=== block 1 ===
Fig. 1: block 1, signal wires by layer
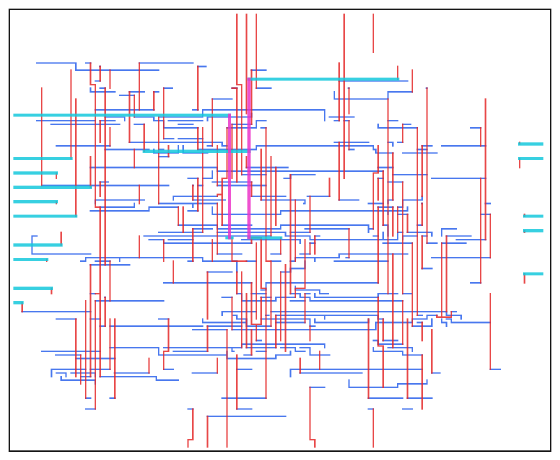

$ cat src/rtl/sort_pkg.sv
// rtl/sort_pkg.sv - shared widths, FSM encoding and pad key for the sort network feeder
package sort_pkg;

  localparam int KEY_W = 3;
  localparam int VEC_N = 4;

  typedef enum logic {
    FILL = 1'b0,
    HOLD = 1'b1
  } state_t;

  // All-ones key of width w; pads sort to the high end of the network.
  function automatic logic [31:0] pad_key(input int w);
    if (w >= 32) return '1;
    return (32'd1 << w) - 32'd1;
  endfunction

endpackage

$ cat src/rtl/sort_loader.sv
// rtl/sort_loader.sv - gathers serial keys into one padded N-element vector for the sort network
module sort_loader
  import sort_pkg::*;
#(
  parameter int W = KEY_W,
  parameter int N = VEC_N,
  localparam int LW = $clog2(N + 1)
) (
  input  logic           clk,
  input  logic           reset,
  input  logic           in_valid,
  output logic           in_ready,
  input  logic [W-1:0]   in_data,
  input  logic           in_last,
  output logic           vec_valid,
  input  logic           vec_ready,
  output logic [N*W-1:0] vec_data,
  output logic [LW-1:0]  vec_len
);

  localparam int CW = $clog2(N);
  localparam logic [W-1:0] PAD = W'(pad_key(W));

  state_t        state;
  logic [CW-1:0] cnt;
  logic          accept;
  logic          done;

  assign in_ready = (state == FILL) && !reset;
  assign accept   = in_valid && in_ready;
  assign done     = (cnt == CW'(N - 1)) || in_last;

  always_ff @(posedge clk) begin
    if (reset) begin
      state     <= FILL;
      cnt       <= '0;
      vec_data  <= '0;
      vec_len   <= '0;
      vec_valid <= 1'b0;
    end else begin
      case (state)
        FILL: begin
          if (accept) begin
            // Slots above the last key are padded in the same edge so no stale key survives.
            for (int j = 0; j < N; j++) begin
              if (CW'(j) == cnt)
                vec_data[j*W +: W] <= in_data;
              else if (done && (CW'(j) > cnt))
                vec_data[j*W +: W] <= PAD;
            end
            if (done) begin
              vec_len   <= LW'(cnt) + LW'(1);
              cnt       <= '0;
              state     <= HOLD;
              vec_valid <= 1'b1;
            end else begin
              cnt <= cnt + CW'(1);
            end
          end
        end
        HOLD: begin
          if (vec_ready) begin
            state     <= FILL;
            vec_valid <= 1'b0;
          end
        end
        default: begin
          state     <= FILL;
          vec_valid <= 1'b0;
        end
      endcase
    end
  end

endmodule

$ cat config.mk
export PLATFORM = sky130hd
export DESIGN_NAME = sort_loader
export DESIGN_NICKNAME = d
export VERILOG_FILES = /design/src/rtl/sort_pkg.sv /design/src/rtl/sort_loader.sv
export SDC_FILE = /design/constraint.sdc
export NUM_CORES = 1
export LEC_CHECK = 0
export CORE_ASPECT_RATIO = 0.8
export CORE_MARGIN = 2
export CORE_UTILIZATION = 48
export DETAILED_ROUTE_END_ITERATION = 12
export PLACE_DENSITY = 0.81
export SKIP_LAST_GASP = 1
export SYNTH_ARGS = -nofsm -noshare
export SYNTH_HDL_FRONTEND = slang
export SYNTH_SLANG_ARGS = --single-unit
$ cat constraint.sdc
create_clock -name clk -period 2.45 [get_ports clk]
set_clock_uncertainty 0.2 [all_clocks]
set_input_delay 0.49 -clock clk [delete_from_list [all_inputs] [get_ports clk]]
set_output_delay 0.49 -clock clk [all_outputs]
set_load 0.05 [all_outputs]
=== block 2 ===
===== src/rtl/fetch_stage.sv =====
// Instruction fetch stage: PC register, IF/ID pipeline latch and a RUN/WAIT/HALT control FSM.
// Optional hazard stall counter is built only when STALL_CNT_EN is defined.
module fetch_stage #(
  parameter int DATA_W = 16
) (
  input  logic              clk,
  input  logic              rst_n,
  input  logic              hazard,
  input  logic              PC_update,
  input  logic [DATA_W-1:0] PC_target,
  input  logic [DATA_W-1:0] instr_mem_rd_data,
  output logic [DATA_W-1:0] instr_mem_addr,
  output logic [DATA_W-1:0] IF_ID_instr,
  output logic [DATA_W-1:0] IF_ID_PC_plus1,
  output logic              IF_ID_valid,
  output logic [3:0]        IF_ID_reg_rd,
  output logic [3:0]        IF_ID_reg_rs,
  output logic [3:0]        IF_ID_reg_rt,
  output logic              halted,
  output logic [DATA_W-1:0] stall_cnt
);

  localparam logic [3:0] OP_CALL = 4'b1101;
  localparam logic [3:0] OP_RET  = 4'b1110;
  localparam logic [3:0] OP_HLT  = 4'b1111;

  typedef enum logic [1:0] {ST_RUN, ST_WAIT, ST_HALT} state_t;

  state_t            state, state_nxt;
  logic [DATA_W-1:0] pc_p0, pc_nxt, pc_inc;
  logic [DATA_W-1:0] instr_p1, instr_nxt;
  logic [DATA_W-1:0] pcp1_p1, pcp1_nxt;
  logic              vld_p1, vld_nxt;
  logic [3:0]        fetch_op;

  function automatic logic [DATA_W-1:0] sat_inc(input logic [DATA_W-1:0] v);
    return (&v) ? v : v + 1'b1;
  endfunction

  assign pc_inc   = pc_p0 + 1'b1;
  assign fetch_op = instr_mem_rd_data[DATA_W-1:DATA_W-4];

  always_comb begin
    state_nxt = state;
    pc_nxt    = pc_p0;
    instr_nxt = instr_p1;
    pcp1_nxt  = pcp1_p1;
    vld_nxt   = vld_p1;
    case (state)
      ST_RUN: begin
        if (PC_update) begin
          pc_nxt    = PC_target;
          instr_nxt = '0;
          pcp1_nxt  = '0;
          vld_nxt   = 1'b0;
        end else if (!hazard) begin
          pc_nxt    = pc_inc;
          instr_nxt = instr_mem_rd_data;
          pcp1_nxt  = pc_inc;
          vld_nxt   = 1'b1;
          if (fetch_op == OP_CALL || fetch_op == OP_RET)
            state_nxt = ST_WAIT;
          else if (fetch_op == OP_HLT)
            state_nxt = ST_HALT;
        end
      end
      ST_WAIT: begin
        if (PC_update) begin
          pc_nxt    = PC_target;
          instr_nxt = '0;
          pcp1_nxt  = '0;
          vld_nxt   = 1'b0;
          state_nxt = ST_RUN;
        end else if (!hazard) begin
          instr_nxt = '0;
          pcp1_nxt  = '0;
          vld_nxt   = 1'b0;
        end
      end
      ST_HALT: begin
        // Redirects are ignored here; only reset leaves HALT.
        if (!hazard) begin
          instr_nxt = '0;
          pcp1_nxt  = '0;
          vld_nxt   = 1'b0;
        end
      end
      default: state_nxt = ST_RUN;
    endcase
  end

  // Stage p0 -> p1: PC register and IF/ID latch
  always_ff @(posedge clk or negedge rst_n) begin
    if (!rst_n) begin
      state    <= ST_RUN;
      pc_p0    <= '0;
      instr_p1 <= '0;
      pcp1_p1  <= '0;
      vld_p1   <= 1'b0;
    end else begin
      state    <= state_nxt;
      pc_p0    <= pc_nxt;
      instr_p1 <= instr_nxt;
      pcp1_p1  <= pcp1_nxt;
      vld_p1   <= vld_nxt;
    end
  end

`ifdef STALL_CNT_EN
  logic [DATA_W-1:0] stall_cnt_q;

  always_ff @(posedge clk or negedge rst_n) begin
    if (!rst_n)
      stall_cnt_q <= '0;
    else if (hazard && !PC_update)
      stall_cnt_q <= sat_inc(stall_cnt_q);
  end

  assign stall_cnt = stall_cnt_q;
`else
  assign stall_cnt = '0;
`endif

  assign instr_mem_addr = pc_p0;
  assign IF_ID_instr    = instr_p1;
  assign IF_ID_PC_plus1 = pcp1_p1;
  assign IF_ID_valid    = vld_p1;
  assign IF_ID_reg_rd   = instr_p1[11:8];
  assign IF_ID_reg_rs   = instr_p1[7:4];
  assign IF_ID_reg_rt   = instr_p1[3:0];
  assign halted         = (state == ST_HALT);

endmodule


===== config.mk =====
export PLATFORM = sky130hd
export DESIGN_NAME = fetch_stage
export DESIGN_NICKNAME = d
export VERILOG_FILES = /design/src/rtl/fetch_stage.sv
export SDC_FILE = /design/constraint.sdc
export NUM_CORES = 1
export LEC_CHECK = 0
export ABC_AREA = 1
export CORE_AREA = 8 8 93 95
export CTS_BUF_LIST = sky130_fd_sc_hd__clkbuf_8
export CTS_CLUSTER_DIAMETER = 100
export DETAILED_ROUTE_END_ITERATION = 8
export DIE_AREA = 0 0 101 103
export GPL_TIMING_DRIVEN = 0
export PLACE_DENSITY = 0.78
export SLEW_MARGIN = 20
export SYNTH_ARGS = -nofsm -noshare
export SYNTH_HDL_FRONTEND = slang
export SYNTH_SLANG_ARGS = --single-unit

===== constraint.sdc =====
create_clock -name clk -period 1.7 [get_ports clk]
set_clock_uncertainty 0.2 [all_clocks]
set_input_delay 0.255 -clock clk [delete_from_list [all_inputs] [get_ports clk]]
set_output_delay 0.255 -clock clk [all_outputs]
set_load 0.005 [all_outputs]

=== block 3 ===
$ cat src/rtl/async_pipe_sink.sv
// async_pipe_sink
//   Clocked receiver at the tail of a four-phase bundled-data pipeline.
//   The asynchronous request is synchronized into clk. One word is captured
//   per handshake into a small FIFO. The FIFO is drained over valid/ready.
//
// Ports
//   clk       in   system clock, rising edge
//   reset     in   asynchronous active-low reset
//   Rin       in   four-phase request from upstream (asynchronous)
//   Ain       out  four-phase acknowledge to upstream (registered)
//   data_in   in   bundled data, WIDTH bits
//   out_valid out  FIFO non-empty
//   out_ready in   downstream accepts head word
//   out_data  out  FIFO head word, WIDTH bits
//   level     out  FIFO occupancy, $clog2(DEPTH)+1 bits
//   xfer_cnt  out  32-bit count of FIFO writes (only with ASYNC_SINK_XFER_CNT_EN)
//
// Optional feature macro: ASYNC_SINK_XFER_CNT_EN
module async_pipe_sink #(
    parameter int unsigned WIDTH       = 512,
    parameter int unsigned DEPTH       = 2,
    parameter int unsigned SYNC_STAGES = 2
) (
    input  logic                       clk,
    input  logic                       reset,
    input  logic                       Rin,
    output logic                       Ain,
    input  logic [WIDTH-1:0]           data_in,
    output logic                       out_valid,
    input  logic                       out_ready,
    output logic [WIDTH-1:0]           out_data,
    output logic [$clog2(DEPTH):0]     level
`ifdef ASYNC_SINK_XFER_CNT_EN
    ,
    output logic [31:0]                xfer_cnt
`endif
);

    localparam int unsigned AW = $clog2(DEPTH);
    localparam int unsigned LW = AW + 1;
    localparam logic [LW-1:0] DEPTH_L = LW'(DEPTH);

    typedef enum logic {
        IDLE = 1'b0,
        ACK  = 1'b1
    } state_t;

    state_t                 r_state;
    state_t                 w_state_nxt;
    logic [SYNC_STAGES-1:0] r_sync;
    logic                   w_req_s;
    logic [WIDTH-1:0]       r_mem [DEPTH];
    logic [AW-1:0]          r_wr_ptr;
    logic [AW-1:0]          r_rd_ptr;
    logic [LW-1:0]          r_level;
    logic                   w_push;
    logic                   w_pop;

    // Only the synchronizer looks at Rin; everything else uses w_req_s.
    always_ff @(posedge clk or negedge reset) begin
        if (!reset) begin
            r_sync <= '0;
        end else begin
            r_sync <= {r_sync[SYNC_STAGES-2:0], Rin};
        end
    end

    assign w_req_s = r_sync[SYNC_STAGES-1];

    always_ff @(posedge clk or negedge reset) begin
        if (!reset) begin
            r_state <= IDLE;
        end else begin
            r_state <= w_state_nxt;
        end
    end

    // Full test uses the level held at the start of the cycle, so a pop in
    // the same cycle does not open room for a push into a full FIFO.
    always_comb begin
        w_state_nxt = r_state;
        w_push      = 1'b0;
        case (r_state)
            IDLE: begin
                if (w_req_s && (r_level < DEPTH_L)) begin
                    w_push      = 1'b1;
                    w_state_nxt = ACK;
                end
            end
            ACK: begin
                if (!w_req_s) begin
                    w_state_nxt = IDLE;
                end
            end
            default: w_state_nxt = IDLE;
        endcase
    end

    // Single-bit state encoding: Ain is the state flop itself.
    assign Ain = (r_state == ACK);

    assign w_pop = out_valid && out_ready;

    always_ff @(posedge clk or negedge reset) begin
        if (!reset) begin
            for (int unsigned i = 0; i < DEPTH; i++) begin
                r_mem[i] <= '0;
            end
            r_wr_ptr <= '0;
            r_rd_ptr <= '0;
            r_level  <= '0;
        end else begin
            if (w_push) begin
                r_mem[r_wr_ptr] <= data_in;
                r_wr_ptr        <= r_wr_ptr + 1'b1;
            end
            if (w_pop) begin
                r_rd_ptr <= r_rd_ptr + 1'b1;
            end
            case ({w_push, w_pop})
                2'b10:   r_level <= r_level + 1'b1;
                2'b01:   r_level <= r_level - 1'b1;
                default: r_level <= r_level;
            endcase
        end
    end

    assign out_valid = (r_level != '0);
    assign out_data  = r_mem[r_rd_ptr];
    assign level     = r_level;

`ifdef ASYNC_SINK_XFER_CNT_EN
    logic [31:0] r_xfer_cnt;

    always_ff @(posedge clk or negedge reset) begin
        if (!reset) begin
            r_xfer_cnt <= '0;
        end else if (w_push) begin
            r_xfer_cnt <= r_xfer_cnt + 32'd1;
        end
    end

    assign xfer_cnt = r_xfer_cnt;
`endif

endmodule

$ cat config.mk
export PLATFORM = sky130hd
export DESIGN_NAME = async_pipe_sink
export DESIGN_NICKNAME = d
export VERILOG_FILES = /design/src/rtl/async_pipe_sink.sv
export SDC_FILE = /design/constraint.sdc
export NUM_CORES = 1
export LEC_CHECK = 0
export CORE_AREA = 3 3 400 402
export DETAILED_ROUTE_END_ITERATION = 7
export DIE_AREA = 0 0 403 405
export PLACE_DENSITY = 0.52
export SETUP_SLACK_MARGIN = 0.5
export SLEW_MARGIN = 20
export SYNTH_ARGS = -nofsm -noshare
export SYNTH_HDL_FRONTEND = slang
export SYNTH_SLANG_ARGS = --single-unit
$ cat constraint.sdc
create_clock -name clk -period 5.31 [get_ports clk]
set_input_delay 1.3275 -clock clk [delete_from_list [all_inputs] [get_ports clk]]
set_output_delay 1.3275 -clock clk [all_outputs]
set_load 0.01 [all_outputs]
=== block 4 ===
<file path="config.mk">
export PLATFORM = sky130hd
export DESIGN_NAME = term_cursor_ctrl
export DESIGN_NICKNAME = d
export VERILOG_FILES = /design/src/rtl/term_pkg.sv /design/src/rtl/term_sweep_cnt.sv /design/src/rtl/term_cursor_ctrl.sv
export SDC_FILE = /design/constraint.sdc
export NUM_CORES = 1
export LEC_CHECK = 0
export CAP_MARGIN = 20
export CORE_UTILIZATION = 29
export DETAILED_ROUTE_END_ITERATION = 10
export PLACE_DENSITY = 0.48
export SLEW_MARGIN = 40
export SYNTH_ARGS = -nofsm -noshare
export SYNTH_HDL_FRONTEND = slang
export SYNTH_SLANG_ARGS = --single-unit
</file>
<file path="constraint.sdc">
create_clock -name clk -period 3.4 [get_ports clk]
set_input_delay 0.34 -clock clk [delete_from_list [all_inputs] [get_ports clk]]
set_output_delay 0.34 -clock clk [all_outputs]
set_load 0.05 [all_outputs]
</file>
<file path="src/rtl/term_pkg.sv">
// rtl/term_pkg.sv - character constants, FSM state type and width helper for the terminal cursor controller
package term_pkg;

  localparam logic [7:0] CHAR_BS  = 8'h08;
  localparam logic [7:0] CHAR_LF  = 8'h0A;
  localparam logic [7:0] CHAR_CR  = 8'h0D;
  localparam logic [7:0] CHAR_SP  = 8'h20;
  localparam logic [7:0] PRINT_LO = 8'h20;
  localparam logic [7:0] PRINT_HI = 8'h7E;

  typedef enum logic [1:0] {
    IDLE   = 2'd0,
    ROWCLR = 2'd1,
    ALLCLR = 2'd2
  } state_t;

  // Address width for n entries, never narrower than one bit.
  function automatic int addr_w(input int n);
    return (n > 1) ? $clog2(n) : 1;
  endfunction

endpackage

</file>
<file path="src/rtl/term_sweep_cnt.sv">
// rtl/term_sweep_cnt.sv - row/column sweep address generator for row and full-screen clears
module term_sweep_cnt
  import term_pkg::*;
#(
  parameter int COLS = 32,
  parameter int ROWS = 4,
  localparam int ROW_W = addr_w(ROWS),
  localparam int COL_W = addr_w(COLS)
) (
  input  logic             clk,
  input  logic             reset,
  input  logic             start,
  input  logic             row_only,
  input  logic             restart,
  input  logic             en,
  input  logic [ROW_W-1:0] start_row,
  output logic [ROW_W-1:0] row,
  output logic [COL_W-1:0] col,
  output logic             done
);

  localparam logic [ROW_W-1:0] ROW_LAST = ROW_W'(ROWS - 1);
  localparam logic [COL_W-1:0] COL_LAST = COL_W'(COLS - 1);

  logic single;

  // Current address is the final cell of the active sweep.
  assign done = (col == COL_LAST) && (single || (row == ROW_LAST));

  // Load on restart (full screen from cell 0) or start (one row), else step row-major.
  always_ff @(posedge clk) begin
    if (reset || restart) begin
      row    <= '0;
      col    <= '0;
      single <= 1'b0;
    end else if (start) begin
      row    <= start_row;
      col    <= '0;
      single <= row_only;
    end else if (en) begin
      if (col == COL_LAST) begin
        col <= '0;
        if (!single) begin
          row <= (row == ROW_LAST) ? '0 : row + 1'b1;
        end
      end else begin
        col <= col + 1'b1;
      end
    end
  end

endmodule

</file>
<file path="src/rtl/term_cursor_ctrl.sv">
// rtl/term_cursor_ctrl.sv - byte-stream to text RAM writer with cursor, scroll and clear sweeps
module term_cursor_ctrl
  import term_pkg::*;
#(
  parameter int COLS   = 32,
  parameter int ROWS   = 4,
  parameter int SCROLL = 0,
  localparam int ROW_W = addr_w(ROWS),
  localparam int COL_W = addr_w(COLS)
) (
  input  logic             clk,
  input  logic             reset,
  input  logic             rx_valid,
  input  logic [7:0]       rx_data,
  input  logic             clr,
  output logic             wr_en,
  output logic [ROW_W-1:0] wr_row,
  output logic [COL_W-1:0] wr_col,
  output logic [7:0]       wr_data,
  output logic [ROW_W-1:0] cur_row,
  output logic [COL_W-1:0] cur_col,
  output logic [ROW_W-1:0] top_row,
  output logic             busy,
  output logic             ovr
);

  localparam logic [ROW_W-1:0] ROW_LAST = ROW_W'(ROWS - 1);
  localparam logic [COL_W-1:0] COL_LAST = COL_W'(COLS - 1);

  state_t state;
  logic   cr_seen;

  logic is_print, is_bs, is_cr, is_lf, take;
  logic newline, scroll, do_wr;
  logic [ROW_W-1:0] row_n, top_n, wrow_n, sw_row_start, sw_row;
  logic [COL_W-1:0] col_n, wcol_n, sw_col;
  logic [7:0]       wdata_n;
  logic             sw_done;

  // Logical row r under top row t maps to this physical RAM row.
  function automatic logic [ROW_W-1:0] phys(input logic [ROW_W-1:0] t, input logic [ROW_W-1:0] r);
    int sum;
    sum = int'(t) + int'(r);
    if (sum > ROWS - 1) sum = sum - ROWS;
    return ROW_W'(sum);
  endfunction

  assign busy     = (state != IDLE);
  assign is_print = (rx_data >= PRINT_LO) && (rx_data <= PRINT_HI);
  assign is_bs    = (rx_data == CHAR_BS);
  assign is_cr    = (rx_data == CHAR_CR);
  assign is_lf    = (rx_data == CHAR_LF);
  assign take     = (state == IDLE) && rx_valid && !clr;

  // After a scroll the new bottom row sits just above the new top row.
  assign sw_row_start = phys(top_n, ROW_LAST);

  // Decode the accepted byte into the write it causes and the next cursor/top position.
  always_comb begin
    row_n   = cur_row;
    col_n   = cur_col;
    top_n   = top_row;
    do_wr   = 1'b0;
    wdata_n = rx_data;
    wrow_n  = phys(top_row, cur_row);
    wcol_n  = cur_col;
    newline = 1'b0;
    scroll  = 1'b0;
    if (take) begin
      if (is_print) begin
        do_wr = 1'b1;
        if (cur_col == COL_LAST) begin
          newline = 1'b1;
        end else begin
          col_n = cur_col + 1'b1;
        end
      end else if (is_cr || (is_lf && !cr_seen)) begin
        newline = 1'b1;
      end else if (is_bs && ((cur_row != '0) || (cur_col != '0))) begin
        do_wr   = 1'b1;
        wdata_n = CHAR_SP;
        if (cur_col == '0) begin
          row_n = cur_row - 1'b1;
          col_n = COL_LAST;
        end else begin
          col_n = cur_col - 1'b1;
        end
        wrow_n = phys(top_row, row_n);
        wcol_n = col_n;
      end
      if (newline) begin
        col_n = '0;
        if (cur_row != ROW_LAST) begin
          row_n = cur_row + 1'b1;
        end else if (SCROLL == 0) begin
          row_n = '0;
        end else begin
          scroll = 1'b1;
          top_n  = (top_row == ROW_LAST) ? '0 : top_row + 1'b1;
        end
      end
    end
  end

  term_sweep_cnt #(
    .COLS(COLS),
    .ROWS(ROWS)
  ) u_sweep (
    .clk      (clk),
    .reset    (reset),
    .start    (take && scroll),
    .row_only (1'b1),
    .restart  (clr),
    .en       (busy),
    .start_row(sw_row_start),
    .row      (sw_row),
    .col      (sw_col),
    .done     (sw_done)
  );

  // Control FSM: byte handling in IDLE, one space per cycle during clear sweeps.
  always_ff @(posedge clk) begin
    if (reset) begin
      state   <= IDLE;
      cur_row <= '0;
      cur_col <= '0;
      top_row <= '0;
      cr_seen <= 1'b0;
      wr_en   <= 1'b0;
      wr_row  <= '0;
      wr_col  <= '0;
      wr_data <= 8'h00;
      ovr     <= 1'b0;
    end else begin
      wr_en <= 1'b0;
      ovr   <= rx_valid && (clr || busy);
      if (clr) begin
        state   <= ALLCLR;
        cur_row <= '0;
        cur_col <= '0;
        top_row <= '0;
        cr_seen <= 1'b0;
      end else begin
        case (state)
          IDLE: begin
            if (take) begin
              cr_seen <= is_cr;
              cur_row <= row_n;
              cur_col <= col_n;
              top_row <= top_n;
              if (do_wr) begin
                wr_en   <= 1'b1;
                wr_row  <= wrow_n;
                wr_col  <= wcol_n;
                wr_data <= wdata_n;
              end
              if (scroll) state <= ROWCLR;
            end
          end
          ROWCLR, ALLCLR: begin
            wr_en   <= 1'b1;
            wr_row  <= sw_row;
            wr_col  <= sw_col;
            wr_data <= CHAR_SP;
            if (sw_done) state <= IDLE;
          end
          default: state <= IDLE;
        endcase
      end
    end
  end

endmodule
</file>
=== block 5 ===
[src/rtl/hilo_mul_ctrl.sv]
// HI/LO sequencer for the shared 32x32 multiplier: owns HI/LO, stalls EX while a
// product is pending, and accumulates MULT/MADD/MSUB results with a same-cycle bypass.
module hilo_mul_ctrl #(
  parameter int WAIT_MAX = 15
) (
  input  logic        i_clk,
  input  logic        i_rst,
  input  logic        i_op_valid,
  input  logic [2:0]  i_op,
  input  logic [31:0] i_srca,
  input  logic [31:0] i_srcb,
  input  logic        i_flush,
  output logic        o_busy,
  output logic [31:0] o_hi_out,
  output logic [31:0] o_lo_out,
  output logic        o_mul_in_valid,
  output logic        o_mul_sign,
  output logic [31:0] o_mul_srca,
  output logic [31:0] o_mul_srcb,
  input  logic        i_mul_out_valid,
  input  logic [31:0] i_mul_hi,
  input  logic [31:0] i_mul_lo,
  output logic        o_wd_err
);

  localparam int WCW = $clog2(WAIT_MAX + 1);

  typedef enum logic [1:0] {
    S_IDLE = 2'd0,
    S_WAIT = 2'd1,
    S_ACC  = 2'd2
  } state_t;

  state_t      r_state;
  logic [31:0] r_hi;
  logic [31:0] r_lo;
  logic [31:0] r_a;
  logic [31:0] r_b;
  logic [2:0]  r_op;
  logic        r_sign;
  logic [63:0] r_prod;
  logic [WCW-1:0] r_wcnt;
  logic        r_wd_err;
  logic        r_mul_in_valid;

  logic        w_start;
  logic        w_mthi;
  logic        w_mtlo;
  logic [63:0] w_acc;

  assign w_start = i_op_valid & ~i_flush & (i_op <= 3'd5);
  assign w_mthi  = i_op_valid & ~i_flush & (i_op == 3'd6);
  assign w_mtlo  = i_op_valid & ~i_flush & (i_op == 3'd7);

  always_comb begin
    w_acc = r_prod;
    case (r_op)
      3'd2, 3'd3: w_acc = {r_hi, r_lo} + r_prod;
      3'd4, 3'd5: w_acc = {r_hi, r_lo} - r_prod;
      default:    w_acc = r_prod;
    endcase
  end

  assign o_busy         = ((r_state == S_IDLE) & w_start) | (r_state == S_WAIT);
  assign o_hi_out       = (r_state == S_ACC) ? w_acc[63:32] : r_hi;
  assign o_lo_out       = (r_state == S_ACC) ? w_acc[31:0]  : r_lo;
  assign o_mul_in_valid = r_mul_in_valid;
  assign o_mul_sign     = r_sign;
  assign o_mul_srca     = r_a;
  assign o_mul_srcb     = r_b;
  assign o_wd_err       = r_wd_err;

  always_ff @(posedge i_clk) begin
    if (i_rst) begin
      r_state        <= S_IDLE;
      r_hi           <= 32'd0;
      r_lo           <= 32'd0;
      r_a            <= 32'd0;
      r_b            <= 32'd0;
      r_op           <= 3'd0;
      r_sign         <= 1'b0;
      r_prod         <= 64'd0;
      r_wcnt         <= '0;
      r_wd_err       <= 1'b0;
      r_mul_in_valid <= 1'b0;
    end else begin
      case (r_state)
        S_IDLE: begin
          if (w_start) begin
            r_a            <= i_srca;
            r_b            <= i_srcb;
            r_op           <= i_op;
            r_sign         <= (i_op == 3'd0) | (i_op == 3'd2) | (i_op == 3'd4);
            r_wcnt         <= '0;
            r_mul_in_valid <= 1'b1;
            r_state        <= S_WAIT;
          end else begin
            if (w_mthi) r_hi <= i_srca;
            if (w_mtlo) r_lo <= i_srca;
          end
        end
        S_WAIT: begin
          // Watchdog only flags; the sequencer keeps waiting for the product.
          if (r_wcnt != WCW'(WAIT_MAX)) r_wcnt <= r_wcnt + 1'b1;
          if (r_wcnt == WCW'(WAIT_MAX - 1)) r_wd_err <= 1'b1;
          if (i_flush) begin
            r_mul_in_valid <= 1'b0;
            r_state        <= S_IDLE;
          end else if (i_mul_out_valid) begin
            r_prod         <= {i_mul_hi, i_mul_lo};
            r_mul_in_valid <= 1'b0;
            r_state        <= S_ACC;
          end
        end
        S_ACC: begin
          // A move in the same cycle is younger than the accumulate, so it wins its half.
          r_hi <= w_mthi ? i_srca : w_acc[63:32];
          r_lo <= w_mtlo ? i_srca : w_acc[31:0];
          if (w_start) begin
            r_a            <= i_srca;
            r_b            <= i_srcb;
            r_op           <= i_op;
            r_sign         <= (i_op == 3'd0) | (i_op == 3'd2) | (i_op == 3'd4);
            r_wcnt         <= '0;
            r_mul_in_valid <= 1'b1;
            r_state        <= S_WAIT;
          end else begin
            r_mul_in_valid <= 1'b0;
            r_state        <= S_IDLE;
          end
        end
        default: begin
          r_mul_in_valid <= 1'b0;
          r_state        <= S_IDLE;
        end
      endcase
    end
  end

endmodule

[config.mk]
export PLATFORM = sky130hd
export DESIGN_NAME = hilo_mul_ctrl
export DESIGN_NICKNAME = d
export VERILOG_FILES = /design/src/rtl/hilo_mul_ctrl.sv
export SDC_FILE = /design/constraint.sdc
export NUM_CORES = 1
export LEC_CHECK = 0
export CAP_MARGIN = 20
export CELL_PAD_IN_SITES_DETAIL_PLACEMENT = 0
export CELL_PAD_IN_SITES_GLOBAL_PLACEMENT = 1
export CORE_MARGIN = 1
export CORE_UTILIZATION = 41
export DETAILED_ROUTE_END_ITERATION = 6
export PLACE_DENSITY_LB_ADDON = 0.1
export REMOVE_ABC_BUFFERS = 1
export SLEW_MARGIN = 20
export SYNTH_ARGS = -nofsm -noshare
export SYNTH_HDL_FRONTEND = slang
export SYNTH_SLANG_ARGS = --single-unit
[constraint.sdc]
create_clock -name i_clk -period 18.05 [get_ports i_clk]
set_input_delay 3.61 -clock i_clk [delete_from_list [all_inputs] [get_ports i_clk]]
set_output_delay 3.61 -clock i_clk [all_outputs]
set_load 0.05 [all_outputs]

## Gallery

Close-up of the layout.
Plate I
Region (22, 22) to (62, 62) um. Cells in grey, sequential cells in the stronger grey; small squares are vias.
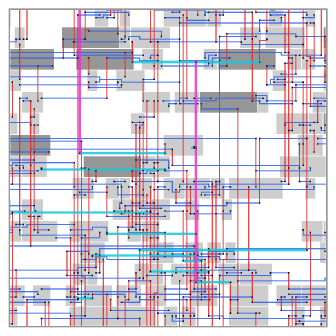
Plate II
Region (74, 74) to (114, 114) um. Cells in grey, sequential cells in the stronger grey; small squares are vias.
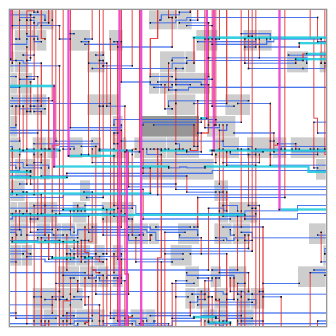
Plate III
Region (30, 32) to (70, 72) um. Cells in grey, sequential cells in the stronger grey; small squares are vias.
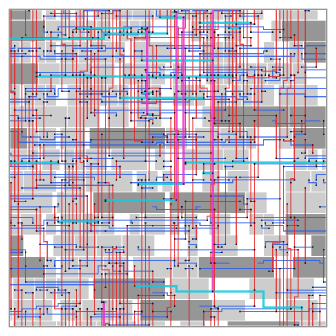
| picture | from |
|---|---|
| Plate III | block 2 |
| Plate I | block 4 |
| Plate II | block 5 |

Fig. 2: block 2, signal metal coverage by tile
Bar = 20 um. The die is cut into 20 by 21 equal tiles; white is low, dark blue is high, scaled to the fullest tile. Values are wire area over tile area, all layers added.
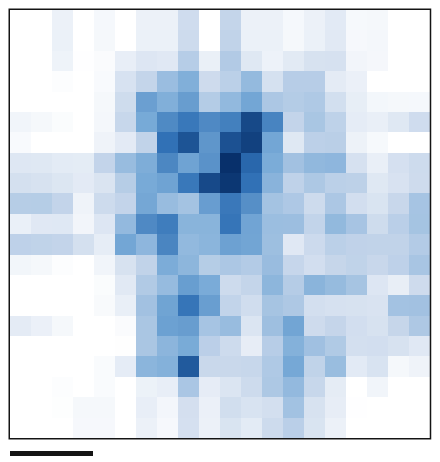
emptiest ninth of the die: lower left
tiles over half the peak: 11%
nearly empty tiles: 20%
densest ninth of the die: centre
mean over tiles: 0.14
fullest tile: 0.61

Fig. 3: block 2, the metal 3 layer
Cells faint in the background.
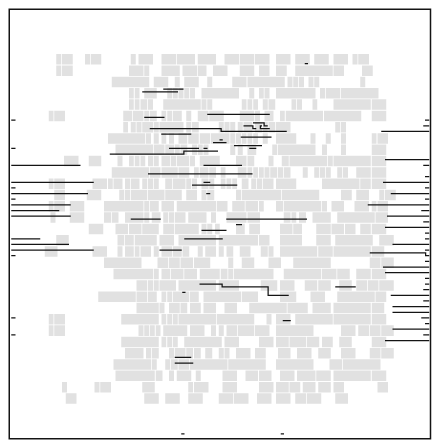
longest straight run: 24.8 um
wire length on this layer: 588 um
share of all routed wire: 6.6%
main direction: horizontal

==> notes.md, block 2 <==
run metrics: worst-skew pair later-pin latency=0.31 ns, seq pwr=between 2 and 2.5 mW, Stages on worst setup path=8, max cap viols=0, pin slew with the least headroom to its limit=0.6575 ns, Worst EP required=about 1.7 ns, path type of the worst setup path=reg -> reg, Clock-cell share=2.285%, weighted congestion at the end of routability-driven global placement=0.8618, Tap Count=99, share of the core filled by cells before placement=39.85%, clock buffers created by TritonCTS=5, drc violations=0, TritonCTS clock tree=yes, violated checks=setup timing, Pre-Repair DR Iteration Count=4, final critical-path setup slack=-0.08477 ns, outcome=complete, but fails checks, final number of setup-violating endpoints=27, clock buffer count in the final layout=7, total of plain and repair buffers excluding clock buffers=170, Sum Neg Setup Slack=-1.373 ns, layout cell share with drive strength beyond 1=26.88%, average cell area after synthesis=8.103 sq um, worst-path fanout max=6, count of inverters other than clock inverters in the layout=25, Largest area class, layout=non-clock buffers, AND/OR/NAND/NOR Cells, Area Fraction=26.26%, kind of cell adding the most delay to the critical path=flip-flops, tally of nets with antenna violations remaining after routing=0, number of enable-type register cells in the synthesized netlist=0, total wirelength of the detailed-routed design=8985 um
[block 2: path summary, 6_finish.rpt]
path,start,to
max,state[1],IF_ID_PC_plus1[2]
min,IF_ID_PC_plus1[9],IF_ID_PC_plus1[9]
max reg2reg,state[1],IF_ID_PC_plus1[2]
min reg2reg,IF_ID_PC_plus1[9],IF_ID_PC_plus1[9]
max in group asynchronous,rst_n,instr_mem_addr[10]
min in group asynchronous,rst_n,instr_mem_addr[15]
Fig. 4: block 3, signal metal coverage by tile
Bar = 100 um. The die is cut into 20 by 20 equal tiles; white is low, dark blue is high, scaled to the fullest tile. Values are wire area over tile area, all layers added.
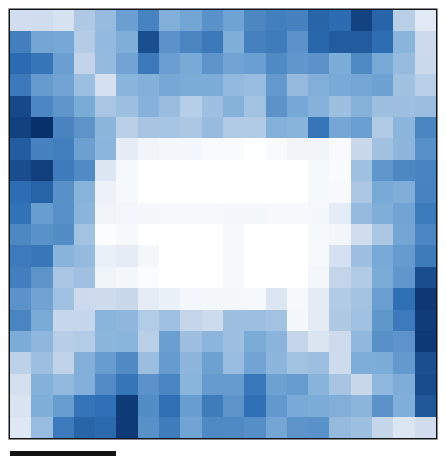
tiles over half the peak: 38%
emptiest ninth of the die: centre
mean over tiles: 0.15
nearly empty tiles: 9.5%
fullest tile: 0.37

==> notes.md, block 3 <==
run metrics: number of vias after detailed routing=26,980, Stages on worst setup path=4, terminus of the critical flop-to-flop path=r_mem[469], sequential cell area fraction in the yosys report=53.16%, CTS Root Cell=sky130_fd_sc_hd__clkbuf_16, flop share of the area=40.26%, final layout net count=4,325, Slew Limit Fails=0, layout cell share with drive strength beyond 1=45.59%, Worst EP required=~4 ns, Die Y=405 um, maximum level of the CTS H-tree=3, endpoint of the most critical setup path=out_data[452], outcome=finished, final reports clean, row count=145, tally of non-filler cells in the final layout=5,973, cell accounting for the most synthesized area=sky130_fd_sc_hd__dfrtp_1, Power Combinational=22.3 mW, startpoint class of the critical path=flop, CP bufs+invs=3, sequential cells=1,031, fraction of the cycle the final worst path needs=~85%, average cell area after synthesis=17.64 sq um, unrepaired setup endpoints after global routing=no, AND/OR/NAND/NOR Cells, Area Fraction=0.1340%, overall power consumption=44.83 mW, Sum Neg Setup Slack=0 ns, most common cell in the synthesized netlist=sky130_fd_sc_hd__dfrtp_1
==> block 3: stage by stage <==
step | utilization, % | setup slack [ns]
finish | 40.99 | 0.8228
global route | 40.97 | 0.6771
CTS | 40.96 | 0.6857
detailed placement | 38.42 | 1.519
global placement | 38.42 | 1.547
floorplan | - | 2.551
==> block 3: registers in the layout, summed over array words and instances, names as in the netlist <==
register  cells
r_sync        2
Ain           1
r_rd_ptr      1
r_wr_ptr      1
r_mem      1024
level         2
==> block 3: per-layer routing <==
metal  share of wire (%)  up-vias
met4                 2.8       34
met2                  50      752
met1                  40    13950
li1                    -    12000
met5                0.16        -
met3                 6.9      256
Fig. 5: block 5, signal metal coverage by tile
Bar = 50 um. The die is cut into 37 by 37 equal tiles; white is low, dark blue is high, scaled to the fullest tile. Values are wire area over tile area, all layers added.
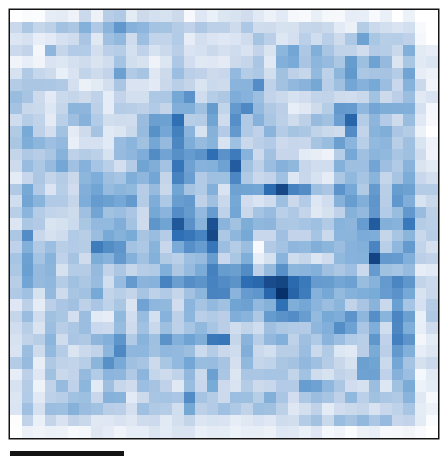
nearly empty tiles: 0.80%
mean over tiles: 0.24
fullest tile: 0.72
tiles over half the peak: 15%
densest ninth of the die: centre

==> notes.md, block 5 <==
run metrics: Synth-to-Final Area Change=25.64%, worst setup path startpoint=r_prod[2], fraction of the cycle the final worst path needs=roughly 61%, n_diodes=0, global-route wire length before repair=81,360 um, Sw Ratio=37.30%, kind of capture point of the worst setup path=primary output, min cycle time layout=10.95 ns, post-synthesis xor/xnor area fraction=7.666%, number of inserted filler cells in the final layout=roughly 3,400, total of plain and repair buffers excluding clock buffers=281, maximum operating frequency=91.32 MHz, Post-Synthesis Cell Area=14,050 sq um, count of input and output buffers=between 200 and 300, Sum Neg Setup Slack=0 ns, pin slew with the least headroom to its limit=1.123 ns, Die Y=187.1 um, Reg power frac=31.2%, number of sinks driven by the clock tree=203, worst-path fanout max=8, maximum number of pins on one net before global-route repair=97, total wirelength of the detailed-routed design=52,030 um, row count=approximately 67, yosys stat cell total=1,989, Detail Placement HPWL=37,390 um, register bit count reported by yosys=203, outcome=finished, final reports clean, proportion of cell area occupied by multi-input gates=52.93%, Power Clock=approximately 0.48 mW, worst clock skew on the final layout=0.01843 ns, final hold violation count=0, slack of the worst reg-to-reg path=roughly 12 ns, adder and majority cell fraction of the synthesized area=6.108%, drc violations=0, data arrival time of the worst path=approximately 7.3 ns, comb. cell area=a little over 9000 sq um, leakage power summed over all cells=6.532 nW, seq pwr=between 0.4 and 0.5 mW, path type of the worst setup path=reg -> out, TritonCTS clock tree=yes, Clk pin slew, worst setup/hold paths=0.06 ns, relative area of non-clock buffer cells in the final design=15.78%, cell types with the highest counts after synthesis=sky130_fd_sc_hd__nand2_1 (398), sky130_fd_sc_hd__a21oi_1 (300), sky130_fd_sc_hd__nor2_1 (205), sky130_fd_sc_hd__dfxtp_1 (203), sky130_fd_sc_hd__clkbuf_1 (118)
==> block 5: sequential cells by signal, indices dropped and copies added (netlist names), 2 cells and up <==
signal and cells:
r_state 2, r_prod 64, r_hi 32, r_lo 32, r_op 2, r_wcnt 4, o_mul_srcb 32, o_mul_srca 32
==> block 5: tightest hold or removal path: cells and delay by family, from the launching register on <==
kind	cells	cell delay [ns]
AND-OR/OR-AND	1	0.05
AND/OR/NAND/NOR	1	0.05
flip-flops	1	0.30
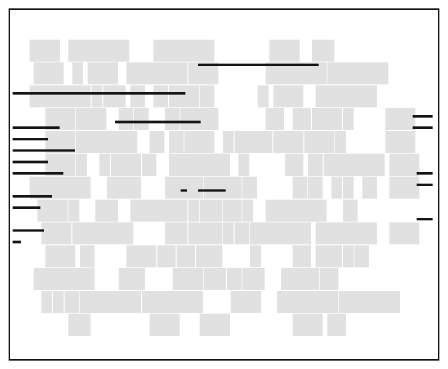
Fig. 6. The metal 3 layer (block 1).
Cells faint in the background.
nets with wire on the layer: 16
wire length on this layer: 93.8 um
main direction: horizontal
share of all routed wire: 5.5%

## Picture notes: Fig. 1
[met4] magenta | wire length: 26.5 um
[met1] blue | wire length: 831 um
[met2] red | wire length: 751 um
[met3] cyan | wire length: 93.8 um

==> notes.md, block 1 <==
run metrics: outcome=finished, final reports clean, maximum operating frequency=460.0 MHz, post-synthesis xor/xnor area fraction=0%, start point of the worst hold path=vec_data[6], tally of nets with antenna violations remaining after routing=0, Worst EP required=1.76 ns, drt wl/cell=about 12 um, Netlist cell types=26, clock buffer count in the final layout=4, Stages on worst setup path=3, number of global-route vias before repair=651, top cell type's share of synthesized area=between 40% and 50%, cell accounting for the most synthesized area=sky130_fd_sc_hd__dfxtp_1, share of total power in combinational logic=24.8%, most frequent logic cell in the layout=sky130_fd_sc_hd__clkdlybuf4s50_1, # resized after CTS=0, storage element area=380.4 sq um, startpoint class of the critical path=input port, worst slew slack as a fraction of its limit=66.09%, Slew Limit Fails=0, GRT Resource Usage Total=approximately a fifth, Int Pwr=roughly 0.45 mW, sequential cell area fraction in the yosys report=~45%, final number of setup-violating endpoints=0, Synth-to-Final Area Change=35.50%, master of the slowest instance on the critical path=sky130_fd_sc_hd__clkdlybuf4s50_1, comb. cell area=435.4 sq um, commonest cells after routing, fill and taps aside=sky130_fd_sc_hd__clkdlybuf4s50_1 (23), sky130_fd_sc_hd__dfxtp_1 (19), sky130_fd_sc_hd__a21oi_1 (13), sky130_fd_sc_hd__nor2_1 (8), sky130_fd_sc_hd__nand2_1 (7), Clk pin slew, worst setup/hold paths=~0.1 ns, final design area excluding fillers=roughly 1100 sq um, layout cell share with drive strength beyond 1=8.547%, via count normalized by instance count=approximately 5.1, worst-case setup slack after placement=0.2765 ns, worst min-delay path class=reg -> reg, flop share of the area=33.19%, number of placed cells counting well taps=135, TritonCTS clock tree=yes, worst-case hold path end point=vec_data[6], Clock-cell share=2.293%, most used flip-flop cell after synthesis=sky130_fd_sc_hd__dfxtp_1, Sum Neg Setup Slack=0 ns, Power Clock=about 0.16 mW, data arrival time of the worst path=1.48 ns, average cell area after synthesis=9.295 sq um, #MultiIn Comb=65, Reg power frac=51.1%
-- block 1: sequential cells by signal, summed over array words and instances (netlist names) --
name and cells:
vec_len 3, state 1, vec_valid 1, vec_data 12, cnt 2
-- block 1: metal layers --
layer / wire length, um / GRT usage (%) / vias to the layer above
met2: 750 / 28.57 / 18
met5: 0 / 0 / -
met3: 93 / 7.914 / 5
li1: - / - / 372
met1: 831 / 24.32 / 317
met4: 26 / 8.108 / 0
Fig. 7: block 4, the metal 3 layer
Cells faint in the background.
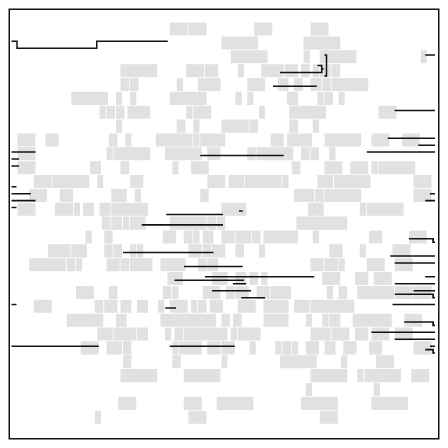
nets with wire on the layer: 41
main direction: horizontal
wire length on this layer: 341 um

==> notes.md, block 4 <==
run metrics: row count=29, maximum number of pins on one net before global-route repair=21, weighted congestion at the end of routability-driven global placement=0.8135, count of inverters other than clock inverters in the layout=7, terminus of the critical flop-to-flop path=wr_col[1], total gr overflow=0, number of antenna violations at the first check in global routing=0, final core occ=38.57%, storage element area=660.6 sq um, average cell area after synthesis=8.476 sq um, count of input and output buffers=36, register bit count reported by yosys=33, cell accounting for the most synthesized area=sky130_fd_sc_hd__dfxtp_1, startpoint class of the critical path=flop, drc violations=8, final hold violation count=0, worst clock skew on the final layout=0.004514 ns, maximum level of the CTS H-tree=2, Detail Placement HPWL=3795 um, final layout net count=284, Pre-Repair DR Iteration Count=8, Clock-cell share=about 4.7%, layout cell share with drive strength beyond 1=under 10%, clock share of power=41.9%, kind of capture point of the worst setup path=flop, fraction of registers with async set or reset after synthesis=0%, Netlist cell types=53, CTS Root Cell=sky130_fd_sc_hd__clkbuf_8, start point of the worst hold path=wr_col[1], Power Combinational=between 0.1 and 0.15 mW, final design area excluding fillers=2477 sq um, min cycle time layout=2.227 ns, number of global-route vias before repair=~1,800, endpoint of the most critical setup path=wr_col[1], drt wl/cell=15.15 um, total of plain and repair buffers excluding clock buffers=39, worst setup path startpoint=cur_col[0], yosys stat cell total=230, cell count after synthesis=230, fraction of the cycle the final worst path needs=65.49%, worst-path fanout max=16, max reg flops=8, comb. cell area=about 1200 sq um, share of the core filled by cells before placement=30.35%, number of placed cells counting well taps=334, violated checks=DRC, sequential cell area fraction in the yosys report=33.89%, CP bufs+invs=1, worst-case hold path end point=wr_col[1], via count normalized by instance count=5.281, path type of the worst setup path=reg -> reg, max cap viols=0, commonest cells after routing, fill and taps aside=sky130_fd_sc_hd__clkdlybuf4s50_1 (36), sky130_fd_sc_hd__nor2_1 (35), sky130_fd_sc_hd__dfxtp_1 (33), sky130_fd_sc_hd__a21oi_1 (20), sky130_fd_sc_hd__nand2_1 (12), outcome=complete, but fails checks
-- block 4: logic make-up (layout without fill, tap and decap cells) --
logic type	Yosys count	after routing	synth area share [%]
simple gates	93	93	27.60
xor+xnor	2	2	0.8988
mux	7	7	3.594
compound gates	66	66	23.68
buf+inv	20	54	5.006
flops	33	33	33.89
fa+ha+maj	8	8	5.135
other cells	1	2	0.1924
-- block 4: routing by layer --
layer  GRT usage [%]  vias to the layer above  wire length, um
met5               0                        -                0
met4           5.172                        0               61
met3           4.352                        6              340
met2           23.62                       61             2194
met1           21.61                      835             2585
li1                -                      904                -

=== block 6 ===
Fig. 8: block 6, clock distribution
Bar = 50 um.
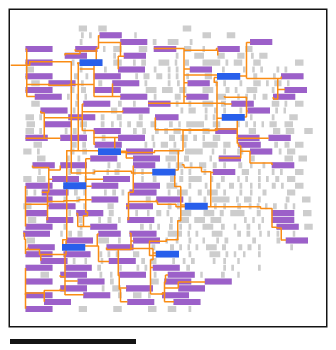

**src/rtl/pixel_plot_pkg.sv**
```systemverilog
// Shared types for the pixel plot receiver: FSM encoding, default framebuffer size,
// and the packed plot request held in the request FIFO.
package pixel_plot_pkg;

  localparam int unsigned DefFbWidth  = 160;
  localparam int unsigned DefFbHeight = 120;
  localparam int unsigned AddrWidth   = 15;

  typedef enum logic [1:0] {
    StIdle  = 2'd0,
    StDrain = 2'd1,
    StClear = 2'd2
  } state_e;

  typedef struct packed {
    logic [7:0] x;
    logic [6:0] y;
    logic [2:0] colour;
  } plot_entry_t;

endpackage

```
**src/rtl/plot_fifo.sv**
```systemverilog
// Show-ahead FIFO of plot requests; the head entry is visible on rdata while non-empty.
module plot_fifo
  import pixel_plot_pkg::*;
#(
  parameter int unsigned Depth = 4,
  localparam int unsigned PtrW = $clog2(Depth)
) (
  input  logic        CLOCK_50,
  input  logic        reset,
  input  logic        push,
  input  logic        pop,
  input  plot_entry_t wdata,
  output plot_entry_t rdata,
  output logic        full,
  output logic        empty,
  output logic [PtrW:0] count
);

  plot_entry_t   mem [Depth];
  logic [PtrW:0] wr_ptr_q, wr_ptr_d;
  logic [PtrW:0] rd_ptr_q, rd_ptr_d;
  logic          do_push, do_pop;

  // Pointers carry one wrap bit so full and empty are distinguishable.
  assign empty   = (wr_ptr_q == rd_ptr_q);
  assign full    = (wr_ptr_q[PtrW] != rd_ptr_q[PtrW]) &&
                   (wr_ptr_q[PtrW-1:0] == rd_ptr_q[PtrW-1:0]);
  assign count   = wr_ptr_q - rd_ptr_q;
  assign do_push = push && !full;
  assign do_pop  = pop && !empty;
  assign rdata   = mem[rd_ptr_q[PtrW-1:0]];

  always_comb begin
    wr_ptr_d = wr_ptr_q;
    rd_ptr_d = rd_ptr_q;
    if (do_push) wr_ptr_d = wr_ptr_q + 1'b1;
    if (do_pop)  rd_ptr_d = rd_ptr_q + 1'b1;
  end

  always_ff @(posedge CLOCK_50 or posedge reset) begin
    if (reset) begin
      wr_ptr_q <= '0;
      rd_ptr_q <= '0;
    end else begin
      wr_ptr_q <= wr_ptr_d;
      rd_ptr_q <= rd_ptr_d;
    end
  end

  always_ff @(posedge CLOCK_50) begin
    if (do_push) mem[wr_ptr_q[PtrW-1:0]] <= wdata;
  end

endmodule

```
**src/rtl/pixel_plot_receiver.sv**
```systemverilog
// Buffers pixel plot requests and turns them into one framebuffer write per cycle.
// Define PIXEL_PLOT_CLEAR_EN to add the full-screen clear sweep and its ports.
module pixel_plot_receiver
  import pixel_plot_pkg::*;
#(
  parameter int unsigned FB_WIDTH   = DefFbWidth,
  parameter int unsigned FB_HEIGHT  = DefFbHeight,
  parameter int unsigned FIFO_DEPTH = 4
) (
  input  logic        CLOCK_50,
  input  logic        reset,
  input  logic [7:0]  x,
  input  logic [6:0]  y,
  input  logic [2:0]  colour,
  input  logic        plot,
`ifdef PIXEL_PLOT_CLEAR_EN
  input  logic        clear,
  input  logic [2:0]  clear_colour,
`endif
  output logic        ready,
  output logic [14:0] fb_addr,
  output logic [2:0]  fb_data,
  output logic        fb_wren,
  output logic        busy,
  output logic [7:0]  drop_count
);

  localparam int unsigned PtrW = $clog2(FIFO_DEPTH);
  localparam int unsigned CntW = PtrW + 1;
  localparam logic [AddrWidth-1:0] LastAddr = AddrWidth'(FB_WIDTH * FB_HEIGHT - 1);

`ifndef PIXEL_PLOT_CLEAR_EN
  // Without the clear feature the request is tied off and StClear is unreachable.
  logic       clear;
  logic [2:0] clear_colour;
  assign clear        = 1'b0;
  assign clear_colour = 3'b000;
`endif

  state_e               state_q, state_d;
  logic                 clear_pending_q, clear_pending_d;
  logic [2:0]           clear_colour_q, clear_colour_d;
  logic [AddrWidth-1:0] clr_addr_q, clr_addr_d;

  logic                 fb_wren_q, fb_wren_d;
  logic [AddrWidth-1:0] fb_addr_q, fb_addr_d;
  logic [2:0]           fb_data_q, fb_data_d;
  logic [7:0]           drop_q, drop_d;

  plot_entry_t          in_entry, head;
  logic                 fifo_full, fifo_empty, push, pop;
  logic [PtrW:0]        count, count_next;
  logic                 in_range;
  logic [AddrWidth-1:0] head_addr;

  assign in_entry = '{x: x, y: y, colour: colour};
  assign ready    = !reset && !fifo_full && !clear_pending_q && (state_q != StClear);
  assign push     = plot && ready;
  // StDrain is held exactly while the FIFO has entries, so it doubles as the pop strobe.
  assign pop      = (state_q == StDrain);
  assign count_next = count + CntW'(push) - CntW'(pop);

  plot_fifo #(
    .Depth(FIFO_DEPTH)
  ) u_fifo (
    .CLOCK_50(CLOCK_50),
    .reset   (reset),
    .push    (push),
    .pop     (pop),
    .wdata   (in_entry),
    .rdata   (head),
    .full    (fifo_full),
    .empty   (fifo_empty),
    .count   (count)
  );

  always_ff @(posedge CLOCK_50 or posedge reset) begin
    if (reset) begin
      state_q         <= StIdle;
      clear_pending_q <= 1'b0;
      clear_colour_q  <= 3'b000;
      clr_addr_q      <= '0;
      fb_wren_q       <= 1'b0;
      fb_addr_q       <= '0;
      fb_data_q       <= 3'b000;
      drop_q          <= 8'd0;
    end else begin
      state_q         <= state_d;
      clear_pending_q <= clear_pending_d;
      clear_colour_q  <= clear_colour_d;
      clr_addr_q      <= clr_addr_d;
      fb_wren_q       <= fb_wren_d;
      fb_addr_q       <= fb_addr_d;
      fb_data_q       <= fb_data_d;
      drop_q          <= drop_d;
    end
  end

  always_comb begin
    state_d         = state_q;
    clear_pending_d = clear_pending_q;
    clear_colour_d  = clear_colour_q;
    clr_addr_d      = clr_addr_q;
    case (state_q)
      StClear: begin
        clr_addr_d = clr_addr_q + 1'b1;
        if (clr_addr_q == LastAddr) state_d = StIdle;
      end
      default: begin
        if (clear && !clear_pending_q) begin
          clear_pending_d = 1'b1;
          clear_colour_d  = clear_colour;
        end
        // A pending clear waits until the FIFO has fully drained.
        if (clear_pending_q && (count_next == '0)) begin
          state_d         = StClear;
          clear_pending_d = 1'b0;
          clr_addr_d      = '0;
        end else begin
          state_d = (count_next != '0) ? StDrain : StIdle;
        end
      end
    endcase
  end

  assign in_range  = (32'(head.x) < FB_WIDTH) && (32'(head.y) < FB_HEIGHT);
  assign head_addr = AddrWidth'(head.y) * AddrWidth'(FB_WIDTH) + AddrWidth'(head.x);

  always_comb begin
    fb_wren_d = 1'b0;
    fb_addr_d = fb_addr_q;
    fb_data_d = fb_data_q;
    drop_d    = drop_q;
    case (state_q)
      StDrain: begin
        if (in_range) begin
          fb_wren_d = 1'b1;
          fb_addr_d = head_addr;
          fb_data_d = head.colour;
        end else if (drop_q != 8'hFF) begin
          drop_d = drop_q + 8'd1;
        end
      end
      StClear: begin
        fb_wren_d = 1'b1;
        fb_addr_d = clr_addr_q;
        fb_data_d = clear_colour_q;
      end
      default: ;
    endcase
  end

  assign fb_wren    = fb_wren_q;
  assign fb_addr    = fb_addr_q;
  assign fb_data    = fb_data_q;
  assign drop_count = drop_q;
  assign busy       = !fifo_empty || fb_wren_q || clear_pending_q || (state_q == StClear);

endmodule
```
**config.mk**
```make
export PLATFORM = sky130hd
export DESIGN_NAME = pixel_plot_receiver
export DESIGN_NICKNAME = d
export VERILOG_FILES = /design/src/rtl/pixel_plot_pkg.sv /design/src/rtl/plot_fifo.sv /design/src/rtl/pixel_plot_receiver.sv
export SDC_FILE = /design/constraint.sdc
export NUM_CORES = 1
export LEC_CHECK = 0
export ABC_AREA = 1
export ABC_CLOCK_PERIOD_IN_PS = 3300
export CELL_PAD_IN_SITES_DETAIL_PLACEMENT = 2
export CELL_PAD_IN_SITES_GLOBAL_PLACEMENT = 2
export CORE_MARGIN = 5
export CORE_UTILIZATION = 37
export CTS_CLUSTER_SIZE = 8
export DETAILED_ROUTE_END_ITERATION = 12
export GPL_ROUTABILITY_DRIVEN = 0
export GPL_TIMING_DRIVEN = 1
export PLACE_DENSITY = 0.87
export SETUP_SLACK_MARGIN = 0.15
export SLEW_MARGIN = 20
export SYNTH_ARGS = -nofsm -noshare
export SYNTH_HDL_FRONTEND = slang
export SYNTH_SLANG_ARGS = --single-unit
```
**constraint.sdc**
```tcl
create_clock -name CLOCK_50 -period 3.3 [get_ports CLOCK_50]
set_input_delay 0.33 -clock CLOCK_50 [delete_from_list [all_inputs] [get_ports CLOCK_50]]
set_output_delay 0.33 -clock CLOCK_50 [all_outputs]
set_load 0.01 [all_outputs]
```
=== block 7 ===
## src/rtl/dl_cmd_pkg.sv

```systemverilog
`default_nettype none
// ============================================================================
//  Package    : dl_cmd_pkg
//  Description: Shared widths, defaults, FSM state type and byte encoder for
//               the switch-to-command path.
//  Revision   : 1.0  initial release
// ============================================================================
package dl_cmd_pkg;

  localparam int CMD_W = 8;
  localparam int TAG_W = 2;
  localparam int VAL_W = CMD_W - TAG_W;

  localparam logic [TAG_W-1:0] DEF_TAG         = 2'b11;
  localparam logic [CMD_W-1:0] DEF_IGNORE_CODE = 8'h03;

  typedef enum logic [0:0] {
    IDLE = 1'b0,
    SEND = 1'b1
  } state_e;

  // Value is zero-extended by the caller, so the pad bits are implicit.
  function automatic logic [CMD_W-1:0] encode(
    input logic [VAL_W-1:0] value,
    input logic [VAL_W-1:0] vmax,
    input logic [TAG_W-1:0] tag,
    input logic [CMD_W-1:0] ignore_code
  );
    if (value > vmax) begin
      return ignore_code;
    end
    return {value, tag};
  endfunction

endpackage
`default_nettype wire

```

## src/rtl/switch_debouncer.sv

```systemverilog
`default_nettype none
// ============================================================================
//  Module     : switch_debouncer
//  Description: Two-flop synchroniser followed by a hold-still counter.
//               Emits a single-cycle commit pulse once the synchronised
//               value has been steady for CNT cycles.
//  Revision   : 1.0  initial release
// ============================================================================
module switch_debouncer #(
  parameter int W   = 5,
  parameter int CNT = 4
) (
  input  logic         clk,
  input  logic         rst,
  input  logic [W-1:0] sw_i,
  output logic [W-1:0] value_o,
  output logic         commit_o
);

  localparam int            CW   = (CNT > 1) ? $clog2(CNT) : 1;
  localparam logic [CW-1:0] LAST = CW'(CNT - 1);

  logic [W-1:0]  sync1_q;
  logic [W-1:0]  sync2_q;
  logic [W-1:0]  cand_q;
  logic [CW-1:0] cnt_q;
  logic          commit_q;

  // Synchronise, restart the count on any change, pulse commit when the count saturates
  always_ff @(posedge clk) begin
    if (rst) begin
      sync1_q  <= '0;
      sync2_q  <= '0;
      cand_q   <= '0;
      cnt_q    <= '0;
      commit_q <= 1'b0;
    end else begin
      sync1_q <= sw_i;
      sync2_q <= sync1_q;
      if (sync2_q != cand_q) begin
        cand_q   <= sync2_q;
        cnt_q    <= '0;
        commit_q <= 1'b0;
      end else if (cnt_q != LAST) begin
        cnt_q    <= cnt_q + CW'(1);
        commit_q <= ((cnt_q + CW'(1)) == LAST);
      end else begin
        commit_q <= 1'b0;
      end
    end
  end

  assign value_o  = cand_q;
  assign commit_o = commit_q;

endmodule
`default_nettype wire

```

## src/rtl/switch_cmd_encoder.sv

```systemverilog
`default_nettype none
// ============================================================================
//  Module     : switch_cmd_encoder
//  Description: Turns debounced panel switches into tagged command bytes with
//               a valid/ready handshake, a single-deep pending update and an
//               optional periodic resend.
//  Revision   : 1.0  initial release
// ============================================================================
module switch_cmd_encoder
  import dl_cmd_pkg::*;
#(
  parameter int               SW_W         = 5,
  parameter int               DEBOUNCE_CNT = 5_000_000,
  parameter int               VALUE_MAX    = 20,
  parameter logic [TAG_W-1:0] TAG          = DEF_TAG,
  parameter logic [CMD_W-1:0] IGNORE_CODE  = DEF_IGNORE_CODE,
  parameter int               REPEAT_CNT   = 0
) (
  input  logic             clk,
  input  logic             rst,
  input  logic [SW_W-1:0]  sw_in,
  input  logic             tx_ready,
  output logic [CMD_W-1:0] data,
  output logic             data_valid,
  output logic [SW_W-1:0]  stable_val
);

  localparam int            RW       = (REPEAT_CNT > 1) ? $clog2(REPEAT_CNT) : 1;
  localparam bit            RPT_EN   = (REPEAT_CNT > 0);
  localparam logic [RW-1:0] RPT_LAST = RW'((REPEAT_CNT > 0) ? REPEAT_CNT - 1 : 0);
  localparam logic [VAL_W-1:0] VMAX  = VAL_W'(VALUE_MAX);

  logic [SW_W-1:0]  cand;
  logic             commit;

  state_e           state_q;
  logic [CMD_W-1:0] data_q;
  logic             valid_q;
  logic [SW_W-1:0]  stable_q;
  logic             primed_q;
  logic             pending_q;
  logic [RW-1:0]    timer_q;

  logic             change_evt;
  logic             repeat_evt;
  logic [SW_W-1:0]  load_val;

  switch_debouncer #(
    .W   (SW_W),
    .CNT (DEBOUNCE_CNT)
  ) u_debouncer (
    .clk      (clk),
    .rst      (rst),
    .sw_i     (sw_in),
    .value_o  (cand),
    .commit_o (commit)
  );

  // The first commit after reset always sends, even if it matches stable_val.
  assign change_evt = commit && ((cand != stable_q) || !primed_q);
  assign repeat_evt = RPT_EN && primed_q && (timer_q == RPT_LAST);
  // Loading in the commit cycle must see the value being committed right now.
  assign load_val   = commit ? cand : stable_q;

  // Commit tracking, handshake FSM, pending flag, repeat timer and output registers
  always_ff @(posedge clk) begin
    if (rst) begin
      state_q   <= IDLE;
      data_q    <= '0;
      valid_q   <= 1'b0;
      stable_q  <= '0;
      primed_q  <= 1'b0;
      pending_q <= 1'b0;
      timer_q   <= '0;
    end else begin
      if (commit) begin
        stable_q <= cand;
        primed_q <= 1'b1;
      end
      case (state_q)
        IDLE: begin
          if (change_evt || repeat_evt || pending_q) begin
            data_q    <= encode(VAL_W'(load_val), VMAX, TAG, IGNORE_CODE);
            valid_q   <= 1'b1;
            pending_q <= 1'b0;
            timer_q   <= '0;
            state_q   <= SEND;
          end else if (RPT_EN && primed_q) begin
            timer_q <= timer_q + RW'(1);
          end
        end
        SEND: begin
          // Single-deep: a later change simply re-arms the same flag.
          if (change_evt) begin
            pending_q <= 1'b1;
          end
          if (tx_ready) begin
            valid_q <= 1'b0;
            timer_q <= '0;
            state_q <= IDLE;
          end
        end
        default: state_q <= IDLE;
      endcase
    end
  end

  assign data       = data_q;
  assign data_valid = valid_q;
  assign stable_val = stable_q;

endmodule
`default_nettype wire

```

## config.mk

```make
export PLATFORM = sky130hd
export DESIGN_NAME = switch_cmd_encoder
export DESIGN_NICKNAME = d
export VERILOG_FILES = /design/src/rtl/dl_cmd_pkg.sv /design/src/rtl/switch_debouncer.sv /design/src/rtl/switch_cmd_encoder.sv
export SDC_FILE = /design/constraint.sdc
export NUM_CORES = 1
export LEC_CHECK = 0
export CORE_MARGIN = 1
export CORE_UTILIZATION = 49
export DETAILED_ROUTE_END_ITERATION = 7
export PLACE_DENSITY_LB_ADDON = 0.12
export RECOVER_POWER = 50
export SLEW_MARGIN = 20
export SYNTH_ARGS = -nofsm -noshare
export SYNTH_HDL_FRONTEND = slang
export SYNTH_SLANG_ARGS = --single-unit
export TNS_END_PERCENT = 5
```

## constraint.sdc

```tcl
create_clock -name clk -period 2.6 [get_ports clk]
set_clock_uncertainty 0.15 [all_clocks]
set_input_delay 0.26 -clock clk [delete_from_list [all_inputs] [get_ports clk]]
set_output_delay 0.26 -clock clk [all_outputs]
set_load 0.01 [all_outputs]
```

=== block 8 ===
**src/rtl/handler_arbiter.sv**
```systemverilog
// Packet-level arbiter merging NUM_SOURCES AXI-Stream handler streams onto one output.
// Default is round-robin; define HANDLER_ARB_FIXED_PRIO_EN for fixed priority (lowest index wins).
module handler_arbiter #(
  parameter int NUM_SOURCES = 2,
  parameter int DATA_WIDTH  = 64,
  parameter int ID_WIDTH    = $clog2(NUM_SOURCES)
) (
  input  logic                              clock,
  input  logic                              reset,
  input  logic [NUM_SOURCES*DATA_WIDTH-1:0] s_axis_tdata,
  input  logic [NUM_SOURCES-1:0]            s_axis_tvalid,
  input  logic [NUM_SOURCES-1:0]            s_axis_tlast,
  output logic [NUM_SOURCES-1:0]            s_axis_tready,
  output logic [DATA_WIDTH-1:0]             axis_handler_tdata,
  output logic                              axis_handler_tvalid,
  output logic                              axis_handler_tlast,
  input  logic                              axis_handler_tready,
  input  logic                              arb_enable,
  output logic                              grant_valid,
  output logic [ID_WIDTH-1:0]               grant_id
);

  typedef enum logic {ST_IDLE, ST_BUSY} state_e;

  state_e              state_q, state_d;
  logic [ID_WIDTH-1:0] grant_id_q, grant_id_d;
  logic [ID_WIDTH-1:0] winner;
  logic [DATA_WIDTH-1:0] src_data [NUM_SOURCES];

  for (genvar k = 0; k < NUM_SOURCES; k++) begin : g_unpack
    assign src_data[k] = s_axis_tdata[k*DATA_WIDTH +: DATA_WIDTH];
  end

`ifdef HANDLER_ARB_FIXED_PRIO_EN
  // Scan downward so the lowest valid index is the last (winning) assignment.
  always_comb begin
    winner = '0;
    for (int i = NUM_SOURCES - 1; i >= 0; i--) begin
      if (s_axis_tvalid[i]) winner = ID_WIDTH'(i);
    end
  end
`else
  logic [ID_WIDTH-1:0] last_id_q, last_id_d;

  // Search starts just past the last winner, so it has lowest priority next time.
  always_comb begin
    logic                found;
    logic [ID_WIDTH-1:0] cand;
    winner = '0;
    found  = 1'b0;
    cand   = '0;
    for (int i = 1; i <= NUM_SOURCES; i++) begin
      cand = ID_WIDTH'((int'(last_id_q) + i) % NUM_SOURCES);
      if (!found && s_axis_tvalid[cand]) begin
        winner = cand;
        found  = 1'b1;
      end
    end
  end
`endif

  // NOTE: every output and next-state value gets a default before the case so no latch is inferred.
  always_comb begin
    state_d             = state_q;
    grant_id_d          = grant_id_q;
`ifndef HANDLER_ARB_FIXED_PRIO_EN
    last_id_d           = last_id_q;
`endif
    s_axis_tready       = '0;
    axis_handler_tdata  = '0;
    axis_handler_tvalid = 1'b0;
    axis_handler_tlast  = 1'b0;
    case (state_q)
      ST_IDLE: begin
        if (arb_enable && (|s_axis_tvalid)) begin
          state_d    = ST_BUSY;
          grant_id_d = winner;
`ifndef HANDLER_ARB_FIXED_PRIO_EN
          last_id_d  = winner;
`endif
        end
      end
      ST_BUSY: begin
        axis_handler_tdata        = src_data[grant_id_q];
        axis_handler_tvalid       = s_axis_tvalid[grant_id_q];
        axis_handler_tlast        = s_axis_tlast[grant_id_q];
        s_axis_tready[grant_id_q] = axis_handler_tready;
        if (s_axis_tvalid[grant_id_q] && axis_handler_tready && s_axis_tlast[grant_id_q]) begin
          state_d = ST_IDLE;
        end
      end
    endcase
  end

  // NOTE: state registers use non-blocking assignments so all flops update together at the edge.
  always_ff @(posedge clock) begin
    if (reset) begin
      state_q    <= ST_IDLE;
      grant_id_q <= '0;
`ifndef HANDLER_ARB_FIXED_PRIO_EN
      last_id_q  <= ID_WIDTH'(NUM_SOURCES - 1);
`endif
    end else begin
      state_q    <= state_d;
      grant_id_q <= grant_id_d;
`ifndef HANDLER_ARB_FIXED_PRIO_EN
      last_id_q  <= last_id_d;
`endif
    end
  end

  assign grant_valid = (state_q == ST_BUSY);
  assign grant_id    = grant_id_q;

endmodule

```
**config.mk**
```make
export PLATFORM = sky130hd
export DESIGN_NAME = handler_arbiter
export DESIGN_NICKNAME = d
export VERILOG_FILES = /design/src/rtl/handler_arbiter.sv
export SDC_FILE = /design/constraint.sdc
export NUM_CORES = 1
export LEC_CHECK = 0
export CORE_AREA = 2 2 79 81
export DETAILED_ROUTE_END_ITERATION = 7
export DIE_AREA = 0 0 81 83
export PLACE_DENSITY = 0.87
export SYNTH_ARGS = -nofsm -noshare
export SYNTH_HDL_FRONTEND = slang
export SYNTH_SLANG_ARGS = --single-unit
```
**constraint.sdc**
```tcl
create_clock -name clock -period 1.3 [get_ports clock]
set_input_delay 0.26 -clock clock [delete_from_list [all_inputs] [get_ports clock]]
set_output_delay 0.26 -clock clock [all_outputs]
set_load 0.02 [all_outputs]
```
=== block 9 ===
`src/rtl/sram_1rw_arbiter.sv`:
```
// Round-robin read/write arbiter in front of a single-port SRAM, with a 2-entry read-response FIFO.
// Define SRAM_ARB_ZERO_INIT_EN to zero-fill the SRAM after reset before any request is accepted.
module sram_1rw_arbiter #(
  parameter int ADDR_W = 6,
  parameter int DATA_W = 52,
  parameter int DEPTH  = 64
) (
  input  logic              clk,
  input  logic              rst,
  input  logic              rd_req_valid,
  output logic              rd_req_ready,
  input  logic [ADDR_W-1:0] rd_req_addr,
  output logic              rd_resp_valid,
  input  logic              rd_resp_ready,
  output logic [DATA_W-1:0] rd_resp_data,
  input  logic              wr_req_valid,
  output logic              wr_req_ready,
  input  logic [ADDR_W-1:0] wr_req_addr,
  input  logic [DATA_W-1:0] wr_req_data,
  output logic              init_done,
  output logic              sram_en,
  output logic              sram_write,
  output logic [ADDR_W-1:0] sram_addr,
  output logic [DATA_W-1:0] sram_write_data,
  input  logic [DATA_W-1:0] sram_read_data
);

  if (DEPTH != (1 << ADDR_W)) begin : g_depth_check
    $error("DEPTH must equal 2**ADDR_W");
  end

  logic              run;
  logic              sweeping;
  logic [ADDR_W-1:0] sweep_addr;

`ifdef SRAM_ARB_ZERO_INIT_EN
  typedef enum logic {ST_INIT, ST_RUN} state_t;

  state_t            state_q, state_d;
  logic [ADDR_W-1:0] sweep_addr_q, sweep_addr_d;

  always_ff @(posedge clk) begin
    if (rst) begin
      state_q      <= ST_INIT;
      sweep_addr_q <= '0;
    end else begin
      state_q      <= state_d;
      sweep_addr_q <= sweep_addr_d;
    end
  end

  // Outputs are gated by rst so the SRAM stays idle while reset is held.
  always_comb begin
    state_d      = state_q;
    sweep_addr_d = sweep_addr_q;
    sweeping     = 1'b0;
    run          = 1'b0;
    if (!rst) begin
      case (state_q)
        ST_INIT: begin
          sweeping     = 1'b1;
          sweep_addr_d = sweep_addr_q + ADDR_W'(1);
          if (sweep_addr_q == ADDR_W'(DEPTH - 1)) state_d = ST_RUN;
        end
        ST_RUN:  run = 1'b1;
        default: ;
      endcase
    end
  end

  assign sweep_addr = sweep_addr_q;
`else
  assign run        = ~rst;
  assign sweeping   = 1'b0;
  assign sweep_addr = '0;
`endif

  assign init_done = run;

  logic [DATA_W-1:0] fifo_mem [2];
  logic              fifo_wr_ptr, fifo_rd_ptr;
  logic [1:0]        fifo_count;
  logic              inflight_q;
  logic              last_grant_wr_q;
  logic              push, deq;
  logic [2:0]        occupancy;
  logic              rd_can, rd_cand, wr_cand;
  logic              grant_rd, grant_wr;

  assign push          = inflight_q;
  assign rd_resp_valid = (fifo_count != 2'd0);
  assign rd_resp_data  = fifo_mem[fifo_rd_ptr];
  assign deq           = rd_resp_valid & rd_resp_ready;

  // Counting the in-flight read as occupied is what keeps the FIFO from overflowing.
  assign occupancy = {1'b0, fifo_count} + {2'b00, inflight_q} - {2'b00, deq};
  assign rd_can    = (occupancy < 3'd2);
  assign rd_cand   = run & rd_req_valid & rd_can;
  assign wr_cand   = run & wr_req_valid;
  assign grant_rd  = rd_cand & (~wr_cand | last_grant_wr_q);
  assign grant_wr  = wr_cand & (~rd_cand | ~last_grant_wr_q);

  assign rd_req_ready = grant_rd;
  assign wr_req_ready = grant_wr;

  always_comb begin
    sram_en         = 1'b0;
    sram_write      = 1'b0;
    sram_addr       = '0;
    sram_write_data = '0;
    if (sweeping) begin
      sram_en    = 1'b1;
      sram_write = 1'b1;
      sram_addr  = sweep_addr;
    end else if (grant_wr) begin
      sram_en         = 1'b1;
      sram_write      = 1'b1;
      sram_addr       = wr_req_addr;
      sram_write_data = wr_req_data;
    end else if (grant_rd) begin
      sram_en   = 1'b1;
      sram_addr = rd_req_addr;
    end
  end

  always_ff @(posedge clk) begin
    if (rst) begin
      fifo_wr_ptr     <= 1'b0;
      fifo_rd_ptr     <= 1'b0;
      fifo_count      <= 2'd0;
      inflight_q      <= 1'b0;
      last_grant_wr_q <= 1'b1;
    end else begin
      inflight_q <= grant_rd;
      if (grant_rd | grant_wr) last_grant_wr_q <= grant_wr;
      if (push) fifo_wr_ptr <= ~fifo_wr_ptr;
      if (deq)  fifo_rd_ptr <= ~fifo_rd_ptr;
      case ({push, deq})
        2'b10:   fifo_count <= fifo_count + 2'd1;
        2'b01:   fifo_count <= fifo_count - 2'd1;
        default: fifo_count <= fifo_count;
      endcase
    end
  end

  always_ff @(posedge clk) begin
    if (!rst && push) fifo_mem[fifo_wr_ptr] <= sram_read_data;
  end

endmodule

```
`config.mk`:
```
export PLATFORM = sky130hd
export DESIGN_NAME = sram_1rw_arbiter
export DESIGN_NICKNAME = d
export VERILOG_FILES = /design/src/rtl/sram_1rw_arbiter.sv
export SDC_FILE = /design/constraint.sdc
export NUM_CORES = 1
export LEC_CHECK = 0
export ABC_AREA = 0
export CAP_MARGIN = 20
export CORE_AREA = 2 2 108 110
export DETAILED_ROUTE_END_ITERATION = 16
export DIE_AREA = 0 0 110 112
export HOLD_SLACK_MARGIN = 0.02
export PLACE_DENSITY = 0.91
export SLEW_MARGIN = 40
export SYNTH_ARGS = -nofsm -noshare
export SYNTH_HDL_FRONTEND = slang
export SYNTH_SLANG_ARGS = --single-unit
```
`constraint.sdc`:
```
create_clock -name clk -period 9.1 [get_ports clk]
set_input_delay 1.365 -clock clk [delete_from_list [all_inputs] [get_ports clk]]
set_output_delay 1.365 -clock clk [all_outputs]
set_load 0.005 [all_outputs]
```

## Gallery

Clock routing.
shot_01.png
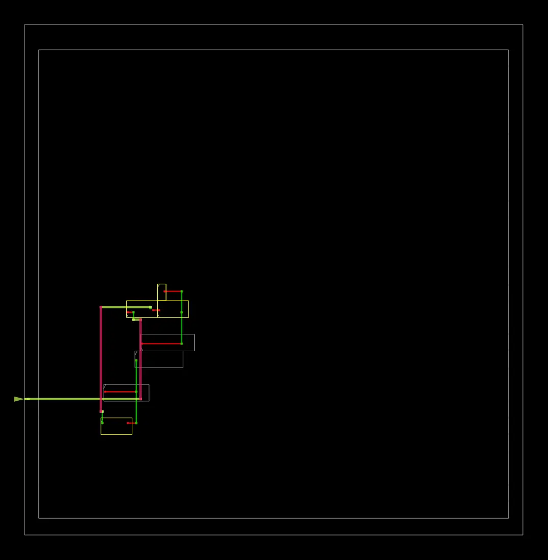
shot_02.png
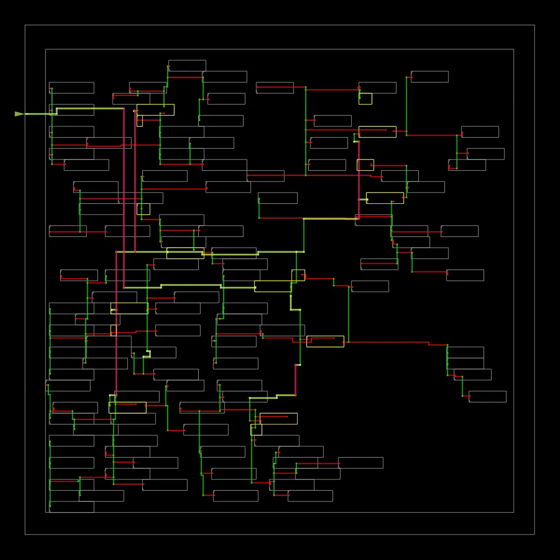
shot_03.png
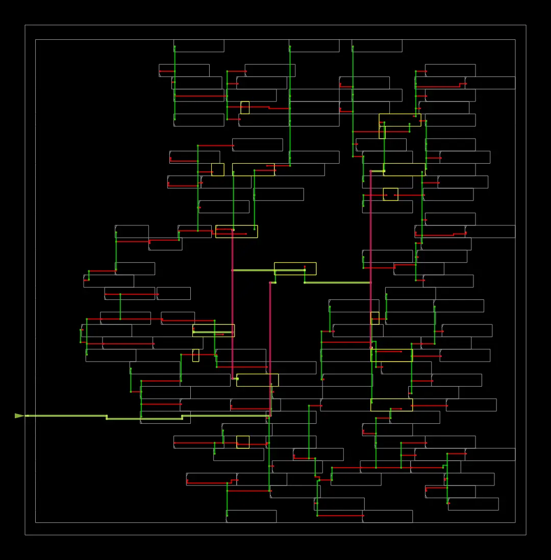
shot_04.png
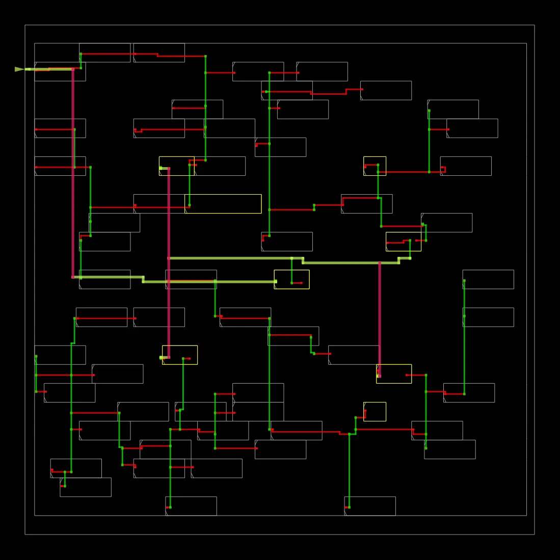
Of these, fewest sequential cells: shot_01.png
shot_04.png -> block 7
shot_03.png -> block 9
shot_02.png -> block 6
shot_01.png -> block 8

Fig. 9: block 8, clock distribution
Bar = 20 um.
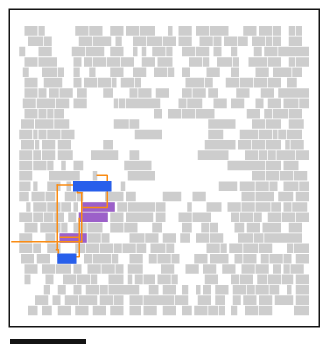
[clock wires] orange | length: 97.2 um
[flip-flops] purple | count: 3
[cells driving clock nets] blue | count: 3
routed clock nets: 4

Fig. 10: block 8, the metal 3 layer
Cells faint in the background.
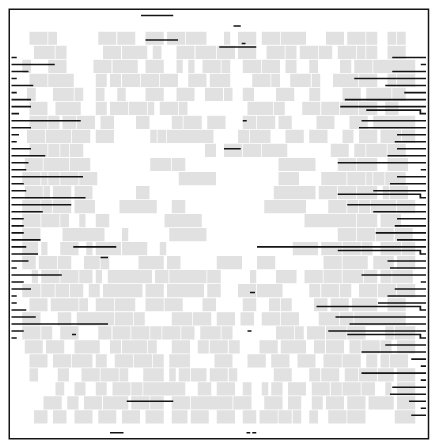
nets with wire on the layer: 103
main direction: horizontal

==> notes.md, block 8 <==
run metrics: outcome=complete, but fails checks, violated checks=setup timing, worst-case hold path end point=last_id_q, clock share of power=14.7%, # resized after CTS=273, global-route wire length before repair=10,180 um, final number of setup-violating endpoints=69, Detail Placement HPWL=5343 um, worst slew slack as a fraction of its limit=about 82%, most used flip-flop cell after synthesis=sky130_fd_sc_hd__dfxtp_1, yosys stat cell total=roughly 160, number of setup buffers added after CTS=11, final critical-path setup slack=-0.3997 ns, Power Clock=0.271 mW, top cell type's share of synthesized area=55.35%, master of the slowest instance on the critical path=sky130_fd_sc_hd__dfxtp_4, layout cell share with drive strength beyond 1=between 50% and 60%, maximum single-stage delay on the critical path=0.42 ns
[block 8: sequential cells by signal, summed over array words and instances (netlist names)]
signal       count
grant_valid      1
last_id_q        1
grant_id         1
[block 8: logic make-up (layout without fill, tap and decap cells)]
kind of cell / Yosys count / count (layout) / synth area share [%]
compound gates: 4 / 4 / 2.829
simple gates: 75 / 75 / 25.05
flops: 3 / 3 / 5.032
buf+inv: 16 / 262 / 11.74
mux: 66 / 66 / 55.35
[block 8: area by class of cell]
class,count,area share [%]
timing repair buffer,257,62.15
multi-input combinational,145,32.63
tap,75,2.358
sequential,3,1.635
clock buffer,4,1.132
inverter,1,0.09431
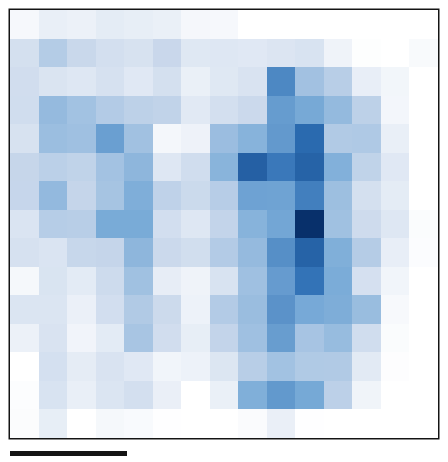
Fig. 11. Signal metal coverage by tile (block 7).
Bar = 20 um. The die is cut into 15 by 15 equal tiles; white is low, dark blue is high, scaled to the fullest tile. Values are wire area over tile area, all layers added.
densest ninth of the die: centre
nearly empty tiles: 16%
fullest tile: 0.61
tiles over half the peak: 10%
mean over tiles: 0.14

==> notes.md, block 7 <==
run metrics: data arrival time of the worst path=around 2.6 ns, layout cell share with drive strength beyond 1=under 10%, drt wl/cell=13.13 um, final layout net count=306, Die Y=about 73 um, maximum single-stage delay on the critical path=0.58 ns, Worst EP required=2.72 ns, worst slew slack as a fraction of its limit=21.17%, row count=25, fraction of registers with async set or reset after synthesis=0%, pin slew with the least headroom to its limit=around 1.2 ns, most used flip-flop cell after synthesis=sky130_fd_sc_hd__dfxtp_1, register bit count reported by yosys=54, number of antenna violations at the first check in global routing=0, clock buffers created by TritonCTS=5, warnings from Yosys=0, hold-critical path depth=1, area of the die=5381 sq um, kind of capture point of the worst setup path=flop, total wirelength of the detailed-routed design=roughly 4800 um, Stages on worst setup path=7, terminus of the critical flop-to-flop path=u_debouncer.commit_o, top cell type's share of synthesized area=43.33%, GR Util met1=24.36%, first-iteration detailed-routing DRC count=between 200 and 250, GRT Resource Usage Total=roughly a fifth, Post-Synthesis Cell Area=2495 sq um, routed length on met1=2211 um, number of setup buffers added after CTS=0, maximum number of pins on one net before global-route repair=32, pwr/cell area=524.5 nW/um^2, total nets after synthesis=~290, worst-skew pair later-pin latency=0.31 ns, tally of nets with antenna violations remaining after routing=0, layer with the highest usage after global routing=met2, top-level I/O count=22, path type of the worst setup path=reg -> reg, worst-path fanout max=7, endpoint of the most critical setup path=u_debouncer.commit_o, number of enable-type register cells in the synthesized netlist=0, top routing layer in use=met4, worst min-delay path class=reg -> reg, CTS max path bufs=2, # resized after CTS=0, most frequent logic cell in the layout=sky130_fd_sc_hd__dfxtp_1, post-synthesis xor/xnor area fraction=11.94%, IR drop worst, VDD=0.0002839 V, number of vias after detailed routing=between 1,500 and 2,000, Sum Neg Setup Slack=0 ns, tally of non-filler cells in the final layout=364, number of global-route vias before repair=1,806, mux contribution to synthesized area=under 10%, Cell area leaders=sky130_fd_sc_hd__dfxtp_1 (43%), sky130_fd_sc_hd__xnor2_1 (9.1%), sky130_fd_sc_hd__nor2_1 (4.8%), final core occ=59.06%, adder and majority cell fraction of the synthesized area=1.003%, maximum operating frequency=409.8 MHz, outcome=finished, final reports clean, Most flops, register=u_debouncer.cnt_q, start point of the worst hold path=u_debouncer.sync1_q[3]
block 7: report_power, final:
group	leakage, nW	internal (mW)	switching, mW
clock	0.0591	0.294	0.294
sequential	0.438	0.838	0.0105
combinational	0.505	0.0269	0.0281
total	1.00	1.16	0.333
block 7: area by class of cell:
| cell class | instances | area (sq um) |
|---|---|---|
| multi-input combinational | 200 | 1304 |
| sequential | 54 | 1081 |
| inverter | 12 | 45.04 |
| clock inverter | 3 | 47.55 |
| fill | 459 | 1972 |
| timing repair buffer | 23 | 215.2 |
| tap | 67 | 83.83 |
| clock buffer | 5 | 68.82 |
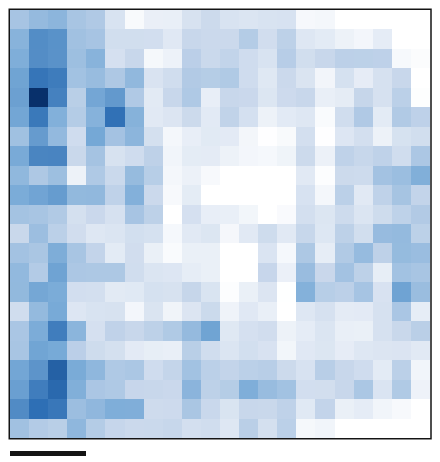
Fig. 12. Signal metal coverage by tile (block 9).
Bar = 20 um. The die is cut into 22 by 22 equal tiles; white is low, dark blue is high, scaled to the fullest tile. Values are wire area over tile area, all layers added.
fullest tile: 0.64
densest ninth of the die: upper left
nearly empty tiles: 7.6%
emptiest ninth of the die: centre

Fig. 13: block 9, clock distribution
Bar = 20 um.
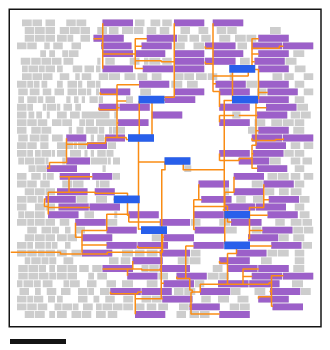
[clock wires] orange | length: 1,100 um
[flip-flops] purple | count: 111
[cells driving clock nets] blue | count: 9
routed clock nets: 10

==> notes.md, block 9 <==
run metrics: GRT Resource Usage Total=a little under a fifth, Post-Synthesis Cell Area=4659 sq um, origin of the critical flop-to-flop path=fifo_count[1], Sum Neg Setup Slack=0 ns, CTS hold repair buffers=0, Clock-cell share=~3.6%, outcome=finished, final reports clean, cell count after synthesis=283, number of antenna violations at the first check in global routing=0, Detail Placement HPWL=8787 um, kind of capture point of the worst setup path=primary output, mux contribution to synthesized area=12.57%, comb. cell area=1252 sq um, total of plain and repair buffers excluding clock buffers=240, fraction of the cycle the final worst path needs=65.08%, Die Y=112 um, share of the core filled by cells before placement=between 40% and 50%
-- block 9: final timing paths --
| check | to | slack (ns) | cells after the start |
|---|---|---|---|
| worst max-delay path | sram_addr[4] | 3.18 | 9 |
| worst min-delay path | flop | 0.52 | 2 |
| worst max register to register | inflight_q | 6.56 | 7 |
| worst min register to register | flop | 0.52 | 2 |
-- block 9: power breakdown --
| group | internal (mW) | leakage [nW] | switching (mW) |
|---|---|---|---|
| Clock | 0.184 | 0.126 | 0.162 |
| Sequential | 0.610 | 0.998 | 0.0495 |
| Combinational | 0.324 | 1.41 | 0.173 |
| Total | 1.12 | 2.54 | 0.385 |
Fig. 14: block 6, the metal 3 layer
Cells faint in the background.
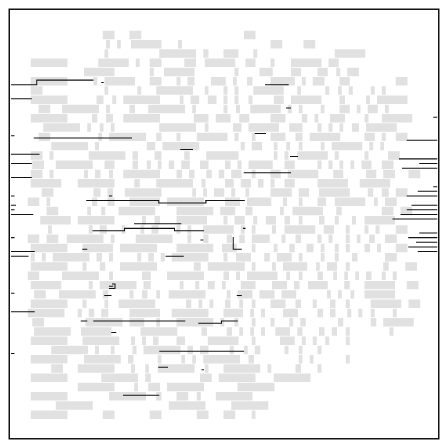
share of all routed wire: 3.4%
longest straight run: 28.5 um

Notes on Fig. 8 above:
[flip-flops] purple | count: 106
[cells driving clock nets] blue | count: 9
[clock wires] orange | length: 1,360 um
routed clock nets: 10

==> notes.md, block 6 <==
run metrics: Clk pin slew, worst setup/hold paths=0.08 ns, maximum single-stage delay on the critical path=0.42 ns, startpoint class of the critical path=flop, clock buffers created by TritonCTS=9, AND/OR/NAND/NOR Cells, Area Fraction=around 17%, Cell area leaders=sky130_fd_sc_hd__edfxtp_1 (44%), sky130_fd_sc_hd__dfrtp_1 (17%), sky130_fd_sc_hd__nand2_1 (10%), data arrival time of the worst path=roughly 3.2 ns, Sum Neg Setup Slack=0 ns, number of global-route vias before repair=~4,200, final hold violation count=0, start point of the worst hold path=fb_addr[0], yosys stat cell total=around 470, met3 routing resource usage after global routing=3.599%, Die Y=roughly 130 um, comb. cell area=1687 sq um, number of sinks driven by the clock tree=106, worst slew slack as a fraction of its limit=between 60 and 70%, hold-critical path depth=2, area of the die=approximately 16,000 sq um, Tap Count=176, layout cell share with drive strength beyond 1=8.129%, storage element area=3014 sq um, count of inverters other than clock inverters in the layout=approximately 42, post-synthesis xor/xnor area fraction=3.540%, top routing layer in use=met4, origin of the critical flop-to-flop path=u_fifo.rd_ptr_q[1], IR drop worst, VDD=0.0004053 V, Placement Cell Area=between 5000 and 6000 sq um, total length of routed met3 wires=455 um, worst-case hold path end point=fb_addr[0], unrepaired setup endpoints after global routing=no, tally of non-filler cells in the final layout=705, CP bufs+invs=3, GRT Resource Usage Total=~18%, Slew Limit Fails=0, fraction of the cycle the final worst path needs=89.34%, number of vias after detailed routing=3,578, worst min-delay path class=reg -> reg, number of cells traversed by the worst register-to-register path=14, tally of nets with antenna violations remaining after routing=0, kind of capture point of the worst setup path=flop, Detail Placement HPWL=9959 um, final critical-path setup slack=0.3518 ns, horizontal extent of the die=125.6 um, Synth-to-Final Area Change=20.10%, outcome=finished, final reports clean, clock share of power=14.6%, pwr/cell area=1192 nW/um^2, tool warning count=29, most frequent logic cell in the layout=sky130_fd_sc_hd__nand2_1, switching pwr=3.289 mW, Stages on worst setup path=14, n_diodes=0, CTS hold repair buffers=0, cell accounting for the most synthesized area=sky130_fd_sc_hd__edfxtp_1, terminus of the critical flop-to-flop path=state_q[0], drc violations=0, slack of the worst reg-to-reg path=0.35 ns, register bit count reported by yosys=between 100 and 150, Largest area class, layout=sequential cells, final core occ=45.06%, AND-OR/OR-AND share of the synthesized area=6.068%
-- block 6: sequential cells by signal, indices dropped and copies added, names as in the netlist --
signal / flops
state_q: 1
u_fifo.rd_ptr_q: 3
u_fifo.mem: 72
fb_wren: 1
u_fifo.wr_ptr_q: 3
fb_addr: 15
fb_data: 3
drop_count: 8
-- block 6: what timing repair did --
item / 4_1_cts / 5_1_grt
gates cloned: 0 / 0
gates resized: 1 / 7
setup endpoints to repair: 1 / 4


==> gallery <==
Close-up of the layout.
image #1
Region (35, 36) to (75, 76) um. Cells in grey, sequential cells in the stronger grey; small squares are vias.
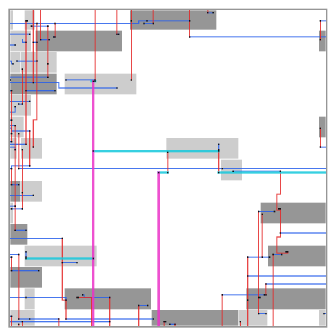
image #2
Region (43, 43) to (83, 83) um. Cells in grey, sequential cells in the stronger grey; small squares are vias.
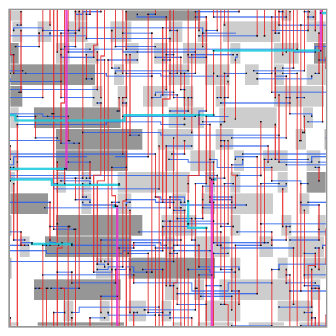
image #3
Region (17, 17) to (57, 57) um. Cells in grey, sequential cells in the stronger grey; small squares are vias.
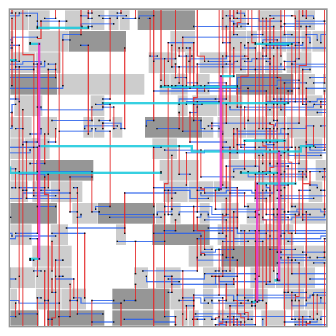
image #4
Region (20, 22) to (60, 62) um. Cells in grey, sequential cells in the stronger grey; small squares are vias.
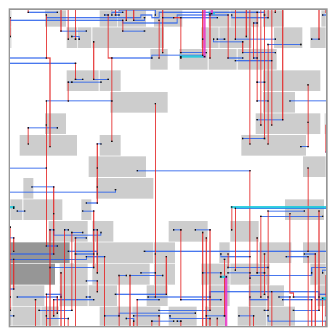
Image #2 comes from block 6.
Image #3 comes from block 7.
Image #1 comes from block 9.
Image #4 comes from block 8.


==> layout pictures side by side <==
The metal 3 layer.
Cells faint in the background.
panel A
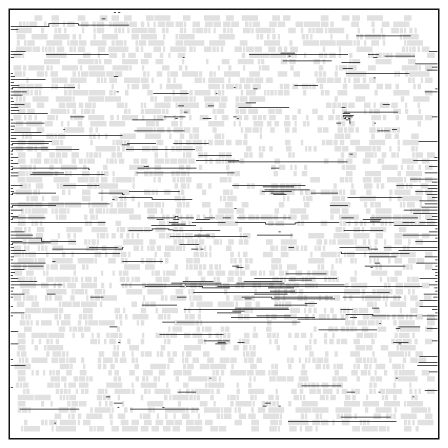
panel B
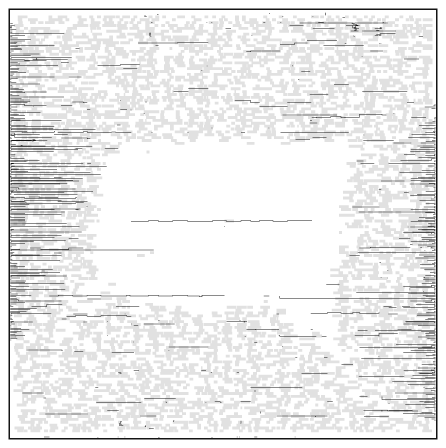
panel C
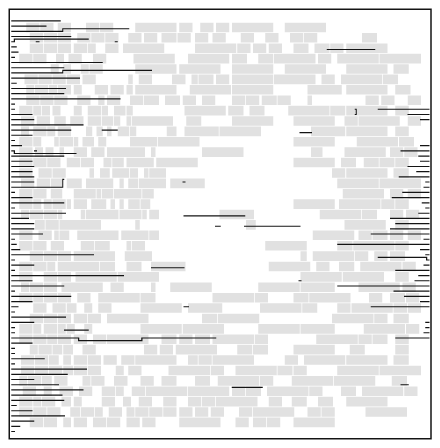
panel D
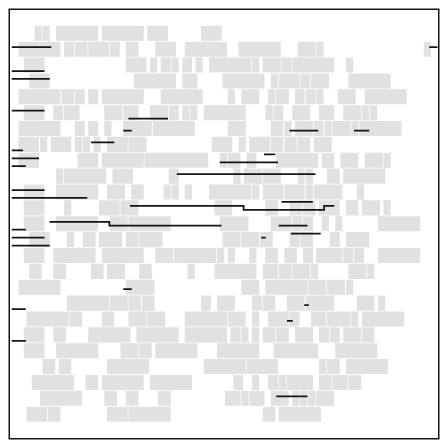
- panel B = block 3
- panel A = block 5
- panel D = block 7
- panel C = block 9

No activity file was given, so power comes from the tool's default toggle rates.
